==================== cdb_arbiter_flat
`config.mk`:
```
export PLATFORM = sky130hd
export DESIGN_NAME = cdb_arbiter_flat
export DESIGN_NICKNAME = d
export VERILOG_FILES = /design/src/rtl/cdb_arbiter_if.sv /design/src/rtl/cdb_arbiter.sv /design/src/flat_wrapper.sv
export SDC_FILE = /design/constraint.sdc
export NUM_CORES = 1
export LEC_CHECK = 0
export CORE_MARGIN = 2
export CORE_UTILIZATION = 35
export DETAILED_ROUTE_END_ITERATION = 12
export DONT_BUFFER_PORTS = 1
export MAX_ROUTING_LAYER = met4
export PLACE_DENSITY = 0.6
export SYNTH_ARGS = -nofsm -noshare
export SYNTH_HDL_FRONTEND = slang
export SYNTH_SLANG_ARGS = --single-unit
export TNS_END_PERCENT = 5
```
`constraint.sdc`:
```
create_clock -name clk -period 9.1 [get_ports clk]
set_input_delay 1.365 -clock clk [delete_from_list [all_inputs] [get_ports clk]]
set_output_delay 1.365 -clock clk [all_outputs]
set_load 0.1 [all_outputs]
```
`src/rtl/cdb_arbiter_if.sv`:
```
// Result-bus bundle between the functional units / ROB and the CDB arbiter.
// The master side presents FU results and recovery info; the slave side arbitrates and broadcasts.
interface cdb_arbiter_if #(
  parameter int ROB_W  = 5,
  parameter int PREG_W = 7,
  parameter int DATA_W = 32
);
  logic [2:0]          req_valid;
  logic [2:0]          req_ready;
  logic [3*ROB_W-1:0]  req_rob;
  logic [3*PREG_W-1:0] req_pd;
  logic [3*DATA_W-1:0] req_data;
  logic [ROB_W-1:0]    rob_head;
  logic                flush_valid;
  logic [ROB_W-1:0]    flush_tag;
  logic                cdb_valid;
  logic [ROB_W-1:0]    cdb_rob;
  logic [PREG_W-1:0]   cdb_pd;
  logic [DATA_W-1:0]   cdb_data;
  logic [1:0]          cdb_src;

  modport master (
    output req_valid, req_rob, req_pd, req_data, rob_head, flush_valid, flush_tag,
    input  req_ready, cdb_valid, cdb_rob, cdb_pd, cdb_data, cdb_src
  );

  modport slave (
    input  req_valid, req_rob, req_pd, req_data, rob_head, flush_valid, flush_tag,
    output req_ready, cdb_valid, cdb_rob, cdb_pd, cdb_data, cdb_src
  );
endinterface

```
`src/rtl/cdb_arbiter.sv`:
```
// Common data bus arbiter: per-FU result FIFOs, round-robin grant onto a registered CDB,
// and age-based squashing of results younger than a mispredicted branch.
module cdb_arbiter #(
  parameter int ROB_W  = 5,
  parameter int PREG_W = 7,
  parameter int DATA_W = 32,
  parameter int DEPTH  = 2
) (
  input  logic         clk,
  input  logic         reset,
  cdb_arbiter_if.slave bus
);
  localparam int PTR_W = $clog2(DEPTH);
  localparam int CNT_W = PTR_W + 1;

  // Ages are measured from the ROB head so tag wrap-around compares correctly.
  function automatic logic younger(input logic [ROB_W-1:0] tag,
                                   input logic [ROB_W-1:0] ftag,
                                   input logic [ROB_W-1:0] head);
    logic [ROB_W-1:0] age_tag;
    logic [ROB_W-1:0] age_flush;
    age_tag   = tag - head;
    age_flush = ftag - head;
    return age_tag > age_flush;
  endfunction

  function automatic logic [1:0] wrap3(input logic [1:0] base, input int off);
    int s;
    s = int'(base) + off;
    if (s >= 3) s = s - 3;
    return 2'(s);
  endfunction

  logic [2:0]        ready;
  logic [2:0]        eligible;
  logic [2:0]        grant;
  logic [ROB_W-1:0]  head_rob  [3];
  logic [PREG_W-1:0] head_pd   [3];
  logic [DATA_W-1:0] head_data [3];
  logic              win_any;
  logic [1:0]        win_idx;

  logic [1:0]        rr_reg;
  logic              cdb_valid_reg;
  logic [ROB_W-1:0]  cdb_rob_reg;
  logic [PREG_W-1:0] cdb_pd_reg;
  logic [DATA_W-1:0] cdb_data_reg;
  logic [1:0]        cdb_src_reg;

  generate
    for (genvar gi = 0; gi < 3; gi++) begin : g_fu
      logic [PTR_W-1:0]  rd_ptr_reg;
      logic [PTR_W-1:0]  wr_ptr_reg;
      logic [CNT_W-1:0]  count_reg;
      logic [DEPTH-1:0]  live_reg;
      logic [ROB_W-1:0]  rob_mem  [DEPTH];
      logic [PREG_W-1:0] pd_mem   [DEPTH];
      logic [DATA_W-1:0] data_mem [DEPTH];
      logic [ROB_W-1:0]  in_rob;
      logic [PREG_W-1:0] in_pd;
      logic [DATA_W-1:0] in_data;
      logic              push;
      logic              pop;
      logic              nonempty;
      logic              head_live;

      assign in_rob    = bus.req_rob[gi*ROB_W +: ROB_W];
      assign in_pd     = bus.req_pd[gi*PREG_W +: PREG_W];
      assign in_data   = bus.req_data[gi*DATA_W +: DATA_W];
      assign ready[gi] = (count_reg < CNT_W'(DEPTH));
      assign nonempty  = (count_reg != '0);
      assign head_live = live_reg[rd_ptr_reg];

      assign head_rob[gi]  = rob_mem[rd_ptr_reg];
      assign head_pd[gi]   = pd_mem[rd_ptr_reg];
      assign head_data[gi] = data_mem[rd_ptr_reg];

      // A head being squashed on this very edge must not reach the bus.
      assign eligible[gi] = nonempty && head_live &&
                            !(bus.flush_valid && younger(head_rob[gi], bus.flush_tag, bus.rob_head));
      assign push = bus.req_valid[gi] && ready[gi];
      assign pop  = grant[gi] || (nonempty && !head_live);

      always_ff @(posedge clk) begin
        if (push) begin
          rob_mem[wr_ptr_reg]  <= in_rob;
          pd_mem[wr_ptr_reg]   <= in_pd;
          data_mem[wr_ptr_reg] <= in_data;
        end
      end

      always_ff @(posedge clk or posedge reset) begin
        if (reset) begin
          rd_ptr_reg <= '0;
          wr_ptr_reg <= '0;
          count_reg  <= '0;
          live_reg   <= '0;
        end else begin
          if (bus.flush_valid) begin
            for (int k = 0; k < DEPTH; k++) begin
              if (younger(rob_mem[k], bus.flush_tag, bus.rob_head)) live_reg[k] <= 1'b0;
            end
          end
          if (push) begin
            live_reg[wr_ptr_reg] <= !(bus.flush_valid && younger(in_rob, bus.flush_tag, bus.rob_head));
            wr_ptr_reg <= wr_ptr_reg + PTR_W'(1);
          end
          if (pop) rd_ptr_reg <= rd_ptr_reg + PTR_W'(1);
          if (push && !pop)      count_reg <= count_reg + CNT_W'(1);
          else if (!push && pop) count_reg <= count_reg - CNT_W'(1);
        end
      end
    end
  endgenerate

  // Highest priority goes to the FU at the pointer; the last match in this loop wins.
  always_comb begin
    win_any = 1'b0;
    win_idx = 2'd0;
    for (int k = 2; k >= 0; k--) begin
      if (eligible[wrap3(rr_reg, k)]) begin
        win_any = 1'b1;
        win_idx = wrap3(rr_reg, k);
      end
    end
  end

  assign grant = win_any ? (3'b001 << win_idx) : 3'b000;

  always_ff @(posedge clk or posedge reset) begin
    if (reset) begin
      rr_reg        <= 2'd0;
      cdb_valid_reg <= 1'b0;
      cdb_rob_reg   <= '0;
      cdb_pd_reg    <= '0;
      cdb_data_reg  <= '0;
      cdb_src_reg   <= 2'd0;
    end else if (win_any) begin
      rr_reg        <= (win_idx == 2'd2) ? 2'd0 : win_idx + 2'd1;
      cdb_valid_reg <= 1'b1;
      cdb_rob_reg   <= head_rob[win_idx];
      cdb_pd_reg    <= head_pd[win_idx];
      cdb_data_reg  <= head_data[win_idx];
      cdb_src_reg   <= win_idx;
    end else begin
      cdb_valid_reg <= 1'b0;
    end
  end

  assign bus.req_ready = ready;
  assign bus.cdb_valid = cdb_valid_reg;
  assign bus.cdb_rob   = cdb_rob_reg;
  assign bus.cdb_pd    = cdb_pd_reg;
  assign bus.cdb_data  = cdb_data_reg;
  assign bus.cdb_src   = cdb_src_reg;
endmodule
```
`src/flat_wrapper.sv`:
```
// flat-port wrapper written by rule: the top's interface ports become plain ports
module cdb_arbiter_flat 
#(
  parameter int ROB_W  = 5,
  parameter int PREG_W = 7,
  parameter int DATA_W = 32,
  parameter int DEPTH  = 2
)
  (clk, reset, bus_req_valid, bus_req_rob, bus_req_pd, bus_req_data, bus_rob_head, bus_flush_valid, bus_flush_tag, bus_req_ready, bus_cdb_valid, bus_cdb_rob, bus_cdb_pd, bus_cdb_data, bus_cdb_src);
  cdb_arbiter_if #(.ROB_W(ROB_W), .PREG_W(PREG_W), .DATA_W(DATA_W)) bus_i ();
  input  logic clk;
  input  logic reset;
  input wire logic [$bits(bus_i.req_valid)-1:0] bus_req_valid;
  input wire logic [$bits(bus_i.req_rob)-1:0] bus_req_rob;
  input wire logic [$bits(bus_i.req_pd)-1:0] bus_req_pd;
  input wire logic [$bits(bus_i.req_data)-1:0] bus_req_data;
  input wire logic [$bits(bus_i.rob_head)-1:0] bus_rob_head;
  input wire logic [$bits(bus_i.flush_valid)-1:0] bus_flush_valid;
  input wire logic [$bits(bus_i.flush_tag)-1:0] bus_flush_tag;
  output wire logic [$bits(bus_i.req_ready)-1:0] bus_req_ready;
  output wire logic [$bits(bus_i.cdb_valid)-1:0] bus_cdb_valid;
  output wire logic [$bits(bus_i.cdb_rob)-1:0] bus_cdb_rob;
  output wire logic [$bits(bus_i.cdb_pd)-1:0] bus_cdb_pd;
  output wire logic [$bits(bus_i.cdb_data)-1:0] bus_cdb_data;
  output wire logic [$bits(bus_i.cdb_src)-1:0] bus_cdb_src;
  assign bus_i.req_valid = bus_req_valid;
  assign bus_i.req_rob = bus_req_rob;
  assign bus_i.req_pd = bus_req_pd;
  assign bus_i.req_data = bus_req_data;
  assign bus_i.rob_head = bus_rob_head;
  assign bus_i.flush_valid = bus_flush_valid;
  assign bus_i.flush_tag = bus_flush_tag;
  assign bus_req_ready = bus_i.req_ready;
  assign bus_cdb_valid = bus_i.cdb_valid;
  assign bus_cdb_rob = bus_i.cdb_rob;
  assign bus_cdb_pd = bus_i.cdb_pd;
  assign bus_cdb_data = bus_i.cdb_data;
  assign bus_cdb_src = bus_i.cdb_src;
  cdb_arbiter #(.ROB_W(ROB_W), .PREG_W(PREG_W), .DATA_W(DATA_W), .DEPTH(DEPTH)) u_core (.clk(clk), .reset(reset), .bus(bus_i));
endmodule
```
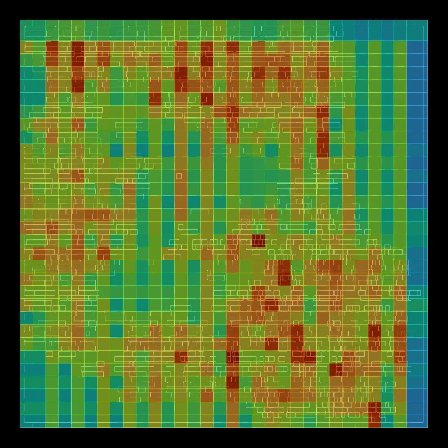
cdb_arbiter_flat: track usage over the die
met2 usage: 28.7%
met3 Use GR: 6.14%
DR WL/cell: 23.6 um
post-layout util: 40.0%
M1 GR Usage: 21.3%

==> GITHUB_STEP_SUMMARY <==
### Flow metrics

| Metric | Value |
|---|---|
| Part of the power in combinational logic | a little over a third |
| Area leader share | between 40% and 50% |
| Peak Freq | ~160 MHz |
| Non-clk buf share | 0.788% |
| # setup viols final | 0 |
| Slew HR | about a quarter |
| MI comb cells | 670 |
| Clk ins delay skew pair | 560 ps |
| Clk_skew | between 20 and 30 ps |
| Combinational power | ~0.0027 W |
| Top cell excl fill/tap | edfxtp_1 |
| Crit path cell chain | mux2i_1 > ha_1 > inv_1 > fa_1 > a21o_1 > a21oi_1 > xnor2_1 > ha_1 > nand3_1 > o21bai_1 > a31o_1 > a21boi_4 > buf_4 > o21a_2 > buf_4 > o221ai_1 > mux2_2 |
| Post-synth top area cell | edfxtp_1 |
| First-pass GRT wire length | roughly 61,000 um |
| Place WS | between 2000 and 2500 ps |
| Filler cells | 4,198 |
| WL met3 | between 3000 and 4000 um |
| RSZ-0062 raised after global routing | false |
| Post-synth seq share | between 50% and 60% |
| WP data required | 9510 ps |
| Max layer used | met4 |
| Hold-critical path depth | 1 |
| Largest net degree at the start of global routing | 50 |
| Ys cells | around 1,100 |
| Placement row count | a little under 80 |
| Tap Cells | about 600 |
| Psw | 0.00321 W |
| Outcome | finished, final reports clean |
| DPL Wire Length | approximately 27,000 um |
| Clk sinks | roughly 330 |
| Yosys Chip Area | 16,100 um^2 |
| Critical path class | reg2reg |
| Buffers excl. clock | 19 |
| TritonCTS clock tree | done |
| Adders+Majority by Area | about a tenth |
| Crit-path slowest cell | dfrtp_4 |
| Chip height | 218 um |
| I/O pin count | 198 |
| FF-to-FF End | u_core.bus.cdb_pd[5] |
| Clock network power share | a little over a fifth |
| Vias in the first global route | between 9,000 and 10,000 |
| ANT cells | 0 |
| Die ar. | roughly 48,000 um^2 |
per-stage QoR:
stage | cell area, um^2 | cells | util (%) | power [W]
after floorplan | 16100 | 1090 | - | 0.00513
after global placement | 16800 | 1667 | 37.1 | 0.00581
after detailed placement | 16800 | 1667 | 37.1 | 0.00589
after CTS | 18100 | 1737 | 40.0 | 0.00746
after global routing | 18100 | 1737 | 40.0 | 0.00776
final | 18100 | 1737 | 40.0 | 0.00737
cell families after synthesis:
family | count (synthesis)
simple gates | 120
flops | 331
compound gates | 177
buf+inv | 89
xor+xnor | 67
fa+ha+maj | 127
mux | 179

==================== mem_port_arb
mem_port_arb, track usage over the die:
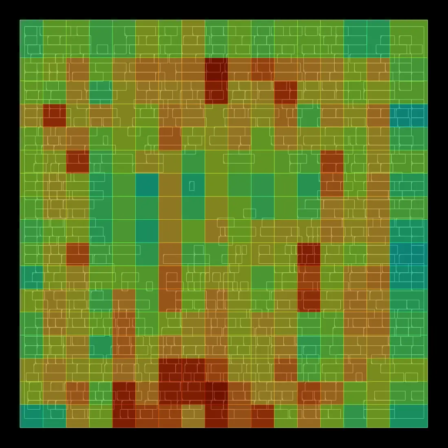
mem_port_arb, metal 3:
Bar = 20 um.
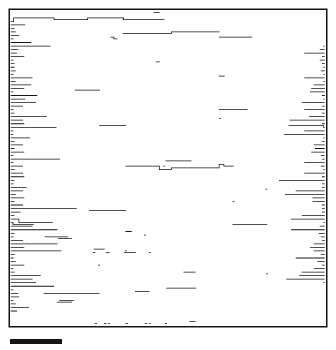
mem_port_arb, the metal 2 layer:
Cells faint in the background.
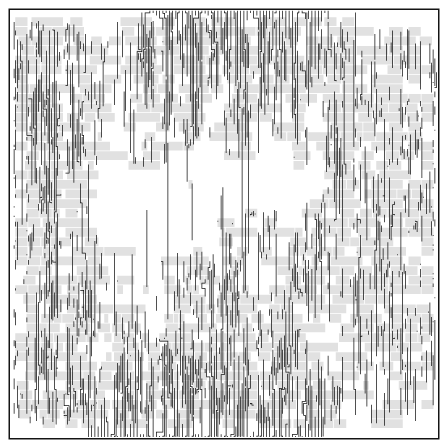
## src/rtl/mem_port_arb_pkg.sv

```systemverilog
// Shared definitions for the memory-port arbiter: bus widths, bus command
// encodings, FSM state encoding, owner encoding and the starvation-counter
// update helper.
package mem_port_arb_pkg;

  localparam int CPU_ADDR_WIDTH = 32;
  localparam int CPU_DATA_WIDTH = 32;

  localparam logic [1:0] CPU_BUS_CMD_IDLE  = 2'b00;
  localparam logic [1:0] CPU_BUS_CMD_READ  = 2'b01;
  localparam logic [1:0] CPU_BUS_CMD_WRITE = 2'b10;

  typedef enum logic [1:0] {
    ST_IDLE = 2'b00,
    ST_CMD  = 2'b01,
    ST_RESP = 2'b10
  } arb_state_e;

  localparam logic OWNER_FETCH = 1'b0;
  localparam logic OWNER_LSU   = 1'b1;

  // Next starvation count: a fetch grant clears it, an LSU grant that
  // overtakes a waiting fetch bumps it (saturating at the limit).
  function automatic logic [3:0] starve_next(
    input logic [3:0] cnt,
    input logic [3:0] limit,
    input logic       lsu_grant,
    input logic       fetch_grant,
    input logic       f_req
  );
    logic [3:0] nxt;
    nxt = cnt;
    if (fetch_grant) begin
      nxt = 4'd0;
    end else if (lsu_grant && f_req && (cnt < limit)) begin
      nxt = cnt + 4'd1;
    end else begin
      nxt = cnt;
    end
    return nxt;
  endfunction

endpackage

```

## src/rtl/mem_port_arb.sv

```systemverilog
// mem_port_arb: shares the single system-bus master port between
// instruction fetch and the LSU. One transaction in flight; LSU has
// priority, but after FETCH_STARVE_LIMIT consecutive LSU wins over a
// waiting fetch, fetch is forced through.
// Ports:
//   clk, nrst                      clock, async active-low reset
//   i_f_req/i_f_addr               fetch read request
//   o_f_ack/o_f_data/o_f_err       fetch completion (1-cycle pulse)
//   i_l_req/i_l_rnw/i_l_addr/
//   i_l_wdata/i_l_be               LSU request
//   o_l_ack/o_l_rdata/o_l_err      LSU completion (1-cycle pulse)
//   o_bus_cmd/addr/wdata/be        bus command phase (registered)
//   i_bus_cmd_ack                  slave accepted command
//   i_bus_rvalid/i_bus_rdata       read response
//   i_bus_err                      error, qualifies cmd_ack (wr) / rvalid (rd)
module mem_port_arb
  import mem_port_arb_pkg::*;
#(
  parameter int unsigned FETCH_STARVE_LIMIT = 4
) (
  input  logic                      clk,
  input  logic                      nrst,
  input  logic                      i_f_req,
  input  logic [CPU_ADDR_WIDTH-1:0] i_f_addr,
  output logic                      o_f_ack,
  output logic [CPU_DATA_WIDTH-1:0] o_f_data,
  output logic                      o_f_err,
  input  logic                      i_l_req,
  input  logic                      i_l_rnw,
  input  logic [CPU_ADDR_WIDTH-1:0] i_l_addr,
  input  logic [CPU_DATA_WIDTH-1:0] i_l_wdata,
  input  logic [3:0]                i_l_be,
  output logic                      o_l_ack,
  output logic [CPU_DATA_WIDTH-1:0] o_l_rdata,
  output logic                      o_l_err,
  output logic [1:0]                o_bus_cmd,
  output logic [CPU_ADDR_WIDTH-1:0] o_bus_addr,
  output logic [CPU_DATA_WIDTH-1:0] o_bus_wdata,
  output logic [3:0]                o_bus_be,
  input  logic                      i_bus_cmd_ack,
  input  logic                      i_bus_rvalid,
  input  logic [CPU_DATA_WIDTH-1:0] i_bus_rdata,
  input  logic                      i_bus_err
);

  localparam logic [3:0] STARVE_LIMIT = 4'(FETCH_STARVE_LIMIT);

  arb_state_e                state_r;
  arb_state_e                state_s;
  logic                      owner_r;
  logic [3:0]                starve_cnt_r;
  logic                      grant_f_s;
  logic                      grant_l_s;
  logic                      done_s;

  logic [1:0]                bus_cmd_r;
  logic [CPU_ADDR_WIDTH-1:0] bus_addr_r;
  logic [CPU_DATA_WIDTH-1:0] bus_wdata_r;
  logic [3:0]                bus_be_r;
  logic                      f_ack_r;
  logic [CPU_DATA_WIDTH-1:0] f_data_r;
  logic                      f_err_r;
  logic                      l_ack_r;
  logic [CPU_DATA_WIDTH-1:0] l_rdata_r;
  logic                      l_err_r;

  // Next-state, arbitration and completion decode.
  always_comb begin
    state_s   = state_r;
    grant_f_s = 1'b0;
    grant_l_s = 1'b0;
    done_s    = 1'b0;
    case (state_r)
      ST_IDLE: begin
        // LSU wins unless a waiting fetch has hit the starvation limit.
        if (i_l_req && !(i_f_req && (starve_cnt_r == STARVE_LIMIT))) begin
          grant_l_s = 1'b1;
          state_s   = ST_CMD;
        end else if (i_f_req) begin
          grant_f_s = 1'b1;
          state_s   = ST_CMD;
        end else begin
          state_s = ST_IDLE;
        end
      end
      ST_CMD: begin
        if (i_bus_cmd_ack) begin
          if (bus_cmd_r == CPU_BUS_CMD_WRITE) begin
            done_s  = 1'b1;
            state_s = ST_IDLE;
          end else begin
            state_s = ST_RESP;
          end
        end else begin
          state_s = ST_CMD;
        end
      end
      ST_RESP: begin
        if (i_bus_rvalid) begin
          done_s  = 1'b1;
          state_s = ST_IDLE;
        end else begin
          state_s = ST_RESP;
        end
      end
      default: begin
        state_s = ST_IDLE;
      end
    endcase
  end

  // State register and fetch-starvation counter.
  always_ff @(posedge clk or negedge nrst) begin
    if (!nrst) begin
      state_r      <= ST_IDLE;
      starve_cnt_r <= 4'd0;
    end else begin
      state_r      <= state_s;
      starve_cnt_r <= starve_next(starve_cnt_r, STARVE_LIMIT, grant_l_s,
                                  grant_f_s, i_f_req);
    end
  end

  // Command capture on grant, bus command drop on accept, and the
  // registered completion pulse/data returned to the owner.
  always_ff @(posedge clk or negedge nrst) begin
    if (!nrst) begin
      owner_r     <= OWNER_FETCH;
      bus_cmd_r   <= CPU_BUS_CMD_IDLE;
      bus_addr_r  <= '0;
      bus_wdata_r <= '0;
      bus_be_r    <= 4'h0;
      f_ack_r     <= 1'b0;
      f_data_r    <= '0;
      f_err_r     <= 1'b0;
      l_ack_r     <= 1'b0;
      l_rdata_r   <= '0;
      l_err_r     <= 1'b0;
    end else begin
      f_ack_r <= 1'b0;
      l_ack_r <= 1'b0;
      if (grant_l_s) begin
        owner_r     <= OWNER_LSU;
        bus_cmd_r   <= i_l_rnw ? CPU_BUS_CMD_READ : CPU_BUS_CMD_WRITE;
        bus_addr_r  <= i_l_addr;
        bus_wdata_r <= i_l_wdata;
        bus_be_r    <= i_l_be;
      end else if (grant_f_s) begin
        owner_r     <= OWNER_FETCH;
        bus_cmd_r   <= CPU_BUS_CMD_READ;
        bus_addr_r  <= i_f_addr;
        bus_wdata_r <= '0;
        bus_be_r    <= 4'hF;
      end else if ((state_r == ST_CMD) && i_bus_cmd_ack) begin
        bus_cmd_r <= CPU_BUS_CMD_IDLE;
      end
      if (done_s) begin
        if (owner_r == OWNER_LSU) begin
          l_ack_r <= 1'b1;
          l_err_r <= i_bus_err;
          // Writes complete from CMD and leave the read data untouched.
          if (state_r == ST_RESP) begin
            l_rdata_r <= i_bus_rdata;
          end
        end else begin
          f_ack_r  <= 1'b1;
          f_err_r  <= i_bus_err;
          f_data_r <= i_bus_rdata;
        end
      end
    end
  end

  assign o_f_ack     = f_ack_r;
  assign o_f_data    = f_data_r;
  assign o_f_err     = f_err_r;
  assign o_l_ack     = l_ack_r;
  assign o_l_rdata   = l_rdata_r;
  assign o_l_err     = l_err_r;
  assign o_bus_cmd   = bus_cmd_r;
  assign o_bus_addr  = bus_addr_r;
  assign o_bus_wdata = bus_wdata_r;
  assign o_bus_be    = bus_be_r;

endmodule

```

## config.mk

```make
export PLATFORM = sky130hd
export DESIGN_NAME = mem_port_arb
export DESIGN_NICKNAME = d
export VERILOG_FILES = /design/src/rtl/mem_port_arb_pkg.sv /design/src/rtl/mem_port_arb.sv
export SDC_FILE = /design/constraint.sdc
export NUM_CORES = 1
export LEC_CHECK = 0
export CAP_MARGIN = 20
export CORE_UTILIZATION = 40
export CTS_BUF_LIST = sky130_fd_sc_hd__clkbuf_8
export CTS_CLUSTER_SIZE = 28
export DETAILED_ROUTE_END_ITERATION = 10
export GPL_ROUTABILITY_DRIVEN = 1
export GPL_TIMING_DRIVEN = 0
export PLACE_DENSITY = 0.85
export RECOVER_POWER = 25
export SETUP_SLACK_MARGIN = 0.3
export SLEW_MARGIN = 20
export SYNTH_ARGS = -nofsm -noshare
export SYNTH_HDL_FRONTEND = slang
export SYNTH_SLANG_ARGS = --single-unit
```

## constraint.sdc

```tcl
create_clock -name clk -period 4.6 [get_ports clk]
set_clock_uncertainty 0.1 [all_clocks]
set_input_delay 0.92 -clock clk [delete_from_list [all_inputs] [get_ports clk]]
set_output_delay 0.92 -clock clk [all_outputs]
set_load 0.05 [all_outputs]
```

==> GITHUB_STEP_SUMMARY <==
### Flow metrics

| Metric | Value |
|---|---|
| DR iter-0 viols | between 150 and 200 |
| WL met3 | 1050 um |
| FP Util | between 40% and 50% |
| Type of origin of the critical path | flip-flop |
| Outcome | finished with violations |
| Placed Cells | about 840 |
| R2R Path Start | state_r[1] |
| Failing checks | capacitance limit, slew limit |
| Die ar. | approximately 15,000 um^2 |
| Slew Viols, Final | ~74 |
| H-Tree Depth | 4 |
| Sw Ratio | 47.9% |
| Post-synth seq share | about 63% |
| And+or+nand+nor area frac | a little under 6% |
| Post-synth ARST share | 100% |
| Adders+Majority by Area | under 10% |
| Max Cap Viol | 1 |
| Internal power | about 0.0041 W |
| DR WL/cell | roughly 18 um |
Notes on 'track usage over the die' of mem_port_arb above:
Most Used Layer, Global Route: met2
Total Routing Usage GR: 22.4%
met3 Use GR: 6.46%
M1 GR Usage: 26.1%

Notes on 'metal 3' of mem_port_arb above:
169 nets have wire on it. The layer holds 6.6% of the routed length.
total wire length: 15,800 um
Vias: 4,418

Notes on 'the metal 2 layer' of mem_port_arb above:
The layer carries 8,000 um of wire. The layer holds 51% of the routed length. The wires run mostly vertical.
met2 usage: 37.7%

-- power groups by stage --
stage | combinational, W | sequential (W) | clock (W)
2_1_floorplan | 0.000990 | 0.00428 | 0
3_3_place_gp | 0.00463 | 0.00222 | 0
3_5_place_dp | 0.00471 | 0.00225 | 0
4_1_cts | 0.00472 | 0.00225 | 0.000972
5_1_grt | 0.00489 | 0.00232 | 0.00103
6_report | 0.00468 | 0.00224 | 0.000947

==================== jk_mod_counter_flat
jk_mod_counter_flat, the metal 2 layer:
Cells faint in the background.
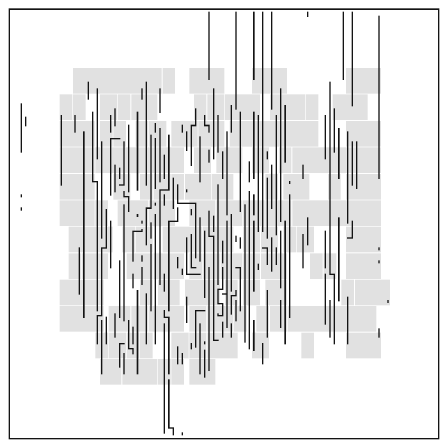
jk_mod_counter_flat, clock network drawn from the DEF:
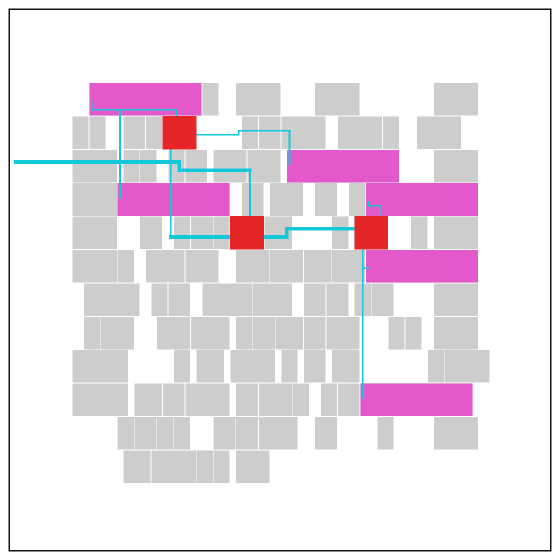
**src/rtl/jk_pkg.sv**
```systemverilog
// Shared JK flip-flop encodings and the excitation helper used by the counter.
package jk_pkg;

   // {J,K} input encodings
   localparam logic [1:0] JK_HOLD = 2'b00;
   localparam logic [1:0] JK_RST  = 2'b01;
   localparam logic [1:0] JK_SET  = 2'b10;
   localparam logic [1:0] JK_TGL  = 2'b11;

   // Returns {J,K} that moves a cell from q to n without ever using toggle.
   function automatic logic [1:0] jk_excite(input logic q, input logic n);
      return {~q & n, q & ~n};
   endfunction

endpackage

```
**src/rtl/jk_mod_counter_if.sv**
```systemverilog
// Control and status bundle of the modulo-N JK counter.
interface jk_mod_counter_if #(
   parameter int WIDTH = 4
);
   logic             en;
   logic             up;
   logic             load;
   logic [WIDTH-1:0] din;
   logic [WIDTH-1:0] q;
   logic [WIDTH-1:0] qb;
   logic             tc;
   logic             wrap;
   logic             load_err;

   modport master (
      output en, up, load, din,
      input  q, qb, tc, wrap, load_err
   );

   modport slave (
      input  en, up, load, din,
      output q, qb, tc, wrap, load_err
   );
endinterface

```
**src/rtl/jk_cell.sv**
```systemverilog
// Single JK flip-flop with asynchronous active-high reset to q=0.
module jk_cell
   import jk_pkg::*;
(
   input  logic clk,
   input  logic rst,
   input  logic j,
   input  logic k,
   output logic q,
   output logic qb
);

   logic state_q;

   // JK state update; reset clears the cell without a clock edge
   always_ff @(posedge clk or posedge rst) begin
      if (rst) begin
         state_q <= 1'b0;
      end else begin
         case ({j, k})
            JK_HOLD: state_q <= state_q;
            JK_RST:  state_q <= 1'b0;
            JK_SET:  state_q <= 1'b1;
            JK_TGL:  state_q <= ~state_q;
            default: state_q <= state_q;
         endcase
      end
   end

   assign q  = state_q;
   assign qb = ~state_q;

endmodule

```
**src/rtl/jk_mod_counter.sv**
```systemverilog
// Modulo-N up/down counter whose state lives in WIDTH JK cells; the top level
// computes the next count and converts it to per-cell J/K excitation.
module jk_mod_counter
   import jk_pkg::*;
#(
   parameter int WIDTH   = 4,
   parameter int MODULUS = 10
) (
   input logic             clk,
   input logic             rst,
   jk_mod_counter_if.slave bus
);

   // Reject parameter combinations the count range cannot represent
   if (WIDTH < 2 || WIDTH > 16 || MODULUS < 2 || MODULUS > (1 << WIDTH)) begin : g_bad_param
      $error("jk_mod_counter: WIDTH=%0d MODULUS=%0d out of range", WIDTH, MODULUS);
   end

   localparam logic [WIDTH-1:0] MAX_V = WIDTH'(MODULUS - 1);
   localparam logic [31:0]      MOD_U = 32'(MODULUS);

   logic [WIDTH-1:0] cnt_q;
   logic [WIDTH-1:0] cnt_qb;
   logic [WIDTH-1:0] cnt_d;
   logic [WIDTH-1:0] j_vec;
   logic [WIDTH-1:0] k_vec;
   logic             wrap_d;
   logic             wrap_q;
   logic             load_err_d;
   logic             load_err_q;

   // Next-count decode: load beats enable; counts at or past the top wrap to 0
   always_comb begin
      cnt_d      = cnt_q;
      wrap_d     = 1'b0;
      load_err_d = 1'b0;
      if (bus.load) begin
         if (32'(bus.din) >= MOD_U) begin
            cnt_d      = '0;
            load_err_d = 1'b1;
         end else begin
            cnt_d = bus.din;
         end
      end else if (bus.en) begin
         if (bus.up) begin
            if (cnt_q >= MAX_V) begin
               cnt_d  = '0;
               wrap_d = 1'b1;
            end else begin
               cnt_d = cnt_q + WIDTH'(1);
            end
         end else begin
            if (cnt_q == '0) begin
               cnt_d  = MAX_V;
               wrap_d = 1'b1;
            end else begin
               cnt_d = cnt_q - WIDTH'(1);
            end
         end
      end
   end

   // One JK cell per bit, excited only toward the bit's next value
   for (genvar i = 0; i < WIDTH; i++) begin : g_cell
      assign {j_vec[i], k_vec[i]} = jk_excite(cnt_q[i], cnt_d[i]);

      jk_cell u_cell (
         .clk (clk),
         .rst (rst),
         .j   (j_vec[i]),
         .k   (k_vec[i]),
         .q   (cnt_q[i]),
         .qb  (cnt_qb[i])
      );
   end

   // Status pulses aligned with the count they describe
   always_ff @(posedge clk or posedge rst) begin
      if (rst) begin
         wrap_q     <= 1'b0;
         load_err_q <= 1'b0;
      end else begin
         wrap_q     <= wrap_d;
         load_err_q <= load_err_d;
      end
   end

   assign bus.q        = cnt_q;
   assign bus.qb       = cnt_qb;
   assign bus.tc       = bus.up ? (cnt_q == MAX_V) : (cnt_q == '0);
   assign bus.wrap     = wrap_q;
   assign bus.load_err = load_err_q;

endmodule
```
**src/flat_wrapper.sv**
```systemverilog
// flat-port wrapper written by rule: the top's interface ports become plain ports
module jk_mod_counter_flat import jk_pkg::*;
#(
   parameter int WIDTH   = 4,
   parameter int MODULUS = 10
)
  (clk, rst, bus_en, bus_up, bus_load, bus_din, bus_q, bus_qb, bus_tc, bus_wrap, bus_load_err);
  jk_mod_counter_if #(.WIDTH(WIDTH)) bus_i ();
  input logic clk;
  input logic rst;
  input wire logic [$bits(bus_i.en)-1:0] bus_en;
  input wire logic [$bits(bus_i.up)-1:0] bus_up;
  input wire logic [$bits(bus_i.load)-1:0] bus_load;
  input wire logic [$bits(bus_i.din)-1:0] bus_din;
  output wire logic [$bits(bus_i.q)-1:0] bus_q;
  output wire logic [$bits(bus_i.qb)-1:0] bus_qb;
  output wire logic [$bits(bus_i.tc)-1:0] bus_tc;
  output wire logic [$bits(bus_i.wrap)-1:0] bus_wrap;
  output wire logic [$bits(bus_i.load_err)-1:0] bus_load_err;
  assign bus_i.en = bus_en;
  assign bus_i.up = bus_up;
  assign bus_i.load = bus_load;
  assign bus_i.din = bus_din;
  assign bus_q = bus_i.q;
  assign bus_qb = bus_i.qb;
  assign bus_tc = bus_i.tc;
  assign bus_wrap = bus_i.wrap;
  assign bus_load_err = bus_i.load_err;
  jk_mod_counter #(.WIDTH(WIDTH), .MODULUS(MODULUS)) u_core (.clk(clk), .rst(rst), .bus(bus_i));
endmodule
```
**config.mk**
```make
export PLATFORM = sky130hd
export DESIGN_NAME = jk_mod_counter_flat
export DESIGN_NICKNAME = d
export VERILOG_FILES = /design/src/rtl/jk_pkg.sv /design/src/rtl/jk_mod_counter_if.sv /design/src/rtl/jk_cell.sv /design/src/rtl/jk_mod_counter.sv /design/src/flat_wrapper.sv
export SDC_FILE = /design/constraint.sdc
export NUM_CORES = 1
export LEC_CHECK = 0
export CORE_MARGIN = 4
export CORE_UTILIZATION = 47
export CTS_CLUSTER_SIZE = 28
export DETAILED_ROUTE_END_ITERATION = 7
export GPL_ROUTABILITY_DRIVEN = 0
export HOLD_SLACK_MARGIN = 0.12
export PLACE_DENSITY = 0.81
export SKIP_CTS_REPAIR_TIMING = 1
export SYNTH_ARGS = -nofsm -noshare
export SYNTH_HDL_FRONTEND = slang
export SYNTH_HIERARCHICAL = 1
export SYNTH_SLANG_ARGS = --single-unit
```
**constraint.sdc**
```tcl
create_clock -name clk -period 3.6 [get_ports clk]
set_input_delay 0.72 -clock clk [delete_from_list [all_inputs] [get_ports clk]]
set_output_delay 0.72 -clock clk [all_outputs]
set_load 0.02 [all_outputs]
```
==> GITHUB_STEP_SUMMARY <==
### Flow metrics

| Metric | Value |
|---|---|
| Hold-critical path depth | 1 |
| Yosys reg bits | 6 |
| Slew HR | 69.4% |
| Max Cap Viol | 0 |
| DR WL/cell | roughly 14 um |
| MI comb cells | about 67 |
| Outcome | finished, final reports clean |
| Global route total overflow | 0 |
| CP endpoint | bus_tc |
| FP Util | between 50% and 60% |
| Sw Ratio | between 40% and 50% |
| Internal power | roughly 0.00031 W |
| Top cell excl fill/tap | clkdlybuf4s50_1 |
| Placement row count | 12 |
| Seq/total area | between 10% and 20% |
| Syn_area_per_cell | 6.85 um^2 |
| I/O pin count | 20 |
| Crit path cell chain | inv_1 > ha_1 > or2b_1 > nor2_1 > a31oi_1 > nor2_1 > clkdlybuf4s50_1 |
| Overall power consumption | approximately 0.00060 W |
| Synthesized cell area | between 600 and 700 um^2 |
| And+or+nand+nor area frac | about a third |
Notes on 'the metal 2 layer' of jk_mod_counter_flat above:
The layer holds 50% of the routed length. The layer carries 834 um of wire. The wires run mostly vertical. The longest straight run is 22.5 um. 98 nets have wire on it.
Vias: 703
met2 usage: 30.8%
total wire length: 1660 um

Notes on 'clock network drawn from the DEF' of jk_mod_counter_flat above:
Key: cells driving clock nets = red [count 3]; flip-flops = magenta [count 6]; clock wires = cyan [length 94.8 um]
There are 4 routed clock nets.
clk_skew: 4.99 ps
clock network power share: 10.3%
clk pwr: 0.0000616 W

## Yosys cell counts (all sizes together), types with 2 or more instances
library cell   n  area [um^2]
dfrtp          6          150
nand2          7         26.3
inv           12         45.0
nand4b         2         17.5
nor2          13         48.8
a21oi         11         55.1
a211oi         2         15.0
nand3          3         15.0
o21ai          6         30.0
nand2b         4         25.0
a31oi          2         12.5
nand3b         3         22.5
clkbuf         2         7.51
o31ai          2         15.0
ha             3         37.5
buf            2         16.3

==================== issueque_int
===== config.mk =====
export PLATFORM = sky130hd
export DESIGN_NAME = issueque_int
export DESIGN_NICKNAME = d
export VERILOG_FILES = /design/src/rtl/issueque_int.sv
export SDC_FILE = /design/constraint.sdc
export NUM_CORES = 1
export LEC_CHECK = 0
export CAP_MARGIN = 20
export CELL_PAD_IN_SITES_DETAIL_PLACEMENT = 1
export CELL_PAD_IN_SITES_GLOBAL_PLACEMENT = 1
export CORE_MARGIN = 5
export CORE_UTILIZATION = 35
export CTS_BUF_LIST = sky130_fd_sc_hd__clkbuf_16
export CTS_CLUSTER_DIAMETER = 80
export DETAILED_ROUTE_END_ITERATION = 10
export PLACE_DENSITY = 0.71
export SETUP_SLACK_MARGIN = 0.1
export SYNTH_ARGS = -nofsm -noshare
export SYNTH_HDL_FRONTEND = slang
export SYNTH_SLANG_ARGS = --single-unit

===== constraint.sdc =====
create_clock -name clk -period 3.86 [get_ports clk]
set_clock_uncertainty 0.05 [all_clocks]
set_input_delay 0.772 -clock clk [delete_from_list [all_inputs] [get_ports clk]]
set_output_delay 0.772 -clock clk [all_outputs]
set_load 0.02 [all_outputs]

===== src/rtl/issueque_int.sv =====
// -----------------------------------------------------------------------------
// issueque_int
// Integer issue queue in front of the integer execution port. It holds up to
// DEPTH dispatched ops in age order, with slot 0 the oldest. It snoops the CDB
// to wake pending source operands. Every cycle it presents the oldest op whose
// two operands are ready. The op leaves the queue when the issue unit answers
// with issueint_equeueint_done.
//
// Ports
//   clk, reset                  clock (rising edge), async active-low reset
//   flush                       synchronous clear of every entry
//   dispatch_*                  one new op per cycle (dropped while full)
//   cdb_valid/tagout/out        result broadcast used for operand wakeup
//   issueint_equeueint_done     issue unit consumed the presented op
//   issueque_full/count         registered occupancy state
//   issueint_ready/opcode/rsdata/rtdata/rdtag   presented op
// -----------------------------------------------------------------------------
module issueque_int #(
    parameter int DEPTH = 4,
    parameter int CNTW  = 3
) (
    input  logic            clk,
    input  logic            reset,
    input  logic            flush,
    input  logic            dispatch_en,
    input  logic [3:0]      dispatch_opcode,
    input  logic [5:0]      dispatch_rdtag,
    input  logic [31:0]     dispatch_rsdata,
    input  logic [5:0]      dispatch_rstag,
    input  logic            dispatch_rsvalid,
    input  logic [31:0]     dispatch_rtdata,
    input  logic [5:0]      dispatch_rttag,
    input  logic            dispatch_rtvalid,
    input  logic            cdb_valid,
    input  logic [5:0]      cdb_tagout,
    input  logic [31:0]     cdb_out,
    input  logic            issueint_equeueint_done,
    output logic            issueque_full,
    output logic [CNTW-1:0] issueque_count,
    output logic            issueint_ready,
    output logic [3:0]      issueint_opcode,
    output logic [31:0]     issueint_rsdata,
    output logic [31:0]     issueint_rtdata,
    output logic [5:0]      issueint_rdtag
);

    localparam int IDXW = (DEPTH > 1) ? $clog2(DEPTH) : 1;

    typedef struct packed {
        logic        valid;
        logic [3:0]  opcode;
        logic [5:0]  rdtag;
        logic [31:0] rsdata;
        logic [5:0]  rstag;
        logic        rsrdy;
        logic [31:0] rtdata;
        logic [5:0]  rttag;
        logic        rtrdy;
    } entry_t;

    entry_t          entry_q [DEPTH];
    entry_t          entry_d [DEPTH];
    logic [CNTW-1:0] count_q;
    logic [CNTW-1:0] count_d;
    logic            full_q;
    logic            full_d;

    logic            sel_found_s;
    logic [IDXW-1:0] sel_idx_s;
    logic            issue_s;
    logic            accept_s;
    logic [CNTW-1:0] wr_idx_s;
    entry_t          new_entry_s;

    // Capture the CDB result into any valid operand that is still waiting on it.
    function automatic entry_t wake(input entry_t e, input logic cv,
                                    input logic [5:0] ct, input logic [31:0] cd);
        entry_t r;
        r = e;
        if (cv && e.valid && !e.rsrdy && (e.rstag == ct)) begin
            r.rsdata = cd;
            r.rsrdy  = 1'b1;
        end else begin
            r.rsrdy  = e.rsrdy;
        end
        if (cv && e.valid && !e.rtrdy && (e.rttag == ct)) begin
            r.rtdata = cd;
            r.rtrdy  = 1'b1;
        end else begin
            r.rtrdy  = e.rtrdy;
        end
        return r;
    endfunction

    // Oldest-first pick of a fully ready entry, using registered state only.
    always_comb begin
        sel_found_s = 1'b0;
        sel_idx_s   = '0;
        for (int i = DEPTH - 1; i >= 0; i--) begin
            if (entry_q[i].valid && entry_q[i].rsrdy && entry_q[i].rtrdy) begin
                sel_found_s = 1'b1;
                sel_idx_s   = IDXW'(i);
            end else begin
                sel_found_s = sel_found_s;
            end
        end
    end

    // Present the selected entry. With nothing selected, all outputs read zero.
    always_comb begin
        issueint_ready  = sel_found_s;
        if (sel_found_s) begin
            issueint_opcode = entry_q[sel_idx_s].opcode;
            issueint_rsdata = entry_q[sel_idx_s].rsdata;
            issueint_rtdata = entry_q[sel_idx_s].rtdata;
            issueint_rdtag  = entry_q[sel_idx_s].rdtag;
        end else begin
            issueint_opcode = 4'h0;
            issueint_rsdata = 32'h0;
            issueint_rtdata = 32'h0;
            issueint_rdtag  = 6'h00;
        end
    end

    // Build the dispatched entry, bypassing a CDB result that arrives in the same cycle.
    always_comb begin
        new_entry_s        = '0;
        new_entry_s.valid  = 1'b1;
        new_entry_s.opcode = dispatch_opcode;
        new_entry_s.rdtag  = dispatch_rdtag;
        new_entry_s.rstag  = dispatch_rstag;
        new_entry_s.rttag  = dispatch_rttag;
        if (!dispatch_rsvalid && cdb_valid && (dispatch_rstag == cdb_tagout)) begin
            new_entry_s.rsdata = cdb_out;
            new_entry_s.rsrdy  = 1'b1;
        end else begin
            new_entry_s.rsdata = dispatch_rsdata;
            new_entry_s.rsrdy  = dispatch_rsvalid;
        end
        if (!dispatch_rtvalid && cdb_valid && (dispatch_rttag == cdb_tagout)) begin
            new_entry_s.rtdata = cdb_out;
            new_entry_s.rtrdy  = 1'b1;
        end else begin
            new_entry_s.rtdata = dispatch_rtdata;
            new_entry_s.rtrdy  = dispatch_rtvalid;
        end
    end

    // Handshake decode. Done counts only while an op is presented, and full
    // is the value held at the start of the cycle.
    always_comb begin
        issue_s  = sel_found_s & issueint_equeueint_done;
        accept_s = dispatch_en & ~full_q;
        if (issue_s) begin
            wr_idx_s = count_q - CNTW'(1);
        end else begin
            wr_idx_s = count_q;
        end
    end

    // Next queue contents: compact over the issued slot, apply wakeup,
    // append the dispatched op, and let flush override everything.
    always_comb begin
        int src;
        src = 0;
        for (int j = 0; j < DEPTH; j++) begin
            if (issue_s && (j >= int'(sel_idx_s))) begin
                src = j + 1;
            end else begin
                src = j;
            end
            if (src < DEPTH) begin
                entry_d[j] = wake(entry_q[IDXW'(src)], cdb_valid, cdb_tagout, cdb_out);
            end else begin
                entry_d[j] = '0;
            end
            if (accept_s && (j == int'(wr_idx_s))) begin
                entry_d[j] = new_entry_s;
            end else begin
                entry_d[j] = entry_d[j];
            end
            if (flush) begin
                entry_d[j] = '0;
            end else begin
                entry_d[j] = entry_d[j];
            end
        end
    end

    // Occupancy bookkeeping. Issue and dispatch in the same cycle cancel out.
    always_comb begin
        if (flush) begin
            count_d = '0;
        end else begin
            count_d = count_q + CNTW'(accept_s) - CNTW'(issue_s);
        end
        full_d = (count_d == CNTW'(DEPTH));
    end

    // State registers.
    always_ff @(posedge clk or negedge reset) begin
        if (!reset) begin
            for (int k = 0; k < DEPTH; k++) begin
                entry_q[k] <= '0;
            end
            count_q <= '0;
            full_q  <= 1'b0;
        end else begin
            for (int k = 0; k < DEPTH; k++) begin
                entry_q[k] <= entry_d[k];
            end
            count_q <= count_d;
            full_q  <= full_d;
        end
    end

    assign issueque_full  = full_q;
    assign issueque_count = count_q;

endmodule


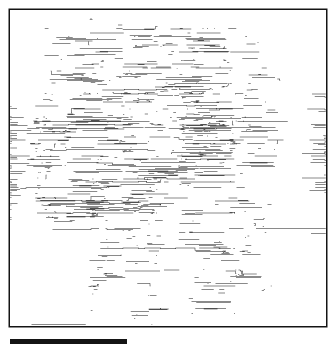
issueque_int: metal 3
Bar = 100 um.
The wires run mostly horizontal. 328 nets have wire on it.
met3 Use GR: 5.17%
Vias: 24,400
total wire length: 111,000 um

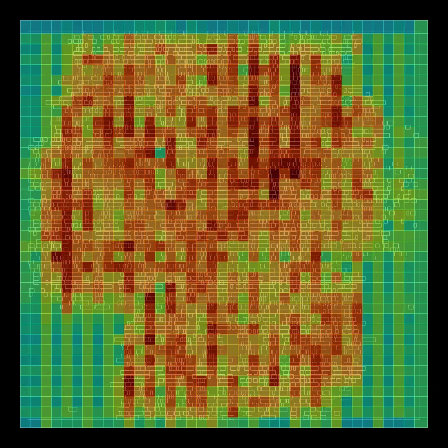
issueque_int: track usage over the die
DR WL/cell: 29.9 um
Most Used Layer, Global Route: met2

==> GITHUB_STEP_SUMMARY <==
### Flow metrics

| Metric | Value |
|---|---|
| R2R cell count | 11 |
| Outcome | finished, final reports clean |
| Ys cells | about 2,600 |
| Crit. path cell count | 8 |
| Yosys reg bits | 360 |
| Clock network power share | between 30% and 40% |
| Main power group | sequential cells |
| Placed Cells | 3,609 |
| Crit path launch | entry_q[178] |
| Internal power | 0.00814 W |
| CP Buf/Inv Count | 3 |
| # setup viols final | 0 |
| Period utilization | between 90% and 100% |
| Sw Ratio | 35.6% |
| Compound-Gate Fraction of Synth Area | 26.9% |
| Max Cap Viol | 0 |
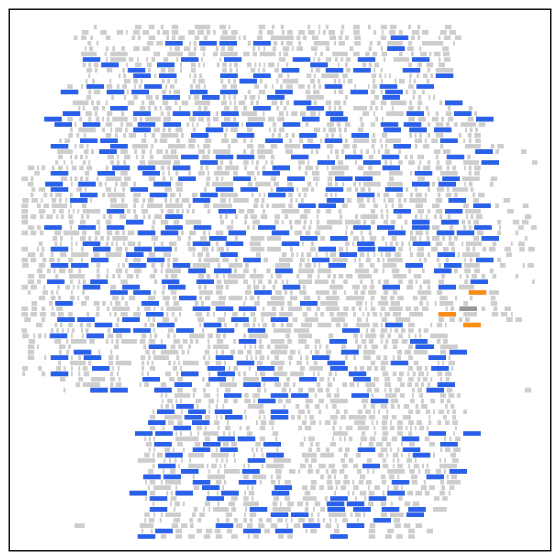
issueque_int: sequential cells grouped by signal name
Key: `entry_q` = blue [placed flops 356]; `issueque_count` = orange [placed flops 3]
Another 1 sequential cells are not colored.

area by class of cell:
type                            instances  area (um^2)
Antenna cell                            3         7.51
Clock buffer                           48         1200
Clock inverter                         38          234
Fill cell                            7546        37900
Inverter                               81          304
Multi-Input combinational cell       1934        13700
Sequential cell                       360         9010
Tap cell                              873         1090
Timing Repair Buffer                  380         4010
flip-flops by register name, summed over array words and instances, names as in the netlist:
register and cells:
entry_q 356, issueque_count 3, issueque_full 1

==================== instr_fetch_unit
===== src/rtl/cpu_pkg.sv =====
// Shared CPU definitions: opcodes, fetch constants and the fetch-stage state encoding.
// Latency: n/a (definitions only).
// Backpressure: n/a.
package cpu_pkg;

  localparam logic [5:0] OP_J    = 6'h02;
  localparam logic [5:0] OP_BEQ  = 6'h04;
  localparam logic [5:0] OP_ADDI = 6'h08;

  localparam logic [31:0] RESET_PC   = 32'h0000_0000;
  localparam logic [31:0] NOP_WORD   = 32'h0000_0000;
  localparam logic [31:0] EXC_VECTOR = 32'h8000_0008;
  localparam logic [31:0] IRQ_VECTOR = 32'h8000_0004;

  typedef enum logic [1:0] {
    BOOT = 2'd0,
    RUN  = 2'd1,
    SPIN = 2'd2
  } fetch_state_t;

  // A j whose 26-bit target equals the word index of its own address
  // is the terminal spin loop that test programs park on.
  function automatic logic is_jump_to_self(input logic [31:0] instr,
                                           input logic [31:0] pc);
    return (instr[31:26] == OP_J) && (instr[25:0] == pc[27:2]);
  endfunction

endpackage


===== src/rtl/if_id_reg.sv =====
// IF/ID pipeline register: captures fetched word, its PC and PC+4.
// Latency: 1 cycle from load to outputs.
// Backpressure: holds when neither load nor squash; squash wins over load.
//
// Ports:
//   clk, reset          clock, synchronous active-low reset
//   load, squash        capture inputs / replace contents with a NOP bubble
//   instr_in, pc_in, pc_plus4_in   fetched word and its addresses
//   if_instr, if_pc, if_pc_plus4, if_valid   registered IF/ID contents
module if_id_reg #(
  parameter logic [31:0] NOP_WORD = cpu_pkg::NOP_WORD
) (
  input  logic        clk,
  input  logic        reset,
  input  logic        load,
  input  logic        squash,
  input  logic [31:0] instr_in,
  input  logic [31:0] pc_in,
  input  logic [31:0] pc_plus4_in,
  output logic [31:0] if_instr,
  output logic [31:0] if_pc,
  output logic [31:0] if_pc_plus4,
  output logic        if_valid
);
  import cpu_pkg::*;

  // A squashed slot keeps its old PC fields; only instr/valid mark the bubble.
  always_ff @(posedge clk) begin
    if (!reset) begin
      if_instr    <= NOP_WORD;
      if_pc       <= 32'h0;
      if_pc_plus4 <= 32'h0;
      if_valid    <= 1'b0;
    end else if (squash) begin
      if_instr    <= NOP_WORD;
      if_valid    <= 1'b0;
    end else if (load) begin
      if_instr    <= instr_in;
      if_pc       <= pc_in;
      if_pc_plus4 <= pc_plus4_in;
      if_valid    <= 1'b1;
    end
  end

endmodule


===== src/rtl/instr_fetch_unit.sv =====
// IF stage: owns the PC, addresses the combinational ROM, fills IF/ID.
// Latency: rom_addr is pc with no delay; fetched word appears in IF/ID one edge later.
// Backpressure: stall holds pc and IF/ID; exc/irq/redirect always win and squash IF/ID.
//
// Ports:
//   clk, reset                    clock, synchronous active-low reset
//   rom_addr / rom_data           word address out, instruction back in the same cycle
//   stall, flush                  hazard-unit hold / squash controls
//   redirect_valid, redirect_pc   taken branch/jump target
//   exc_valid, irq                vector to EXC_VECTOR / IRQ_VECTOR
//   if_instr, if_pc, if_pc_plus4, if_valid   IF/ID register contents
//   spin                          fetch parked on a j-to-self
//   misalign                      sticky flag: a redirect target was not word aligned
module instr_fetch_unit #(
  parameter logic [31:0] RESET_PC   = cpu_pkg::RESET_PC,
  parameter logic [31:0] EXC_VECTOR = cpu_pkg::EXC_VECTOR,
  parameter logic [31:0] IRQ_VECTOR = cpu_pkg::IRQ_VECTOR,
  parameter logic [31:0] NOP_WORD   = cpu_pkg::NOP_WORD
) (
  input  logic        clk,
  input  logic        reset,
  output logic [31:0] rom_addr,
  input  logic [31:0] rom_data,
  input  logic        stall,
  input  logic        flush,
  input  logic        redirect_valid,
  input  logic [31:0] redirect_pc,
  input  logic        exc_valid,
  input  logic        irq,
  output logic [31:0] if_instr,
  output logic [31:0] if_pc,
  output logic [31:0] if_pc_plus4,
  output logic        if_valid,
  output logic        spin,
  output logic        misalign
);
  import cpu_pkg::*;

  fetch_state_t state_q, state_d;
  logic [31:0]  pc_q, pc_d;
  logic [31:0]  pc_plus4;
  logic         misalign_q, misalign_d;
  logic         load, squash;

  assign pc_plus4 = pc_q + 32'd4;
  assign rom_addr = pc_q;
  assign spin     = (state_q == SPIN);
  assign misalign = misalign_q;

  always_ff @(posedge clk) begin
    if (!reset) begin
      state_q    <= BOOT;
      pc_q       <= RESET_PC;
      misalign_q <= 1'b0;
    end else begin
      state_q    <= state_d;
      pc_q       <= pc_d;
      misalign_q <= misalign_d;
    end
  end

  always_comb begin
    state_d    = state_q;
    pc_d       = pc_q;
    misalign_d = misalign_q;
    load       = 1'b0;
    squash     = 1'b0;

    case (state_q)
      BOOT: state_d = RUN;
      RUN, SPIN: begin
        if (exc_valid) begin
          pc_d    = EXC_VECTOR;
          squash  = 1'b1;
          state_d = RUN;
        end else if (irq) begin
          pc_d    = IRQ_VECTOR;
          squash  = 1'b1;
          state_d = RUN;
        end else if (redirect_valid) begin
          // Low bits are dropped so rom_addr stays aligned; the fault is only flagged.
          pc_d    = {redirect_pc[31:2], 2'b00};
          squash  = 1'b1;
          state_d = RUN;
          if (redirect_pc[1:0] != 2'b00) misalign_d = 1'b1;
        end else if (state_q == SPIN || stall) begin
          // Parked or stalled: pc and IF/ID hold.
        end else if (flush) begin
          pc_d   = pc_plus4;
          squash = 1'b1;
        end else begin
          load = 1'b1;
          if (is_jump_to_self(rom_data, pc_q)) state_d = SPIN;
          else                                 pc_d    = pc_plus4;
        end
      end
      default: state_d = BOOT;
    endcase
  end

  if_id_reg #(.NOP_WORD(NOP_WORD)) u_if_id_reg (
    .clk         (clk),
    .reset       (reset),
    .load        (load),
    .squash      (squash),
    .instr_in    (rom_data),
    .pc_in       (pc_q),
    .pc_plus4_in (pc_plus4),
    .if_instr    (if_instr),
    .if_pc       (if_pc),
    .if_pc_plus4 (if_pc_plus4),
    .if_valid    (if_valid)
  );

endmodule


===== config.mk =====
export PLATFORM = sky130hd
export DESIGN_NAME = instr_fetch_unit
export DESIGN_NICKNAME = d
export VERILOG_FILES = /design/src/rtl/cpu_pkg.sv /design/src/rtl/if_id_reg.sv /design/src/rtl/instr_fetch_unit.sv
export SDC_FILE = /design/constraint.sdc
export NUM_CORES = 1
export LEC_CHECK = 0
export ABC_AREA = 0
export CAP_MARGIN = 20
export CORE_ASPECT_RATIO = 0.7
export CORE_MARGIN = 8
export CORE_UTILIZATION = 44
export CTS_CLUSTER_SIZE = 20
export DETAILED_ROUTE_END_ITERATION = 8
export GPL_TIMING_DRIVEN = 0
export PLACE_DENSITY = 0.79
export SYNTH_ARGS = -nofsm -noshare
export SYNTH_HDL_FRONTEND = slang
export SYNTH_SLANG_ARGS = --single-unit

===== constraint.sdc =====
create_clock -name clk -period 3.02 [get_ports clk]
set_input_delay 0.906 -clock clk [delete_from_list [all_inputs] [get_ports clk]]
set_output_delay 0.906 -clock clk [all_outputs]
set_load 0.005 [all_outputs]

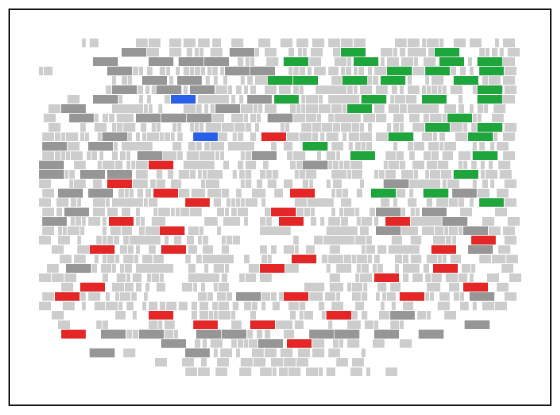
instr_fetch_unit: sequential cells grouped by signal name
Key: `rom_addr` = red [placed flops 30]; `state_q` = blue [placed flops 2]; `u_if_id_reg.if_instr` = green [placed flops 32, where north-east]

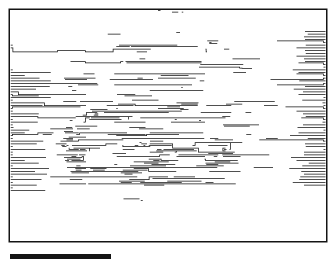
instr_fetch_unit: metal 3
Bar = 50 um.
The longest straight run is 74.1 um. The layer carries 3,580 um of wire. The wires run mostly horizontal.
Vias: 6,713
met3 Use GR: 9.58%
total wire length: 26,100 um

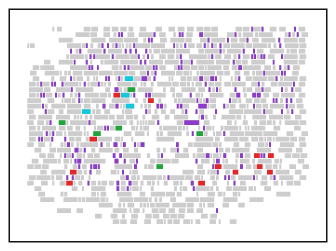
instr_fetch_unit: selected gate families
Key: multiplexers = green [cells 6, most used mux2i_1]; NAND gates = purple [cells 216, most used nand2_1]; adder and majority cells = cyan [cells 4, most used ha_1]; AND-OR and OR-AND gates = red [cells 12, most used a22o_1]

==> GITHUB_STEP_SUMMARY <==
### Flow metrics

| Metric | Value |
|---|---|
| Sum Neg Setup Slack | 0 ps |
| Main power group | clock |
| Vias in the first global route | between 6,000 and 7,000 |
| Deepest clock path buffer count | 2 |
| Port Buffer Count | 193 |
| Crit path launch | exc_valid |
| Crit path capture type | flip-flop |
| Global route total overflow | 0 |
| # setup viols final | 0 |
| CP Buf/Inv Count | 2 |
| Critical Path Max Stage Delay | approximately 530 ps |
| XOR/XNOR Area Share | approximately 7.8% |
| H-Tree Depth | 4 |
| Period utilization | a little under 100% |
| Outcome | finished, final reports clean |
| Fraction of area in multi-input gates | a little over a third |
| Most Used Layer, Global Route | met2 |
| FF-to-FF End | rom_addr[22] |
| Hold_buf cts | 0 |
| Multi-input logic area | ~3100 um^2 |
| Buffers excl. clock | between 200 and 300 |
| Tap Cells | around 190 |
## synthesized netlist by cell type (all sizes together) (2+ instances only)
cell type and n:
nor2 57, o211ai 12, or3 4, xnor2 41
a32o 4, o31ai 6, nand2b 3, o2111ai 3
dfxtp 126, a22o 5, o22ai 3, clkbuf 43
a32oi 3, mux2 2, and2 2, or4 4
o311ai 5, nor3 20, a211oi 21, and3 3
buf 30, xor2 13, nand3 22, nand2 175
mux2i 4, nand4 15, nor4 5, ha 4
a21oi 83, o21ai 26, inv 8

==================== ifu
ifu, track usage over the die:
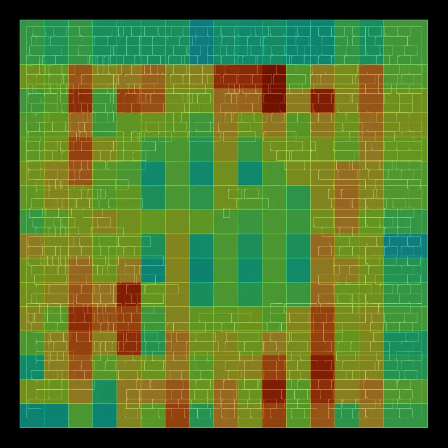
File: src/rtl/ifu.sv
// Instruction fetch unit: one aligned 8-byte read per instruction,
// 32-bit half selected by pc[2], handed to decode over valid/ready.
//
// Ports:
//   clk, rst_n              clock, async active-low reset
//   ce_i_ifu, pc_i_ifu      fetch address from the PC stage
//   flush_i_ifu             branch redirect, kills the current fetch
//   stall_o_ifu             PC stage must hold its address
//   req_*_ifu               instruction-memory read request channel
//   rsp_*_ifu               instruction-memory read response channel
//   inst_*_ifu              instruction to decode (valid/ready)
//   misalign_o_ifu          fetch address not 4-byte aligned
module ifu #(
   parameter int ADDR_W = 64,
   parameter int DATA_W = 64,
   parameter int INST_W = 32
) (
   input  logic              clk,
   input  logic              rst_n,
   input  logic              ce_i_ifu,
   input  logic [ADDR_W-1:0] pc_i_ifu,
   input  logic              flush_i_ifu,
   output logic              stall_o_ifu,
   output logic              req_valid_o_ifu,
   output logic [ADDR_W-1:0] req_addr_o_ifu,
   input  logic              req_ready_i_ifu,
   input  logic              rsp_valid_i_ifu,
   input  logic [DATA_W-1:0] rsp_data_i_ifu,
   output logic              inst_valid_o_ifu,
   output logic [INST_W-1:0] inst_o_ifu,
   output logic [ADDR_W-1:0] inst_pc_o_ifu,
   output logic              misalign_o_ifu,
   input  logic              inst_ready_i_ifu
);

   typedef enum logic [2:0] {
      IDLE,
      REQ,
      WAIT,
      DROP,
      OUT
   } state_e;

   state_e            state_q;
   state_e            state_d;
   logic [ADDR_W-1:0] pc_q;
   logic [ADDR_W-1:0] pc_d;
   logic [INST_W-1:0] inst_q;
   logic [INST_W-1:0] inst_d;
   logic              mis_q;
   logic              mis_d;

   logic              accept;
   logic              pc_mis;
   logic [INST_W-1:0] rsp_sel;

   assign accept = ce_i_ifu & ~flush_i_ifu;
   assign pc_mis = |pc_i_ifu[1:0];

   // pc_q[2] picks the upper or lower word of the 8-byte beat
   assign rsp_sel = pc_q[2] ? rsp_data_i_ifu[INST_W +: INST_W]
                            : rsp_data_i_ifu[0 +: INST_W];

   always_comb begin
      state_d = state_q;
      pc_d    = pc_q;
      inst_d  = inst_q;
      mis_d   = mis_q;
      unique case (state_q)
         IDLE: begin
            if (accept) begin
               pc_d = pc_i_ifu;
               if (pc_mis) begin
                  inst_d  = '0;
                  mis_d   = 1'b1;
                  state_d = OUT;
               end else begin
                  state_d = REQ;
               end
            end
         end
         REQ: begin
            // an accepted request still owes a response: drain it
            if (flush_i_ifu) begin
               state_d = req_ready_i_ifu ? DROP : IDLE;
            end else if (req_ready_i_ifu) begin
               state_d = WAIT;
            end
         end
         WAIT: begin
            if (rsp_valid_i_ifu) begin
               if (flush_i_ifu) begin
                  state_d = IDLE;
               end else begin
                  inst_d  = rsp_sel;
                  mis_d   = 1'b0;
                  state_d = OUT;
               end
            end else if (flush_i_ifu) begin
               state_d = DROP;
            end
         end
         DROP: begin
            if (rsp_valid_i_ifu) begin
               state_d = IDLE;
            end
         end
         OUT: begin
            if (flush_i_ifu || inst_ready_i_ifu) begin
               state_d = IDLE;
            end
         end
         default: begin
            state_d = IDLE;
         end
      endcase
   end

   always_ff @(posedge clk or negedge rst_n) begin
      if (!rst_n) begin
         state_q <= IDLE;
         pc_q    <= '0;
         inst_q  <= '0;
         mis_q   <= 1'b0;
      end else begin
         state_q <= state_d;
         pc_q    <= pc_d;
         inst_q  <= inst_d;
         mis_q   <= mis_d;
      end
   end

   assign stall_o_ifu      = (state_q != IDLE);
   assign req_valid_o_ifu  = (state_q == REQ);
   assign req_addr_o_ifu   = {pc_q[ADDR_W-1:3], 3'b000};
   assign inst_valid_o_ifu = (state_q == OUT);
   assign inst_o_ifu       = inst_q;
   assign inst_pc_o_ifu    = pc_q;
   assign misalign_o_ifu   = mis_q;

endmodule

File: config.mk
export PLATFORM = sky130hd
export DESIGN_NAME = ifu
export DESIGN_NICKNAME = d
export VERILOG_FILES = /design/src/rtl/ifu.sv
export SDC_FILE = /design/constraint.sdc
export NUM_CORES = 1
export LEC_CHECK = 0
export ABC_AREA = 0
export CORE_MARGIN = 1.5
export CORE_UTILIZATION = 39
export CTS_BUF_LIST = sky130_fd_sc_hd__clkbuf_2
export CTS_CLUSTER_DIAMETER = 60
export DETAILED_ROUTE_END_ITERATION = 16
export PLACE_DENSITY = 0.83
export SYNTH_ARGS = -nofsm -noshare
export SYNTH_HDL_FRONTEND = slang
export SYNTH_SLANG_ARGS = --single-unit
File: constraint.sdc
create_clock -name clk -period 2.4 [get_ports clk]
set_input_delay 0.24 -clock clk [delete_from_list [all_inputs] [get_ports clk]]
set_output_delay 0.24 -clock clk [all_outputs]
set_load 0.01 [all_outputs]
==> GITHUB_STEP_SUMMARY <==
### Flow metrics

| Metric | Value |
|---|---|
| Outcome | finished, final reports clean |
| FP Util | 39.7% |
| H-Tree Depth | 3 |
| Die X | around 120 um |
| Max layer used | met4 |
| Non-clk buf share | 39.7% |
| R2R cell count | 5 |
| Most Used Layer, Global Route | met2 |
| Filler cells | 1,031 |
| Share of layout cells above drive strength 1 | 16.0% |
| Cell family with most CP delay | buffers and inverters |
| Vias/cell | 4.66 |
| Largest net degree at the start of global routing | 47 |
| Total wire length | between 10,000 and 15,000 um |
| Antenna-violating nets left | 0 |
| Crit path cell chain | nor3b_2 > clkdlybuf4s50_1 |
| Seq cells | around 100 |
| Crit path time final | around 2200 ps |
| Sum Neg Setup Slack | 0 ps |
| Critical Path Max Stage Delay | approximately 600 ps |
| Critical Path Fanout Max | 4 |
| Cell area after layout | approximately 7800 um^2 |
| Crit path launch | state_q[1] |
| Top cells excl fill/tap | clkdlybuf4s50_1 (292), dfrtp_1 (96), mux2_4 (60) |
| Max reg flops | ~64 |
| Deepest clock path buffer count | 2 |
| Placed cell area | 7560 um^2 |
| Main power group | combinational cells |
| Cell count after synthesis | roughly 380 |
| Combinational power | around 0.0057 W |
| Synth cell types | 30 |
| Ys cells | around 380 |
| Fraction of area in multi-input gates | about 23% |
| Post-layout instance count excluding filler cells | ~790 |
| Seq. pwr | between 0.003 and 0.004 W |
| Crit. path cell count | 2 |
| RSZ-0062 raised after global routing | false |
| Top cell excl fill/tap | clkdlybuf4s50_1 |
| WL met3 | about 1200 um |
| Met1 WL | ~4800 um |
| Global route total overflow | 0 |
| TritonCTS Buffers | 9 |
| Post-synth seq share | roughly 50% |
Notes on 'track usage over the die' of ifu above:
met2 usage: 34.7%
post-layout util: 61.7%
met3 Use GR: 6.80%
Total Routing Usage GR: 19.4%
DR WL/cell: 16.8 um

[synth_stat cells (all sizes together)]
library cell  number  share of area (%)
o21ai             35                3.5
nand3b             1               0.15
nor2               4               0.30
or3                1               0.13
o41ai              1               0.18
mux2              65                 19
dfrtp            100                 50
conb               1              0.075
and2b              1               0.18
nor3b              2               0.30
a21boi             1               0.15
inv                4               0.30
o221a              1               0.23
o311ai             1               0.53
nor3               1               0.10
clkbuf             9               0.68
o21a               1               0.15
nand2             33                2.5
nand3              3               0.30
nand2b             2               0.40
a21oi              2               0.20
o31a               2               0.35
mux2i             32                6.4
o31ai              2               0.30
buf               76                 13

==================== acc_sample_sched
acc_sample_sched, track usage over the die:
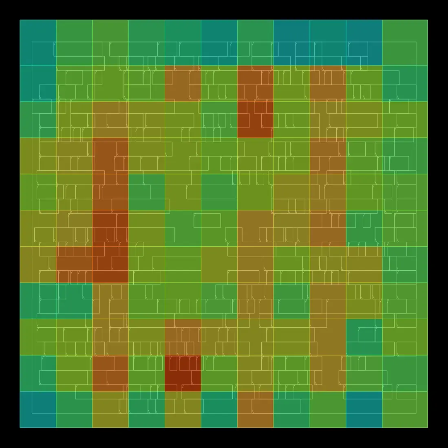
## config.mk

```make
export PLATFORM = sky130hd
export DESIGN_NAME = acc_sample_sched
export DESIGN_NICKNAME = d
export VERILOG_FILES = /design/src/rtl/acc_sample_sched.sv
export SDC_FILE = /design/constraint.sdc
export NUM_CORES = 1
export LEC_CHECK = 0
export ABC_AREA = 1
export CORE_MARGIN = 2
export CORE_UTILIZATION = 46
export CTS_CLUSTER_SIZE = 25
export DETAILED_ROUTE_END_ITERATION = 8
export MAX_ROUTING_LAYER = met4
export PLACE_DENSITY_LB_ADDON = 0.25
export SYNTH_ARGS = -nofsm -noshare
export SYNTH_HDL_FRONTEND = slang
export SYNTH_SLANG_ARGS = --single-unit
```

## constraint.sdc

```tcl
create_clock -name ck -period 1.45 [get_ports ck]
set_input_delay 0.145 -clock ck [delete_from_list [all_inputs] [get_ports ck]]
set_output_delay 0.145 -clock ck [all_outputs]
set_load 0.005 [all_outputs]
```

## src/rtl/acc_sample_sched.sv

```systemverilog
// Periodic X/Y/Z sampling scheduler: prescaler + tick counter set the period, a req/ack FSM reads the axes.
// Optional per-request watchdog enabled by defining ACC_TIMEOUT_EN.
module acc_sample_sched #(
    parameter int DIV     = 4,
    parameter int TPS     = 4,
    parameter int DW      = 16,
    parameter int TIMEOUT = 32
) (
    input  logic          ck,
    input  logic          clr_n,
    input  logic          en,
    input  logic          ack,
    input  logic [DW-1:0] din,
    output logic          req,
    output logic [1:0]    axis,
    output logic [DW-1:0] x,
    output logic [DW-1:0] y,
    output logic [DW-1:0] z,
    output logic          valid,
    output logic          busy,
    output logic          ovr,
    output logic          err
);
    localparam int PW = (DIV > 1) ? $clog2(DIV) : 1;
    localparam int TW = (TPS > 1) ? $clog2(TPS) : 1;

    typedef enum logic [1:0] {
        IDLE = 2'd0,
        REQ  = 2'd1,
        GAP  = 2'd2
    } state_t;

    logic [PW-1:0] pre_r;
    logic [TW-1:0] tcnt_r;
    logic          tick_s;
    logic          hit_s;

    state_t        state_r, state_nx;
    logic          req_r, req_nx;
    logic [1:0]    axis_r, axis_nx;
    logic [DW-1:0] x_r, x_nx, y_r, y_nx, z_r, z_nx;
    logic          valid_r, valid_nx;
    logic          busy_r, busy_nx;
    logic          ovr_r, ovr_nx;

`ifdef ACC_TIMEOUT_EN
    localparam int WW = $clog2(TIMEOUT + 1);
    logic [WW-1:0] wd_r, wd_nx;
    logic          err_r, err_nx;
    assign err = err_r;
`else
    assign err = 1'b0;
`endif

    assign tick_s = en & (pre_r == PW'(DIV - 1));
    assign hit_s  = tick_s & (tcnt_r == TW'(TPS - 1));

    assign req   = req_r;
    assign axis  = axis_r;
    assign x     = x_r;
    assign y     = y_r;
    assign z     = z_r;
    assign valid = valid_r;
    assign busy  = busy_r;
    assign ovr   = ovr_r;

    // Prescaler and tick counter, both frozen while en is low.
    always_ff @(posedge ck or negedge clr_n) begin
        if (!clr_n) begin
            pre_r  <= '0;
            tcnt_r <= '0;
        end else if (en) begin
            if (tick_s) begin
                pre_r  <= '0;
                tcnt_r <= (tcnt_r == TW'(TPS - 1)) ? '0 : tcnt_r + TW'(1);
            end else begin
                pre_r  <= pre_r + PW'(1);
            end
        end
    end

    // Next-state and next-output logic of the read sequencer.
    always_comb begin
        state_nx = state_r;
        req_nx   = req_r;
        axis_nx  = axis_r;
        x_nx     = x_r;
        y_nx     = y_r;
        z_nx     = z_r;
        valid_nx = 1'b0;
        busy_nx  = busy_r;
        // A hit while a sequence is running is dropped and flagged.
        ovr_nx   = ovr_r | (hit_s & busy_r);
`ifdef ACC_TIMEOUT_EN
        wd_nx    = wd_r;
        err_nx   = err_r;
`endif
        case (state_r)
            IDLE: begin
                if (hit_s) begin
                    state_nx = REQ;
                    req_nx   = 1'b1;
                    axis_nx  = 2'd0;
                    busy_nx  = 1'b1;
`ifdef ACC_TIMEOUT_EN
                    wd_nx    = '0;
`endif
                end else begin
                    state_nx = IDLE;
                end
            end
            REQ: begin
                if (ack) begin
                    req_nx = 1'b0;
                    case (axis_r)
                        2'd0:    x_nx = din;
                        2'd1:    y_nx = din;
                        default: z_nx = din;
                    endcase
                    if (axis_r == 2'd2) begin
                        state_nx = IDLE;
                        busy_nx  = 1'b0;
                        valid_nx = 1'b1;
                        axis_nx  = 2'd0;
                    end else begin
                        state_nx = GAP;
                    end
                end else begin
`ifdef ACC_TIMEOUT_EN
                    if (wd_r == WW'(TIMEOUT - 1)) begin
                        state_nx = IDLE;
                        req_nx   = 1'b0;
                        busy_nx  = 1'b0;
                        axis_nx  = 2'd0;
                        err_nx   = 1'b1;
                    end else begin
                        wd_nx    = wd_r + WW'(1);
                    end
`else
                    state_nx = REQ;
`endif
                end
            end
            GAP: begin
                state_nx = REQ;
                req_nx   = 1'b1;
                axis_nx  = axis_r + 2'd1;
`ifdef ACC_TIMEOUT_EN
                wd_nx    = '0;
`endif
            end
            default: begin
                state_nx = IDLE;
                req_nx   = 1'b0;
                busy_nx  = 1'b0;
                axis_nx  = 2'd0;
            end
        endcase
    end

    // Sequencer state and registered outputs.
    always_ff @(posedge ck or negedge clr_n) begin
        if (!clr_n) begin
            state_r <= IDLE;
            req_r   <= 1'b0;
            axis_r  <= 2'd0;
            x_r     <= '0;
            y_r     <= '0;
            z_r     <= '0;
            valid_r <= 1'b0;
            busy_r  <= 1'b0;
            ovr_r   <= 1'b0;
`ifdef ACC_TIMEOUT_EN
            wd_r    <= '0;
            err_r   <= 1'b0;
`endif
        end else begin
            state_r <= state_nx;
            req_r   <= req_nx;
            axis_r  <= axis_nx;
            x_r     <= x_nx;
            y_r     <= y_nx;
            z_r     <= z_nx;
            valid_r <= valid_nx;
            busy_r  <= busy_nx;
            ovr_r   <= ovr_nx;
`ifdef ACC_TIMEOUT_EN
            wd_r    <= wd_nx;
            err_r   <= err_nx;
`endif
        end
    end
endmodule
```

==> GITHUB_STEP_SUMMARY <==
### Flow metrics

| Metric | Value |
|---|---|
| Slew Viols, Final | 0 |
| FP Util | between 40 and 50% |
| Post-synth top area cell | dfrtp_1 |
| Overall power consumption | ~0.0073 W |
| Flop pwr share | between 30% and 40% |
| P&R area growth vs syn | 40.6% |
| Yosys reg bits | ~60 |
| Buffers excl. clock | about 81 |
| Synthesized cell area | around 2500 um^2 |
| Total wire length | between 4000 and 5000 um |
| Vias in the first global route | 1,773 |
| R2R Path Start | axis[0] |
| Fin nets | around 340 |
| Cell family with most CP delay | buffers and inverters |
| Seq/total area | ~43% |
| Synth cell types | 20 |
| Slack of the worst reg-to-reg path | 140 ps |
| Floorplan Nets | about 260 |
| Core Region | approximately 5200 um^2 |
| Outcome | finished, final reports clean |
| DR iter-0 viols | roughly 120 |
| Sum Neg Setup Slack | 0 ps |
| Top cells excl fill/tap | clkdlybuf4s50_1 (72), nand2_1 (63), dfrtp_1 (59) |
| DPL Wire Length | ~3400 um |
| Most Used Layer, Global Route | met2 |
| I/O pin count | 75 |
| Total Routing Usage GR | about a fifth |
| Psw | roughly 0.0023 W |
| Pleak | between 1.5 and 2 nW |
| Filler cells | 427 |
| Seq cells | 60 |
| Crit path time final | roughly 1400 ps |
| Combinational power | about 0.0030 W |
| ANT cells | 0 |
| Antenna-violating nets left | 0 |
| Post_cts resized | 0 |
About 'track usage over the die' of acc_sample_sched:
met3 Use GR: 4.19%
M1 GR Usage: 25.3%
met2 usage: 27.9%
post-layout util: 67.8%

==> metrics by stage <==
stage	setup WS [ps]	area [um^2]	std cells	hold slack, ps	util, %
CTS	14.8	3500	390	372	67.8
global route	14.6	3510	390	417	67.8
floorplan	173	2490	234	-151	-
detailed placement	31.1	3300	374	175	63.9
global placement	61.1	3300	374	176	63.9
finish	65.7	3510	390	359	67.8
==> cells by family (layout without fill, tap and decap cells) <==
group,after synthesis,after routing,synth area share [%]
other cells,1,1,0.150
buf+inv,34,120,7.83
fa+ha+maj,5,5,2.51
simple gates,78,78,13.0
flops,60,60,60.2
mux,1,1,0.452
compound gates,55,55,15.9

==================== card_deck
card_deck, sequential cells grouped by signal name:
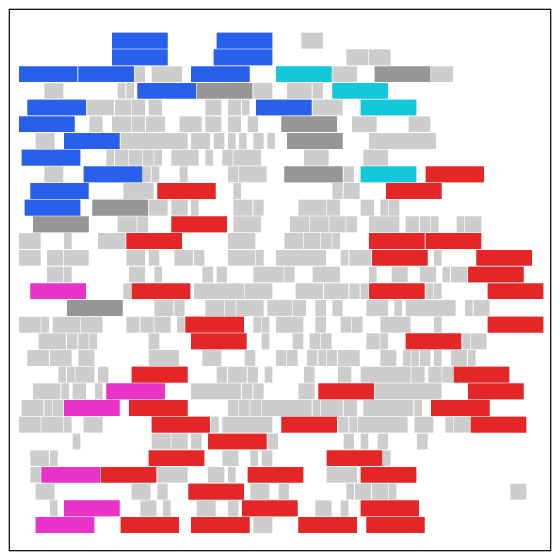
card_deck, the metal 2 layer:
Cells faint in the background.
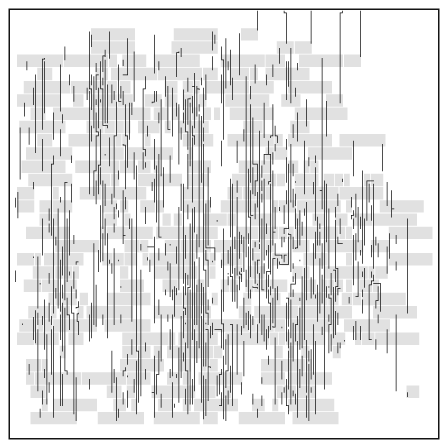
### config.mk
export PLATFORM = sky130hd
export DESIGN_NAME = card_deck
export DESIGN_NICKNAME = d
export VERILOG_FILES = /design/src/rtl/tenthirty_pkg.sv /design/src/rtl/card_deck_lfsr16.sv /design/src/rtl/card_deck.sv
export SDC_FILE = /design/constraint.sdc
export NUM_CORES = 1
export LEC_CHECK = 0
export CAP_MARGIN = 20
export CORE_UTILIZATION = 49
export DETAILED_ROUTE_END_ITERATION = 16
export PLACE_DENSITY = 0.67
export SKIP_CTS_REPAIR_TIMING = 1
export SYNTH_ARGS = -nofsm -noshare
export SYNTH_HDL_FRONTEND = slang
export SYNTH_HIERARCHICAL = 1
export SYNTH_SLANG_ARGS = --single-unit
### constraint.sdc
create_clock -name clk -period 12 [get_ports clk]
set_input_delay 1.8 -clock clk [delete_from_list [all_inputs] [get_ports clk]]
set_output_delay 1.8 -clock clk [all_outputs]
set_load 0.05 [all_outputs]
### src/rtl/tenthirty_pkg.sv
// ============================================================================
// Module      : tenthirty_pkg
// Description : Shared constants, FSM state type and rank helpers for the
//               ten-and-a-half card source.
// Revision    : 1.0 - initial release
// ============================================================================
`default_nettype none

package tenthirty_pkg;

    localparam int RANK_MIN  = 1;
    localparam int RANK_MAX  = 13;
    localparam int NUM_RANKS = 13;

    localparam logic [15:0] LFSR_TAPS = 16'hB400;

    typedef enum logic [0:0] {
        IDLE = 1'b0,
        SCAN = 1'b1
    } state_t;

    // Maps a 4-bit random nibble onto a rank in 1..13.
    function automatic logic [3:0] rank_from_rand(input logic [3:0] r);
        return (r % 4'd13) + 4'd1;
    endfunction

    function automatic logic [3:0] next_rank(input logic [3:0] c);
        return (c == 4'(RANK_MAX)) ? 4'(RANK_MIN) : c + 4'd1;
    endfunction

endpackage

`default_nettype wire

### src/rtl/card_deck_lfsr16.sv
// ============================================================================
// Module      : lfsr16
// Description : Free-running 16-bit Galois LFSR, right-shifting.
// Revision    : 1.0 - initial release
// ============================================================================
`default_nettype none

module lfsr16
    import tenthirty_pkg::*;
#(
    parameter logic [15:0] SEED = 16'hACE1
) (
    input  logic        clk,
    input  logic        rst_n,
    output logic [15:0] q
);

    always_ff @(posedge clk or negedge rst_n) begin
        if (!rst_n) begin
            q <= SEED;
        end else begin
            q <= {1'b0, q[15:1]} ^ (q[0] ? LFSR_TAPS : 16'h0000);
        end
    end

endmodule

`default_nettype wire

### src/rtl/card_deck.sv
// ============================================================================
// Module      : card_deck
// Description : Deals ranks 1..13 from a finite 13 x COPIES deck on each
//               rising edge of pip, skipping exhausted ranks.
// Revision    : 1.0 - initial release
// ============================================================================
`default_nettype none

module card_deck
    import tenthirty_pkg::*;
#(
    parameter logic [15:0] SEED   = 16'hACE1,
    parameter int          COPIES = 4
) (
    input  logic       clk,
    input  logic       rst_n,
    input  logic       pip,
    input  logic       shuffle,
    output logic [3:0] number,
    output logic       valid,
    output logic       empty,
    output logic [5:0] remaining
);

    localparam logic [5:0] FULL     = 6'(NUM_RANKS * COPIES);
    localparam logic [2:0] COPIES_V = 3'(COPIES);

    logic [15:0] lfsr_q;
    logic        unused_lfsr_hi;
    logic        pip_d;
    logic        req;
    state_t      state;
    logic [3:0]  cand;
    logic [3:0]  cand_idx;
    logic [2:0]  cnt [0:NUM_RANKS-1];

    lfsr16 #(
        .SEED (SEED)
    ) u_lfsr (
        .clk   (clk),
        .rst_n (rst_n),
        .q     (lfsr_q)
    );

    assign unused_lfsr_hi = ^lfsr_q[15:4];
    assign req            = pip & ~pip_d;
    assign cand_idx       = cand - 4'd1;

    // Shuffle outranks every FSM action, including a deal due this edge.
    always_ff @(posedge clk or negedge rst_n) begin
        if (!rst_n) begin
            pip_d     <= 1'b0;
            state     <= IDLE;
            cand      <= 4'(RANK_MIN);
            number    <= 4'd0;
            valid     <= 1'b0;
            empty     <= 1'b0;
            remaining <= FULL;
            for (int r = 0; r < NUM_RANKS; r++) begin
                cnt[r] <= COPIES_V;
            end
        end else begin
            pip_d <= pip;
            valid <= 1'b0;
            if (shuffle) begin
                state     <= IDLE;
                remaining <= FULL;
                empty     <= 1'b0;
                for (int r = 0; r < NUM_RANKS; r++) begin
                    cnt[r] <= COPIES_V;
                end
            end else begin
                case (state)
                    IDLE: begin
                        if (req && (remaining != 6'd0)) begin
                            cand  <= rank_from_rand(lfsr_q[3:0]);
                            state <= SCAN;
                        end
                    end
                    SCAN: begin
                        if (cnt[cand_idx] != 3'd0) begin
                            cnt[cand_idx] <= cnt[cand_idx] - 3'd1;
                            remaining     <= remaining - 6'd1;
                            empty         <= (remaining == 6'd1);
                            number        <= cand;
                            valid         <= 1'b1;
                            state         <= IDLE;
                        end else begin
                            cand <= next_rank(cand);
                        end
                    end
                    default: state <= IDLE;
                endcase
            end
        end
    end

endmodule

`default_nettype wire
==> GITHUB_STEP_SUMMARY <==
### Flow metrics

| Metric | Value |
|---|---|
| Outcome | finished, final reports clean |
| Hold Crit Start | u_lfsr/q[7] |
| Placement row count | 30 |
| Met1 WL | approximately 3500 um |
| Hold endpoint | u_lfsr/q[6] |
| H-Tree Depth | 3 |
| Largest net degree at the start of global routing | 74 |
| Slack of the worst reg-to-reg path | approximately 7700 ps |
| Die X | 88.0 um |
| Yosys warns | 6 |
| DR WL/cell | between 15 and 20 um |
| Tap Cells | roughly 96 |
| Crit path cell chain | inv_1 > ha_1 > mux4_2 > nand3_1 > a21oi_1 > nor2b_1 > ha_1 > ha_1 > nor2b_1 > buf_4 > nand2_1 > a21oi_1 > and3_1 > nor3_1 |
| Type of origin of the critical path | flip-flop |
| Total Routing Usage GR | a little under a quarter |
| Seq. cell area | about 1900 um^2 |
| Global route total overflow | 0 |
| Max VDD drop | about 0.076 mV |
| Hold crit path type | reg2reg |
| Clk ins delay skew pair | approximately 350 ps |
| Sum Neg Setup Slack | 0 ps |
| Synth cell types | roughly 52 |
| Top cells excl fill/tap | dfrtp_1 (48), nand2_1 (31), nand3_1 (26), nor2_1 (26), dfstp_2 (25) |
| Initial antenna violation count | 0 |
| Met2 wire len | about 3500 um |
| Fraction of area in multi-input gates | 40.6% |
| Critical Path Fanout Max | 22 |
| Drt drc | 0 |
| Dominant comb cell | simple AND/OR/NAND/NOR gates |
| Crit path DAT | about 4500 ps |
| Crit. path cell count | 14 |
| Overall power consumption | roughly 0.00064 W |
| Yosys Chip Area | roughly 3600 um^2 |
| CP endpoint | cnt[0] |
| Max layer used | met4 |
| Crit path capture type | flip-flop |
| Crit-path most repeated cell | ha_1 |
| Area leader share | about a third |
| Multi-input logic area | around 1600 um^2 |
| Non-CTS inverters | 12 |
| Post-layout instance count excluding filler cells | 445 |
About 'sequential cells grouped by signal name' of card_deck:
Key: `u_lfsr/q` = blue [placed flops 16, where north-west]; `remaining` = magenta [placed flops 6, where south-west]; `number` = cyan [placed flops 4]; `cnt` = red [placed flops 39]

About 'the metal 2 layer' of card_deck:
The layer carries 3,520 um of wire. The wires run mostly vertical. The layer holds 47% of the routed length. The longest straight run is 42.8 um. 296 nets have wire on it.
total wire length: 7560 um
Vias: 2,582
met2 usage: 35.3%

power breakdown:
| part | internal, W | switching [W] | total, W |
|---|---|---|---|
| Sequential | 0.000258 | 0.0000181 | 0.000276 |
| Clock | 0.000136 | 0.0000881 | 0.000224 |
| Combinational | 0.0000478 | 0.0000898 | 0.000138 |
registers in the layout, summed over array words and instances (netlist names):
signal     count
cnt           39
u_lfsr/q      16
remaining      6
cand           4
number         4
empty          1
pip_d          1
state          1
valid          1

==================== mult_div_unit_flat
mult_div_unit_flat, track usage over the die:
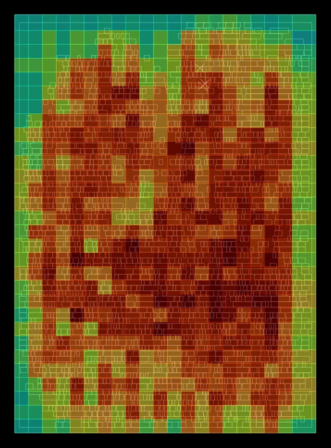
mult_div_unit_flat, the metal 2 layer:
Cells faint in the background.
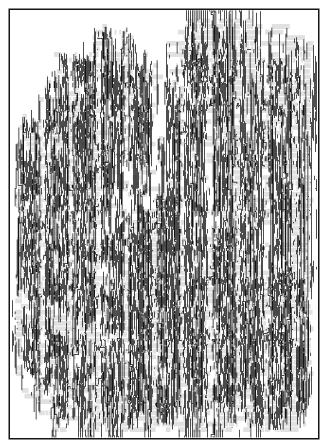
===== src/rtl/mult_div_unit_if.sv =====
// Operand/result bundle between the register-file read stage and the multiply/divide unit.
// The master drives the request and MTHI/MTLO side; the slave returns status and HI/LO.
interface mult_div_unit_if #(
    parameter int WIDTH = 32
);
    logic             start;
    logic [1:0]       op;
    logic [WIDTH-1:0] A;
    logic [WIDTH-1:0] B;
    logic             hi_we;
    logic             lo_we;
    logic [WIDTH-1:0] WD;
    logic             busy;
    logic             done;
    logic             dz;
    logic [WIDTH-1:0] HI;
    logic [WIDTH-1:0] LO;

    modport master (
        output start, op, A, B, hi_we, lo_we, WD,
        input  busy, done, dz, HI, LO
    );

    modport slave (
        input  start, op, A, B, hi_we, lo_we, WD,
        output busy, done, dz, HI, LO
    );
endinterface


===== src/rtl/mult_div_unit.sv =====
// Iterative MIPS MULT/MULTU/DIV/DIVU unit owning the architectural HI/LO registers.
// Operands are reduced to magnitudes on accept; signs are restored in the FINISH cycle.
module mult_div_unit #(
    parameter int WIDTH = 32,
    parameter int ITER  = 32
) (
    input  logic           clk,
    input  logic           rst_n,
    mult_div_unit_if.slave bus
);
    localparam int CW = (ITER > 1) ? $clog2(ITER) : 1;

    typedef enum logic [1:0] {
        IDLE,
        CALC,
        FINISH
    } state_t;

    state_t           state, state_n;
    logic [CW-1:0]    cnt;
    logic             op_div, op_signed, sign_a, sign_b;
    logic [WIDTH-1:0] a_raw;
    logic [WIDTH-1:0] divisor;   // multiplicand for multiplies
    logic [WIDTH:0]   work_hi;   // partial product high half / remainder
    logic [WIDTH-1:0] work_lo;   // multiplier / quotient
    logic [WIDTH-1:0] hi_q, lo_q;
    logic             done_q, dz_q;

    logic [WIDTH:0]     add_sum;
    logic [WIDTH:0]     shifted;
    logic [WIDTH+1:0]   diff;
    logic [2*WIDTH-1:0] prod, prod_res;
    logic [WIDTH-1:0]   quot_res, rem_res;
    logic               dz_now;

    assign bus.busy = (state != IDLE);
    assign bus.done = done_q;
    assign bus.dz   = dz_q;
    assign bus.HI   = hi_q;
    assign bus.LO   = lo_q;

    always_ff @(posedge clk or negedge rst_n) begin
        if (!rst_n) state <= IDLE;
        else        state <= state_n;
    end

    // NOTE: every combinational output gets a default first so no path can infer a latch.
    always_comb begin
        state_n = state;
        case (state)
            IDLE:    if (bus.start) state_n = CALC;
            CALC:    if (cnt == CW'(ITER - 1)) state_n = FINISH;
            FINISH:  state_n = IDLE;
            default: state_n = IDLE;
        endcase
    end

    // One shift-add (multiply) or restoring shift-subtract (divide) step.
    always_comb begin
        add_sum = work_hi + (work_lo[0] ? {1'b0, divisor} : '0);
        shifted = {work_hi[WIDTH-1:0], work_lo[WIDTH-1]};
        diff    = {1'b0, shifted} - {2'b00, divisor};
    end

    always_comb begin
        prod     = {work_hi[WIDTH-1:0], work_lo};
        prod_res = (op_signed && (sign_a ^ sign_b)) ? -prod : prod;
        quot_res = (op_signed && (sign_a ^ sign_b)) ? -work_lo : work_lo;
        rem_res  = (op_signed && sign_a) ? -work_hi[WIDTH-1:0] : work_hi[WIDTH-1:0];
        dz_now   = op_div && (divisor == '0);
    end

    // NOTE: sequential state uses non-blocking assignments so every register samples pre-edge values.
    always_ff @(posedge clk or negedge rst_n) begin
        if (!rst_n) begin
            cnt       <= '0;
            op_div    <= 1'b0;
            op_signed <= 1'b0;
            sign_a    <= 1'b0;
            sign_b    <= 1'b0;
            a_raw     <= '0;
            divisor   <= '0;
            work_hi   <= '0;
            work_lo   <= '0;
            hi_q      <= '0;
            lo_q      <= '0;
            done_q    <= 1'b0;
            dz_q      <= 1'b0;
        end else begin
            done_q <= 1'b0;
            case (state)
                IDLE: begin
                    if (bus.hi_we) hi_q <= bus.WD;
                    if (bus.lo_we) lo_q <= bus.WD;
                    if (bus.start) begin
                        op_div    <= bus.op[1];
                        op_signed <= bus.op[0];
                        sign_a    <= bus.op[0] & bus.A[WIDTH-1];
                        sign_b    <= bus.op[0] & bus.B[WIDTH-1];
                        a_raw     <= bus.A;
                        work_lo   <= (bus.op[0] && bus.A[WIDTH-1]) ? -bus.A : bus.A;
                        divisor   <= (bus.op[0] && bus.B[WIDTH-1]) ? -bus.B : bus.B;
                        work_hi   <= '0;
                        cnt       <= '0;
                    end
                end
                CALC: begin
                    cnt <= cnt + 1'b1;
                    if (op_div) begin
                        work_hi <= diff[WIDTH+1] ? shifted : diff[WIDTH:0];
                        work_lo <= {work_lo[WIDTH-2:0], ~diff[WIDTH+1]};
                    end else begin
                        work_hi <= {1'b0, add_sum[WIDTH:1]};
                        work_lo <= {add_sum[0], work_lo[WIDTH-1:1]};
                    end
                end
                FINISH: begin
                    done_q <= 1'b1;
                    dz_q   <= dz_now;
                    if (dz_now) begin
                        // Divide by zero reports the untouched dividend, not its magnitude.
                        hi_q <= a_raw;
                        lo_q <= '1;
                    end else if (op_div) begin
                        hi_q <= rem_res;
                        lo_q <= quot_res;
                    end else begin
                        hi_q <= prod_res[2*WIDTH-1:WIDTH];
                        lo_q <= prod_res[WIDTH-1:0];
                    end
                end
                default: ;
            endcase
        end
    end
endmodule


===== src/flat_wrapper.sv =====
// flat-port wrapper written by rule: the top's interface ports become plain ports
module mult_div_unit_flat 
#(
    parameter int WIDTH = 32,
    parameter int ITER  = 32
)
  (clk, rst_n, bus_start, bus_op, bus_A, bus_B, bus_hi_we, bus_lo_we, bus_WD, bus_busy, bus_done, bus_dz, bus_HI, bus_LO);
  mult_div_unit_if #(.WIDTH(WIDTH)) bus_i ();
  input  logic clk;
  input  logic rst_n;
  input wire logic [$bits(bus_i.start)-1:0] bus_start;
  input wire logic [$bits(bus_i.op)-1:0] bus_op;
  input wire logic [$bits(bus_i.A)-1:0] bus_A;
  input wire logic [$bits(bus_i.B)-1:0] bus_B;
  input wire logic [$bits(bus_i.hi_we)-1:0] bus_hi_we;
  input wire logic [$bits(bus_i.lo_we)-1:0] bus_lo_we;
  input wire logic [$bits(bus_i.WD)-1:0] bus_WD;
  output wire logic [$bits(bus_i.busy)-1:0] bus_busy;
  output wire logic [$bits(bus_i.done)-1:0] bus_done;
  output wire logic [$bits(bus_i.dz)-1:0] bus_dz;
  output wire logic [$bits(bus_i.HI)-1:0] bus_HI;
  output wire logic [$bits(bus_i.LO)-1:0] bus_LO;
  assign bus_i.start = bus_start;
  assign bus_i.op = bus_op;
  assign bus_i.A = bus_A;
  assign bus_i.B = bus_B;
  assign bus_i.hi_we = bus_hi_we;
  assign bus_i.lo_we = bus_lo_we;
  assign bus_i.WD = bus_WD;
  assign bus_busy = bus_i.busy;
  assign bus_done = bus_i.done;
  assign bus_dz = bus_i.dz;
  assign bus_HI = bus_i.HI;
  assign bus_LO = bus_i.LO;
  mult_div_unit #(.WIDTH(WIDTH), .ITER(ITER)) u_core (.clk(clk), .rst_n(rst_n), .bus(bus_i));
endmodule

===== config.mk =====
export PLATFORM = sky130hd
export DESIGN_NAME = mult_div_unit_flat
export DESIGN_NICKNAME = d
export VERILOG_FILES = /design/src/rtl/mult_div_unit_if.sv /design/src/rtl/mult_div_unit.sv /design/src/flat_wrapper.sv
export SDC_FILE = /design/constraint.sdc
export NUM_CORES = 1
export LEC_CHECK = 0
export CORE_ASPECT_RATIO = 1.4
export CORE_MARGIN = 2
export CORE_UTILIZATION = 53
export CTS_CLUSTER_SIZE = 28
export DETAILED_ROUTE_END_ITERATION = 8
export PLACE_DENSITY = 0.83
export RECOVER_POWER = 25
export SYNTH_ARGS = -nofsm -noshare
export SYNTH_HDL_FRONTEND = slang
export SYNTH_SLANG_ARGS = --single-unit

===== constraint.sdc =====
create_clock -name clk -period 3.1 [get_ports clk]
set_input_delay 0.62 -clock clk [delete_from_list [all_inputs] [get_ports clk]]
set_output_delay 0.62 -clock clk [all_outputs]
set_load 0.05 [all_outputs]

==> GITHUB_STEP_SUMMARY <==
### Flow metrics

| Metric | Value |
|---|---|
| # setup viols final | 1 |
| Sum Neg Setup Slack | -1.41 ps |
| Die ar. | a little over 30,000 um^2 |
| Outcome | finished with violations |
| Crit. path cell count | 14 |
| Fin worst setup slack | -1.41 ps |
| Post-synth top flop | dfrtp_1 |
| Crit path launch | u_core.work_lo[0] |
| Seq cells | approximately 200 |
| Synth cell types | just under 80 |
| Least-Margin Pin Slew | between 2000 and 3000 ps |
| Drt drc | 5 |
| Yosys Chip Area | 15,700 um^2 |
| Yosys warns | 0 |
| Hold Crit Start | u_core.bus.LO[3] |
| Slew Viols, Final | 92 |
| Total setup buffers inserted after CTS | 0 |
| Failing checks | DRC, capacitance limit, slew limit, setup timing |
| Max Cap Viol | 1 |
| TritonCTS clock tree | done |
| Fraction of area in multi-input gates | 50.4% |
| CP endpoint | u_core.work_hi[20] |
| Dominant comb cell | AND-OR/OR-AND gates |
Notes on 'track usage over the die' of mult_div_unit_flat above:
post-layout util: 70.7%
met2 usage: 66.2%
Total Routing Usage GR: 39.0%
Most Used Layer, Global Route: met2
met3 Use GR: 4.89%

Notes on 'the metal 2 layer' of mult_div_unit_flat above:
The wires run mostly vertical. 2,168 nets have wire on it. The longest straight run is 104 um. The layer holds 48% of the routed length.

tightest hold or removal path, stage by stage (launching register included):
cell	delay, ps
dfrtp_1	340
nand2_1	50
o21ai_0	60
placed cells by master (no fill, tap or decap), types with 24 or more instances in the layout:
master / n
o21ai_1: 24
xnor2_1: 105
xor2_1: 62
o22ai_1: 29
inv_1: 57
mux2i_1: 53
nor3_1: 33
clkbuf_16: 24
ha_1: 59
nand2_1: 315
a21oi_1: 121
dfrtp_1: 204
nor2_1: 126
clkdlybuf4s50_1: 168
o211ai_1: 41
o21ai_0: 191
buf_4: 226
a21o_1: 29
nand3_1: 30

==================== imem_loader
imem_loader, selected gate families:
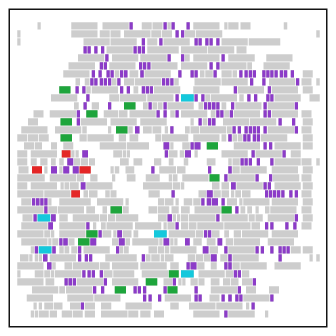
imem_loader, sequential cells grouped by signal name:
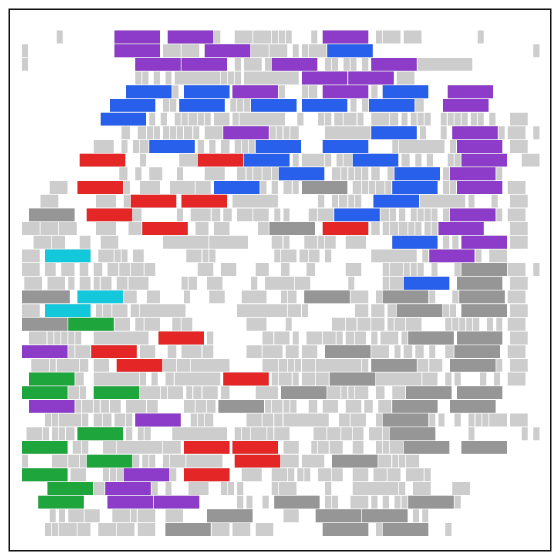
**config.mk**
```make
export PLATFORM = sky130hd
export DESIGN_NAME = imem_loader
export DESIGN_NICKNAME = d
export VERILOG_FILES = /design/src/rtl/imem_loader.sv
export SDC_FILE = /design/constraint.sdc
export NUM_CORES = 1
export LEC_CHECK = 0
export CORE_MARGIN = 2
export CORE_UTILIZATION = 55
export DETAILED_ROUTE_END_ITERATION = 8
export PLACE_DENSITY = 0.92
export SLEW_MARGIN = 20
export SYNTH_ARGS = -nofsm -noshare
export SYNTH_HDL_FRONTEND = slang
export SYNTH_SLANG_ARGS = --single-unit
export TNS_END_PERCENT = 5
```
**constraint.sdc**
```tcl
create_clock -name clk -period 3.55 [get_ports clk]
set_input_delay 0.355 -clock clk [delete_from_list [all_inputs] [get_ports clk]]
set_output_delay 0.355 -clock clk [all_outputs]
set_load 0.03 [all_outputs]
```
**src/rtl/imem_loader.sv**
```systemverilog
// imem_loader: byte-serial program loader for the RV32I core.
// Receives a framed image (16-bit word count, little-endian words,
// optional checksum byte), writes each word into instruction memory and
// holds the core in reset until the image is accepted.
// Optional feature macro: IMEM_LOADER_CSUM_EN (trailing XOR checksum byte).
module imem_loader #(
  parameter int DEPTH   = 64,
  parameter int TIMEOUT = 1023
) (
  input  logic        clk,
  input  logic        reset,
  input  logic        rx_valid,
  input  logic [7:0]  rx_data,
  output logic        rx_ready,
  output logic        we,
  output logic [31:0] waddr,
  output logic [31:0] wdata,
  output logic        cpu_reset,
  output logic        done,
  output logic        err
);

  localparam int IW = (TIMEOUT > 1) ? $clog2(TIMEOUT + 1) : 1;

`ifdef IMEM_LOADER_CSUM_EN
  typedef enum logic [2:0] {HDR0, HDR1, DATA, CSUM, RUN, ERROR} state_t;
`else
  // DRAIN covers the cycle of the final write pulse so the core only
  // leaves reset after the last word has landed in memory.
  typedef enum logic [2:0] {HDR0, HDR1, DATA, DRAIN, RUN, ERROR} state_t;
`endif

  state_t state, state_next;

  logic [15:0]   n_words;
  logic [15:0]   word_idx;
  logic [1:0]    byte_cnt;
  logic [23:0]   asm_q;
  logic [IW-1:0] idle;
`ifdef IMEM_LOADER_CSUM_EN
  logic [7:0]    xsum;
`endif

  logic        xfer;
  logic        idle_state;
  logic        timeout;
  logic        last_word;
  logic [15:0] n_full;

`ifdef IMEM_LOADER_CSUM_EN
  assign rx_ready   = (state == HDR0) || (state == HDR1) || (state == DATA) || (state == CSUM);
  assign idle_state = (state == HDR1) || (state == DATA) || (state == CSUM);
`else
  assign rx_ready   = (state == HDR0) || (state == HDR1) || (state == DATA);
  assign idle_state = (state == HDR1) || (state == DATA);
`endif

  assign xfer      = rx_valid & rx_ready;
  assign n_full    = {rx_data, n_words[7:0]};
  assign timeout   = idle_state && !xfer && (idle == IW'(TIMEOUT - 1));
  assign last_word = (byte_cnt == 2'd3) && (word_idx == n_words - 16'd1);

  // State register; reset drops straight back to waiting for a header.
  always_ff @(posedge clk or negedge reset) begin
    if (!reset) begin
      state <= HDR0;
    end else begin
      state <= state_next;
    end
  end

  // Frame sequencing: header, payload words, optional checksum, then a terminal state.
  always_comb begin
    state_next = state;
    case (state)
      HDR0: begin
        if (xfer) state_next = HDR1;
      end
      HDR1: begin
        if (xfer) begin
          if (n_full > 16'(DEPTH)) begin
            state_next = ERROR;
          end else if (n_full == 16'd0) begin
`ifdef IMEM_LOADER_CSUM_EN
            state_next = CSUM;
`else
            state_next = RUN;
`endif
          end else begin
            state_next = DATA;
          end
        end else if (timeout) begin
          state_next = HDR0;
        end
      end
      DATA: begin
        if (xfer && last_word) begin
`ifdef IMEM_LOADER_CSUM_EN
          state_next = CSUM;
`else
          state_next = DRAIN;
`endif
        end else if (timeout) begin
          state_next = HDR0;
        end
      end
`ifdef IMEM_LOADER_CSUM_EN
      CSUM: begin
        if (xfer) begin
          state_next = (rx_data == xsum) ? RUN : ERROR;
        end else if (timeout) begin
          state_next = HDR0;
        end
      end
`else
      DRAIN: begin
        state_next = RUN;
      end
`endif
      RUN:     state_next = RUN;
      ERROR:   state_next = ERROR;
      default: state_next = HDR0;
    endcase
  end

  // Datapath: header capture, word assembly, memory writes, idle timer and status flags.
  always_ff @(posedge clk or negedge reset) begin
    if (!reset) begin
      n_words   <= '0;
      word_idx  <= '0;
      byte_cnt  <= '0;
      asm_q     <= '0;
      idle      <= '0;
`ifdef IMEM_LOADER_CSUM_EN
      xsum      <= '0;
`endif
      we        <= 1'b0;
      waddr     <= '0;
      wdata     <= '0;
      cpu_reset <= 1'b1;
      done      <= 1'b0;
      err       <= 1'b0;
    end else begin
      we        <= 1'b0;
      done      <= (state_next == RUN);
      err       <= (state_next == ERROR);
      cpu_reset <= (state_next != RUN);

      if (xfer || !idle_state || timeout) begin
        idle <= '0;
      end else begin
        idle <= idle + IW'(1);
      end

      if (timeout) begin
        word_idx <= '0;
        byte_cnt <= '0;
        asm_q    <= '0;
`ifdef IMEM_LOADER_CSUM_EN
        xsum     <= '0;
`endif
      end else if (xfer) begin
        case (state)
          HDR0: n_words[7:0]  <= rx_data;
          HDR1: n_words[15:8] <= rx_data;
          DATA: begin
            byte_cnt <= byte_cnt + 2'd1;
            asm_q    <= {rx_data, asm_q[23:8]};
`ifdef IMEM_LOADER_CSUM_EN
            xsum     <= xsum ^ rx_data;
`endif
            if (byte_cnt == 2'd3) begin
              we    <= 1'b1;
              waddr <= {14'd0, word_idx, 2'b00};
              wdata <= {rx_data, asm_q};
              if (!last_word) word_idx <= word_idx + 16'd1;
            end
          end
          default: ;
        endcase
      end
    end
  end

endmodule

```
==> GITHUB_STEP_SUMMARY <==
### Flow metrics

| Metric | Value |
|---|---|
| FP Util | a little under three fifths |
| Critical path class | reg2reg |
| Slew HR | 39.3% |
| Cell area after layout | between 7000 and 8000 um^2 |
| Post-synth top flop | dfrtp_1 |
| Clk tree area frac | 8.65% |
| Part of the power in combinational logic | 18.1% |
| Syn_area_per_cell | around 9.1 um^2 |
| Period utilization | approximately nine tenths |
| Yosys warns | 0 |
| Mux frac, synth | 2.98% |
| Drt drc | 0 |
| DPL Wire Length | between 9000 and 10,000 um |
| TritonCTS clock tree | done |
| Post-layout util | between 60 and 70% |
| R2R Path Start | n_words[0] |
| PwrDens | ~600 nW/um^2 |
| P&R area growth vs syn | 22.3% |
| Crit path capture type | flip-flop |
| XOR/XNOR Area Share | around 4.2% |
| FF-to-FF End | word_idx[1] |
| Slew Viols, Final | 0 |
| Top cells excl fill/tap | nand2_1 (223), dfrtp_1 (122), clkdlybuf4s50_1 (62) |
| Top cells by area | dfrtp_1 (52%), nand2_1 (14%), a21oi_1 (2.8%), xnor2_1 (2.4%), nor2_1 (2.4%) |
| Placed Cells | a little over 800 |
| Clkbuf count | 18 |
| Top cell excl fill/tap | nand2_1 |
| Tap Cells | about 140 |
| Buffers excl. clock | roughly 75 |
| Area leader share | about half |
| Chip height | roughly 110 um |
| Hold Fails Final Rpt | 0 |
| Sum Neg Setup Slack | 0 ps |
| Flop pwr share | around two fifths |
| Post_cts resized | 0 |
| Total Routing Usage GR | 26.3% |
| R2R cell count | 10 |
| Least-Margin Pin Slew | 910 ps |
| Outcome | finished, final reports clean |
| Internal power | roughly 0.0030 W |
| Fraction of area in multi-input gates | between 30% and 40% |
| DR iter-0 viols | 331 |
About 'selected gate families' of imem_loader:
Key: NAND gates = purple [cells 252, most used nand2_1, where all over the die]; multiplexers = green [cells 16, most used mux2_2]; AND-OR and OR-AND gates = red [cells 4, where west]; adder and majority cells = cyan [cells 5, most used ha_1]

About 'sequential cells grouped by signal name' of imem_loader:
Key: `wdata` = purple [placed flops 32, where all over the die]; `idle` = green [placed flops 10, where south-west]; `n_words` = red [placed flops 16]; `asm_q` = blue [placed flops 24]; `state` = cyan [placed flops 3]
Seq. cell area: 3080 um^2
Seq. pwr: 0.00173 W
Seq/total area: 42.8%

how the worst max path moves through the flow:
stage | start | end | cells after the start
after detailed placement | n_words[0] | word_idx[10] | 9
after CTS | n_words[0] | word_idx[10] | 9
final | n_words[0] | word_idx[1] | 10
after global placement | n_words[0] | word_idx[10] | 9
after global routing | n_words[0] | word_idx[1] | 11
after floorplan | n_words[0] | done | 10
per-layer routing:
metal | track usage (%) | part of all wire, %
met1 | 34.9 | 42
met2 | 41.4 | 49
met3 | 5.27 | 5.9
met4 | 13.0 | 3.1
met5 | 0 | 0

==================== tdm_mux_16to1
tdm_mux_16to1, metal 3:
Bar = 20 um.
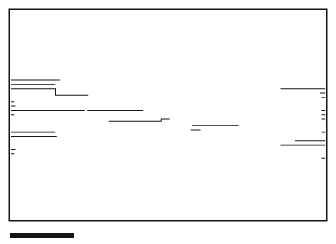
tdm_mux_16to1, the metal 2 layer:
Cells faint in the background.
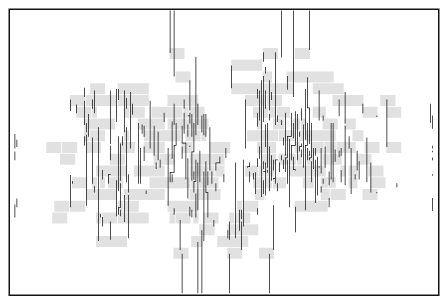
tdm_mux_16to1, selected gate families:
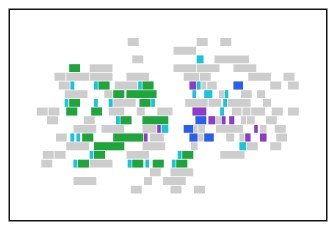
==> config.mk <==
export PLATFORM = sky130hd
export DESIGN_NAME = tdm_mux_16to1
export DESIGN_NICKNAME = d
export VERILOG_FILES = /design/src/rtl/tdm_pkg.sv /design/src/rtl/tdm_mux_16to1_mux.sv /design/src/rtl/tdm_mux_16to1.sv
export SDC_FILE = /design/constraint.sdc
export NUM_CORES = 1
export LEC_CHECK = 0
export CORE_ASPECT_RATIO = 0.6
export CORE_MARGIN = 8
export CORE_UTILIZATION = 28
export CTS_CLUSTER_DIAMETER = 60
export DETAILED_ROUTE_END_ITERATION = 8
export PLACE_DENSITY = 0.54
export SLEW_MARGIN = 20
export SYNTH_ARGS = -nofsm -noshare
export SYNTH_HDL_FRONTEND = slang
export SYNTH_SLANG_ARGS = --single-unit
==> constraint.sdc <==
create_clock -name clk -period 2.25 [get_ports clk]
set_clock_uncertainty 0.15 [all_clocks]
set_input_delay 0.225 -clock clk [delete_from_list [all_inputs] [get_ports clk]]
set_output_delay 0.225 -clock clk [all_outputs]
set_load 0.05 [all_outputs]
==> src/rtl/tdm_pkg.sv <==
// Shared definitions for the 16-channel TDM link: FSM states and the channel
// index width that both the transmit mux and the receive demux must agree on.
package tdm_pkg;

    localparam int CHANNELS = 16;
    localparam int SEL_W    = 4;

    // Index of the final beat of a frame.
    localparam logic [SEL_W-1:0] LAST_SEL = SEL_W'(CHANNELS - 1);

    typedef enum logic {
        IDLE  = 1'b0,
        SHIFT = 1'b1
    } tdm_state_e;

    // Packs the sixteen individual channel pins into one word, channel 0 at bit 0.
    function automatic logic [CHANNELS-1:0] pack_channels(
        input logic d0,  input logic d1,  input logic d2,  input logic d3,
        input logic d4,  input logic d5,  input logic d6,  input logic d7,
        input logic d8,  input logic d9,  input logic d10, input logic d11,
        input logic d12, input logic d13, input logic d14, input logic d15
    );
        return {d15, d14, d13, d12, d11, d10, d9, d8,
                d7,  d6,  d5,  d4,  d3,  d2,  d1, d0};
    endfunction

endpackage

==> src/rtl/tdm_mux_16to1_mux.sv <==
// Combinational 16:1 bit selector; the transmit-side mirror of the demux stage.
module mux_16to1
    import tdm_pkg::*;
(
    input  logic [CHANNELS-1:0] din,
    input  logic [SEL_W-1:0]    sel,
    output logic                data
);

    assign data = din[sel];

endmodule

==> src/rtl/tdm_mux_16to1.sv <==
// Sequential 16:1 time-division multiplexer: snapshots d0..d15 on start and
// streams them one bit per accepted beat with the channel index on sel.
//
// Handshake: a beat is held on data/sel/sof/eof with out_valid high until the
// consumer accepts it (out_valid && out_ready at a rising edge); out_valid
// never drops and the beat never changes before acceptance.
module tdm_mux_16to1
    import tdm_pkg::*;
#(
    parameter bit CONTINUOUS = 1'b0
) (
    input  logic             clk,
    input  logic             rst,
    input  logic             d0,
    input  logic             d1,
    input  logic             d2,
    input  logic             d3,
    input  logic             d4,
    input  logic             d5,
    input  logic             d6,
    input  logic             d7,
    input  logic             d8,
    input  logic             d9,
    input  logic             d10,
    input  logic             d11,
    input  logic             d12,
    input  logic             d13,
    input  logic             d14,
    input  logic             d15,
    input  logic             start,
    output logic             data,
    output logic [SEL_W-1:0] sel,
    output logic             out_valid,
    input  logic             out_ready,
    output logic             sof,
    output logic             eof,
    output logic             busy,
    output logic             done,
    output tdm_state_e       dbg_state
);

    logic [CHANNELS-1:0] d_vec;

    tdm_state_e          state_q, state_d;
    logic [CHANNELS-1:0] snap_q,  snap_d;
    logic [SEL_W-1:0]    cnt_q,   cnt_d;
    logic                sof_q,   sof_d;
    logic                eof_q,   eof_d;
    logic                done_q,  done_d;

    logic                accept;
    logic                final_accept;
    logic                recapture;

    assign d_vec = pack_channels(d0, d1, d2, d3, d4, d5, d6, d7,
                                 d8, d9, d10, d11, d12, d13, d14, d15);

    assign accept       = (state_q == SHIFT) && out_ready;
    assign final_accept = accept && (cnt_q == LAST_SEL);
    assign recapture    = start || CONTINUOUS;

    always_comb begin
        state_d = state_q;
        snap_d  = snap_q;
        cnt_d   = cnt_q;
        done_d  = 1'b0;

        unique case (state_q)
            IDLE: begin
                if (start) begin
                    snap_d  = d_vec;
                    cnt_d   = '0;
                    state_d = SHIFT;
                end
            end
            SHIFT: begin
                if (final_accept) begin
                    done_d = 1'b1;
                    cnt_d  = '0;
                    // Back-to-back frames reload without a bubble beat.
                    if (recapture) begin
                        snap_d = d_vec;
                    end else begin
                        state_d = IDLE;
                    end
                end else if (accept) begin
                    cnt_d = cnt_q + 1'b1;
                end
            end
            default: begin
                state_d = IDLE;
                cnt_d   = '0;
            end
        endcase
    end

    // Frame markers are registered from the next-cycle index so they line up
    // with the beat they describe.
    always_comb begin
        sof_d = (state_d == SHIFT) && (cnt_d == '0);
        eof_d = (state_d == SHIFT) && (cnt_d == LAST_SEL);
    end

    always_ff @(posedge clk) begin
        if (rst) begin
            state_q <= IDLE;
            snap_q  <= '0;
            cnt_q   <= '0;
            sof_q   <= 1'b0;
            eof_q   <= 1'b0;
            done_q  <= 1'b0;
        end else begin
            state_q <= state_d;
            snap_q  <= snap_d;
            cnt_q   <= cnt_d;
            sof_q   <= sof_d;
            eof_q   <= eof_d;
            done_q  <= done_d;
        end
    end

    mux_16to1 u_mux (
        .din  (snap_q),
        .sel  (cnt_q),
        .data (data)
    );

    assign sel       = cnt_q;
    assign out_valid = (state_q == SHIFT);
    assign busy      = (state_q == SHIFT);
    assign sof       = sof_q;
    assign eof       = eof_q;
    assign done      = done_q;
    assign dbg_state = state_q;

endmodule
==> GITHUB_STEP_SUMMARY <==
### Flow metrics

| Metric | Value |
|---|---|
| Outcome | finished, final reports clean |
| Most common cell in the synthesized netlist | dfxtp_1 |
| Area leader share | between 40% and 50% |
| Placed Cells | between 150 and 200 |
| Post-synth seq share | between 40% and 50% |
| GP Congestion | between 0.7 and 0.8 |
| Count of library flops with an enable pin | 0 |
| Hold endpoint | snap_q[3] |
| Top cells excl fill/tap | clkdlybuf4s50_1 (29), dfxtp_1 (22), nor2_1 (21) |
| Hold Crit Start | snap_q[3] |
| Crit path cell chain | mux4_2 > nor2b_1 > a211oi_2 > a31oi_2 > buf_4 |
| Filler cells | around 400 |
| Deepest clock path buffer count | 2 |
| DPL Wire Length | roughly 2200 um |
| Die ar. | 6510 um^2 |
| Overall power consumption | between 0.001 and 0.0015 W |
| Psw | around 0.00023 W |
About 'metal 3' of tdm_mux_16to1:
24 nets have wire on it. The layer holds 7.3% of the routed length. The wires run mostly horizontal. The layer carries 206 um of wire.
Vias: 942
total wire length: 2840 um
met3 Use GR: 4.31%

About 'the metal 2 layer' of tdm_mux_16to1:
134 nets have wire on it. The wires run mostly vertical. The layer holds 44% of the routed length. The layer carries 1,240 um of wire. The longest straight run is 26.9 um.

About 'selected gate families' of tdm_mux_16to1:
Key: AND and OR gates = blue [cells 5, where center]; NAND gates = purple [cells 10, most used nand2_1]; NOR gates = cyan [cells 25, most used nor2_1]; multiplexers = green [cells 20, most used mux2i_1]

## metal layers
layer | part of all wire (%) | vias up | global-route usage, %
met1 | 49 | 454 | 10.7
met5 | 0 | - | 0
met3 | 7.3 | 2 | 4.31
met4 | 0.14 | 0 | 1.71
met2 | 44 | 27 | 14.8
li1 | - | 459 | -
## flip-flops by register name, summed over array words and instances (netlist names)
register,flops
busy,1
done,1
eof,1
sel,4
snap_q,16
sof,1

==================== cam_init_sequencer
cam_init_sequencer, selected gate families:
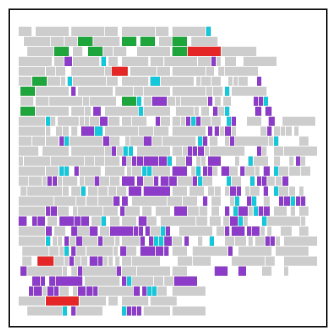
cam_init_sequencer, metal 3:
Bar = 20 um.
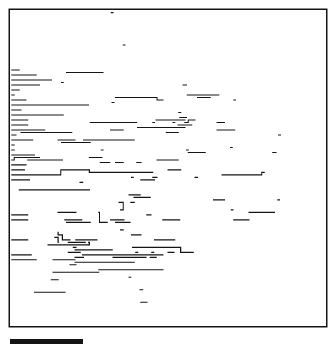
`src/rtl/cam_init_sequencer.sv`:
```
// OV7670 register-table walker: power-up wait, then one SCCB write per table entry,
// with soft-reset settling, NACK retries and a held done/error status for the capture path.
module cam_init_sequencer #(
   parameter int unsigned PWRUP_CYC = 1000000,
   parameter int unsigned SRST_CYC  = 50000,
   parameter int unsigned GAP_CYC   = 500,
   parameter int unsigned NUM_REGS  = 166,
   parameter int unsigned MAX_RETRY = 3
) (
   input  logic        clk,
   input  logic        rst,
   input  logic        start,
   output logic [7:0]  tbl_idx,
   input  logic [15:0] tbl_data,
   output logic        wr_req,
   output logic [7:0]  wr_addr,
   output logic [7:0]  wr_data,
   input  logic        wr_done,
   input  logic        wr_ack_ok,
   output logic        busy,
   output logic        init_done,
   output logic        init_err
);

   // Handshake: wr_req rises with wr_addr/wr_data already stable and stays high until
   // the cycle wr_done is sampled (in WAIT only); wr_ack_ok is meaningful only with wr_done.

   localparam int unsigned MAX_A   = (PWRUP_CYC > SRST_CYC) ? PWRUP_CYC : SRST_CYC;
   localparam int unsigned MAX_CYC = (MAX_A > GAP_CYC) ? MAX_A : GAP_CYC;
   localparam int unsigned CNT_W   = (MAX_CYC < 2) ? 1 : $clog2(MAX_CYC);
   localparam int unsigned RTY_W   = (MAX_RETRY < 2) ? 1 : $clog2(MAX_RETRY + 1);

   // A programmed delay of 0 is treated as a single cycle.
   localparam logic [CNT_W-1:0] PWRUP_END = CNT_W'((PWRUP_CYC == 0) ? 0 : PWRUP_CYC - 1);
   localparam logic [CNT_W-1:0] SRST_END  = CNT_W'((SRST_CYC == 0) ? 0 : SRST_CYC - 1);
   localparam logic [CNT_W-1:0] GAP_END   = CNT_W'((GAP_CYC == 0) ? 0 : GAP_CYC - 1);
   localparam logic [RTY_W-1:0] RTY_MAX   = RTY_W'(MAX_RETRY);
   localparam logic [7:0]       LAST_IDX  = 8'(NUM_REGS - 1);

   typedef enum logic [3:0] {
      S_PWRUP = 4'd0,
      S_FETCH = 4'd1,
      S_LATCH = 4'd2,
      S_REQ   = 4'd3,
      S_WAIT  = 4'd4,
      S_GAP   = 4'd5,
      S_SRST  = 4'd6,
      S_DONE  = 4'd7,
      S_ERR   = 4'd8
   } state_t;

   state_t           state_q, state_d;
   logic [CNT_W-1:0] cnt_q, cnt_d;
   logic [RTY_W-1:0] retry_q, retry_d;
   logic [7:0]       tbl_idx_q, tbl_idx_d;
   logic             wr_req_q, wr_req_d;
   logic [7:0]       wr_addr_q, wr_addr_d;
   logic [7:0]       wr_data_q, wr_data_d;
   logic             gap_to_req_q, gap_to_req_d;

   logic             is_srst;
   logic             is_last;

   assign is_srst = (wr_addr_q == 8'h12) && wr_data_q[7];
   assign is_last = (tbl_idx_q == LAST_IDX);

   always_ff @(posedge clk or posedge rst) begin
      if (rst) begin
         state_q      <= S_PWRUP;
         cnt_q        <= '0;
         retry_q      <= '0;
         tbl_idx_q    <= '0;
         wr_req_q     <= 1'b0;
         wr_addr_q    <= '0;
         wr_data_q    <= '0;
         gap_to_req_q <= 1'b0;
      end else begin
         state_q      <= state_d;
         cnt_q        <= cnt_d;
         retry_q      <= retry_d;
         tbl_idx_q    <= tbl_idx_d;
         wr_req_q     <= wr_req_d;
         wr_addr_q    <= wr_addr_d;
         wr_data_q    <= wr_data_d;
         gap_to_req_q <= gap_to_req_d;
      end
   end

   always_comb begin
      state_d      = state_q;
      cnt_d        = '0;
      retry_d      = retry_q;
      tbl_idx_d    = tbl_idx_q;
      wr_req_d     = wr_req_q;
      wr_addr_d    = wr_addr_q;
      wr_data_d    = wr_data_q;
      gap_to_req_d = gap_to_req_q;

      case (state_q)
         S_PWRUP: begin
            if (cnt_q == PWRUP_END) state_d = S_FETCH;
            else                    cnt_d   = cnt_q + CNT_W'(1);
         end
         S_FETCH: state_d = S_LATCH;
         S_LATCH: begin
            wr_addr_d = tbl_data[15:8];
            wr_data_d = tbl_data[7:0];
            wr_req_d  = 1'b1;
            state_d   = S_REQ;
         end
         S_REQ: state_d = S_WAIT;
         S_WAIT: begin
            if (wr_done) begin
               wr_req_d = 1'b0;
               if (wr_ack_ok) begin
                  retry_d = '0;
                  if (is_srst) begin
                     state_d = S_SRST;
                  end else if (is_last) begin
                     state_d = S_DONE;
                  end else begin
                     tbl_idx_d    = tbl_idx_q + 8'd1;
                     gap_to_req_d = 1'b0;
                     state_d      = S_GAP;
                  end
               end else begin
                  retry_d = retry_q + RTY_W'(1);
                  if (retry_d == RTY_MAX) begin
                     state_d = S_ERR;
                  end else begin
                     gap_to_req_d = 1'b1;
                     state_d      = S_GAP;
                  end
               end
            end
         end
         S_SRST: begin
            // Settling replaces the inter-transaction gap after a sensor soft reset.
            if (cnt_q == SRST_END) begin
               if (is_last) begin
                  state_d = S_DONE;
               end else begin
                  tbl_idx_d = tbl_idx_q + 8'd1;
                  state_d   = S_FETCH;
               end
            end else begin
               cnt_d = cnt_q + CNT_W'(1);
            end
         end
         S_GAP: begin
            if (cnt_q == GAP_END) begin
               if (gap_to_req_q) begin
                  wr_req_d = 1'b1;
                  state_d  = S_REQ;
               end else begin
                  state_d = S_FETCH;
               end
            end else begin
               cnt_d = cnt_q + CNT_W'(1);
            end
         end
         S_DONE, S_ERR: begin
            if (start) begin
               tbl_idx_d = '0;
               retry_d   = '0;
               state_d   = S_FETCH;
            end
         end
         default: state_d = S_PWRUP;
      endcase
   end

   assign tbl_idx   = tbl_idx_q;
   assign wr_req    = wr_req_q;
   assign wr_addr   = wr_addr_q;
   assign wr_data   = wr_data_q;
   assign busy      = (state_q != S_DONE) && (state_q != S_ERR);
   assign init_done = (state_q == S_DONE);
   assign init_err  = (state_q == S_ERR);

   a_req_stable: assert property (@(posedge clk) disable iff (rst)
      (wr_req_q && $past(wr_req_q)) |-> ($stable(wr_addr_q) && $stable(wr_data_q)));
   a_idx_range: assert property (@(posedge clk) disable iff (rst) tbl_idx_q <= LAST_IDX);
   a_flags_excl: assert property (@(posedge clk) disable iff (rst) !(init_done && init_err));

endmodule

```
`config.mk`:
```
export PLATFORM = sky130hd
export DESIGN_NAME = cam_init_sequencer
export DESIGN_NICKNAME = d
export VERILOG_FILES = /design/src/rtl/cam_init_sequencer.sv
export SDC_FILE = /design/constraint.sdc
export NUM_CORES = 1
export LEC_CHECK = 0
export ABC_AREA = 1
export CORE_MARGIN = 2
export CORE_UTILIZATION = 45
export DETAILED_ROUTE_END_ITERATION = 8
export PLACE_DENSITY = 0.8
export SLEW_MARGIN = 20
export SYNTH_ARGS = -nofsm -noshare
export SYNTH_HDL_FRONTEND = slang
export SYNTH_SLANG_ARGS = --single-unit
```
`constraint.sdc`:
```
create_clock -name clk -period 1.6 [get_ports clk]
set_clock_uncertainty 0.1 [all_clocks]
set_input_delay 0.32 -clock clk [delete_from_list [all_inputs] [get_ports clk]]
set_output_delay 0.32 -clock clk [all_outputs]
set_load 0.05 [all_outputs]
```
==> GITHUB_STEP_SUMMARY <==
### Flow metrics

| Metric | Value |
|---|---|
| FF-to-FF End | state_q[0] |
| Yosys reg bits | about 52 |
| Hold Worst Slack | between 200 and 300 ps |
| Most common cell in the synthesized netlist | nand2_1 |
| Least-Margin Pin Slew | about 430 ps |
| First-pass GRT wire length | between 15,000 and 20,000 um |
| Multi-input logic area | 1820 um^2 |
| Outcome | finished with violations |
| Seq. pwr | 0.00136 W |
| Part of the power in combinational logic | between 10 and 15% |
| Hold Fails Final Rpt | 0 |
| TritonCTS clock tree | done |
| Fin worst setup slack | -274 ps |
| GP Congestion | approximately 0.95 |
| Vias in the first global route | around 3,300 |
| # setup viols final | 39 |
| XOR/XNOR Area Share | roughly 2.3% |
| Failing checks | setup timing |
| Yosys Chip Area | 3030 um^2 |
| FP Util | a little under half |
| R2R Path Start | state_q[1] |
## Picture notes: 'selected gate families' of cam_init_sequencer
Key: NAND gates = purple [cells 143, most used nand2_1]; multiplexers = green [cells 11, most used mux2_2]; inverters = cyan [cells 50, most used inv_1]; adder and majority cells = red [cells 4]

## Picture notes: 'metal 3' of cam_init_sequencer
90 nets have wire on it. The layer holds 6.0% of the routed length.
total wire length: 10,500 um
met3 Use GR: 4.72%
Vias: 3,370

-- sequential cells by signal, summed over array words and instances (netlist names) --
name / count
cnt_q: 20
tbl_idx: 8
wr_addr: 8
wr_data: 8
state_q: 4
retry_q: 2
gap_to_req_q: 1
wr_req: 1
-- worst max-delay path: cells and delay by family (launching register included) --
| family | cells | cell delay [ps] |
|---|---|---|
| AND/OR/NAND/NOR | 8 | 880 |
| buffers and inverters | 3 | 340 |
| flip-flops | 1 | 430 |
-- timing repair --
action                     4_1_cts  5_1_grt
setup buffers                   10       11
setup endpoints to repair       38       54
pin swaps                       14       25
cloned                           1        2
resized                         32       67


==> gallery <==
The metal 2 layer.
Cells faint in the background.
picture 1
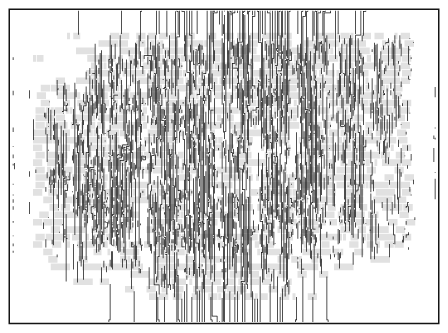
picture 2
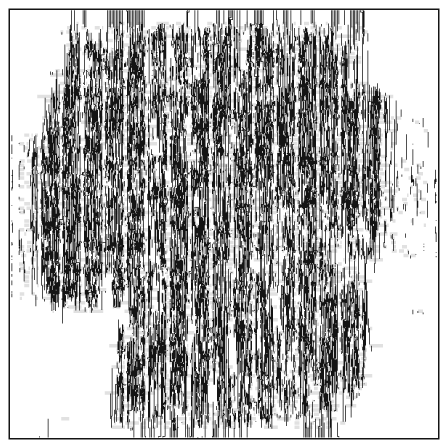
picture 3
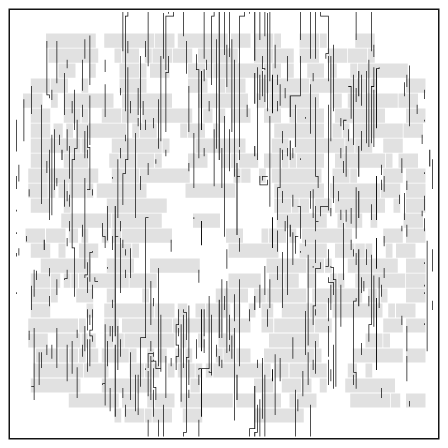
picture 4
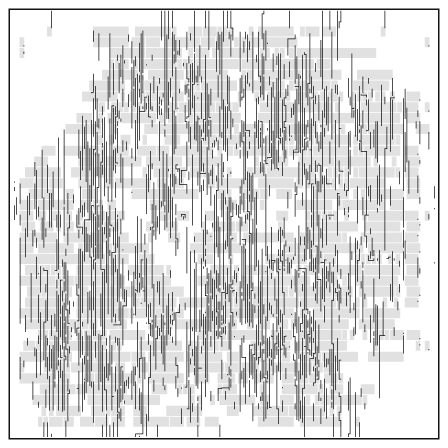
picture 5
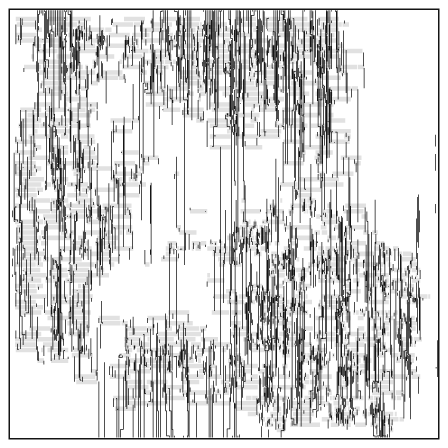
picture 6
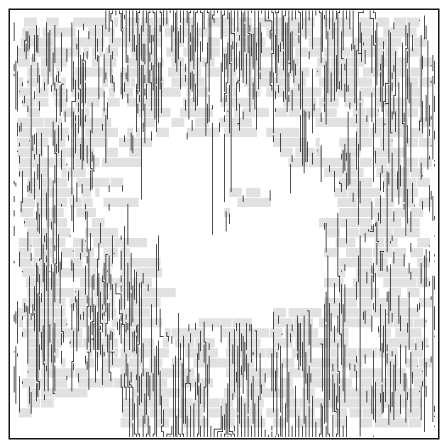
Picture 2 is issueque_int.
Picture 5 is cdb_arbiter_flat.
Picture 1 is instr_fetch_unit.
Picture 6 is ifu.
Picture 3 is acc_sample_sched.
Picture 4 is imem_loader.

Key to picture 4:
The wires run mostly vertical. The layer carries 6,810 um of wire.


==> layout pictures side by side <==
Metal 3.
panel A
Bar = 20 um.
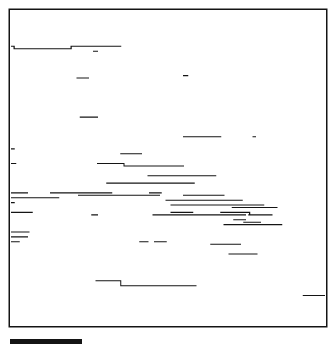
panel B
Bar = 20 um.
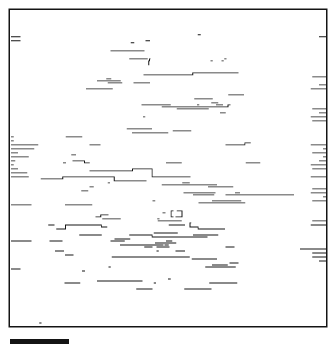
panel C
Bar = 50 um.
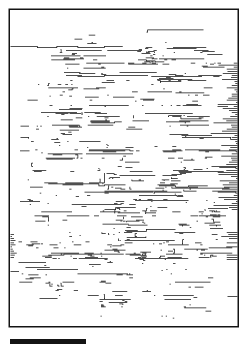
panel D
Bar = 20 um.
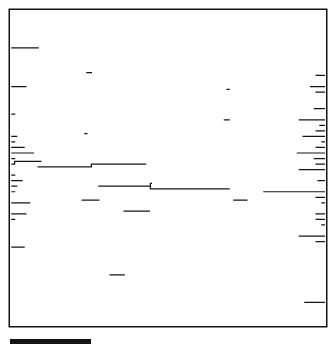
panel E
Bar = 10 um.
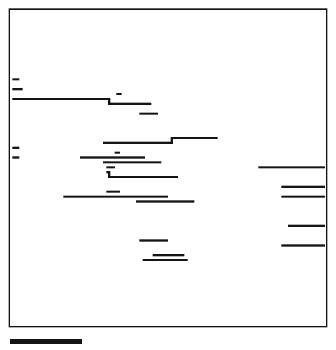
panel B: imem_loader
panel A: card_deck
panel C: mult_div_unit_flat
panel D: acc_sample_sched
panel E: jk_mod_counter_flat
- largest die: panel C
- smallest die: panel E

Key to panel E:
The wires run mostly horizontal. The layer holds 8.4% of the routed length. The layer carries 138 um of wire.

Power and IR drop assume default switching activity.
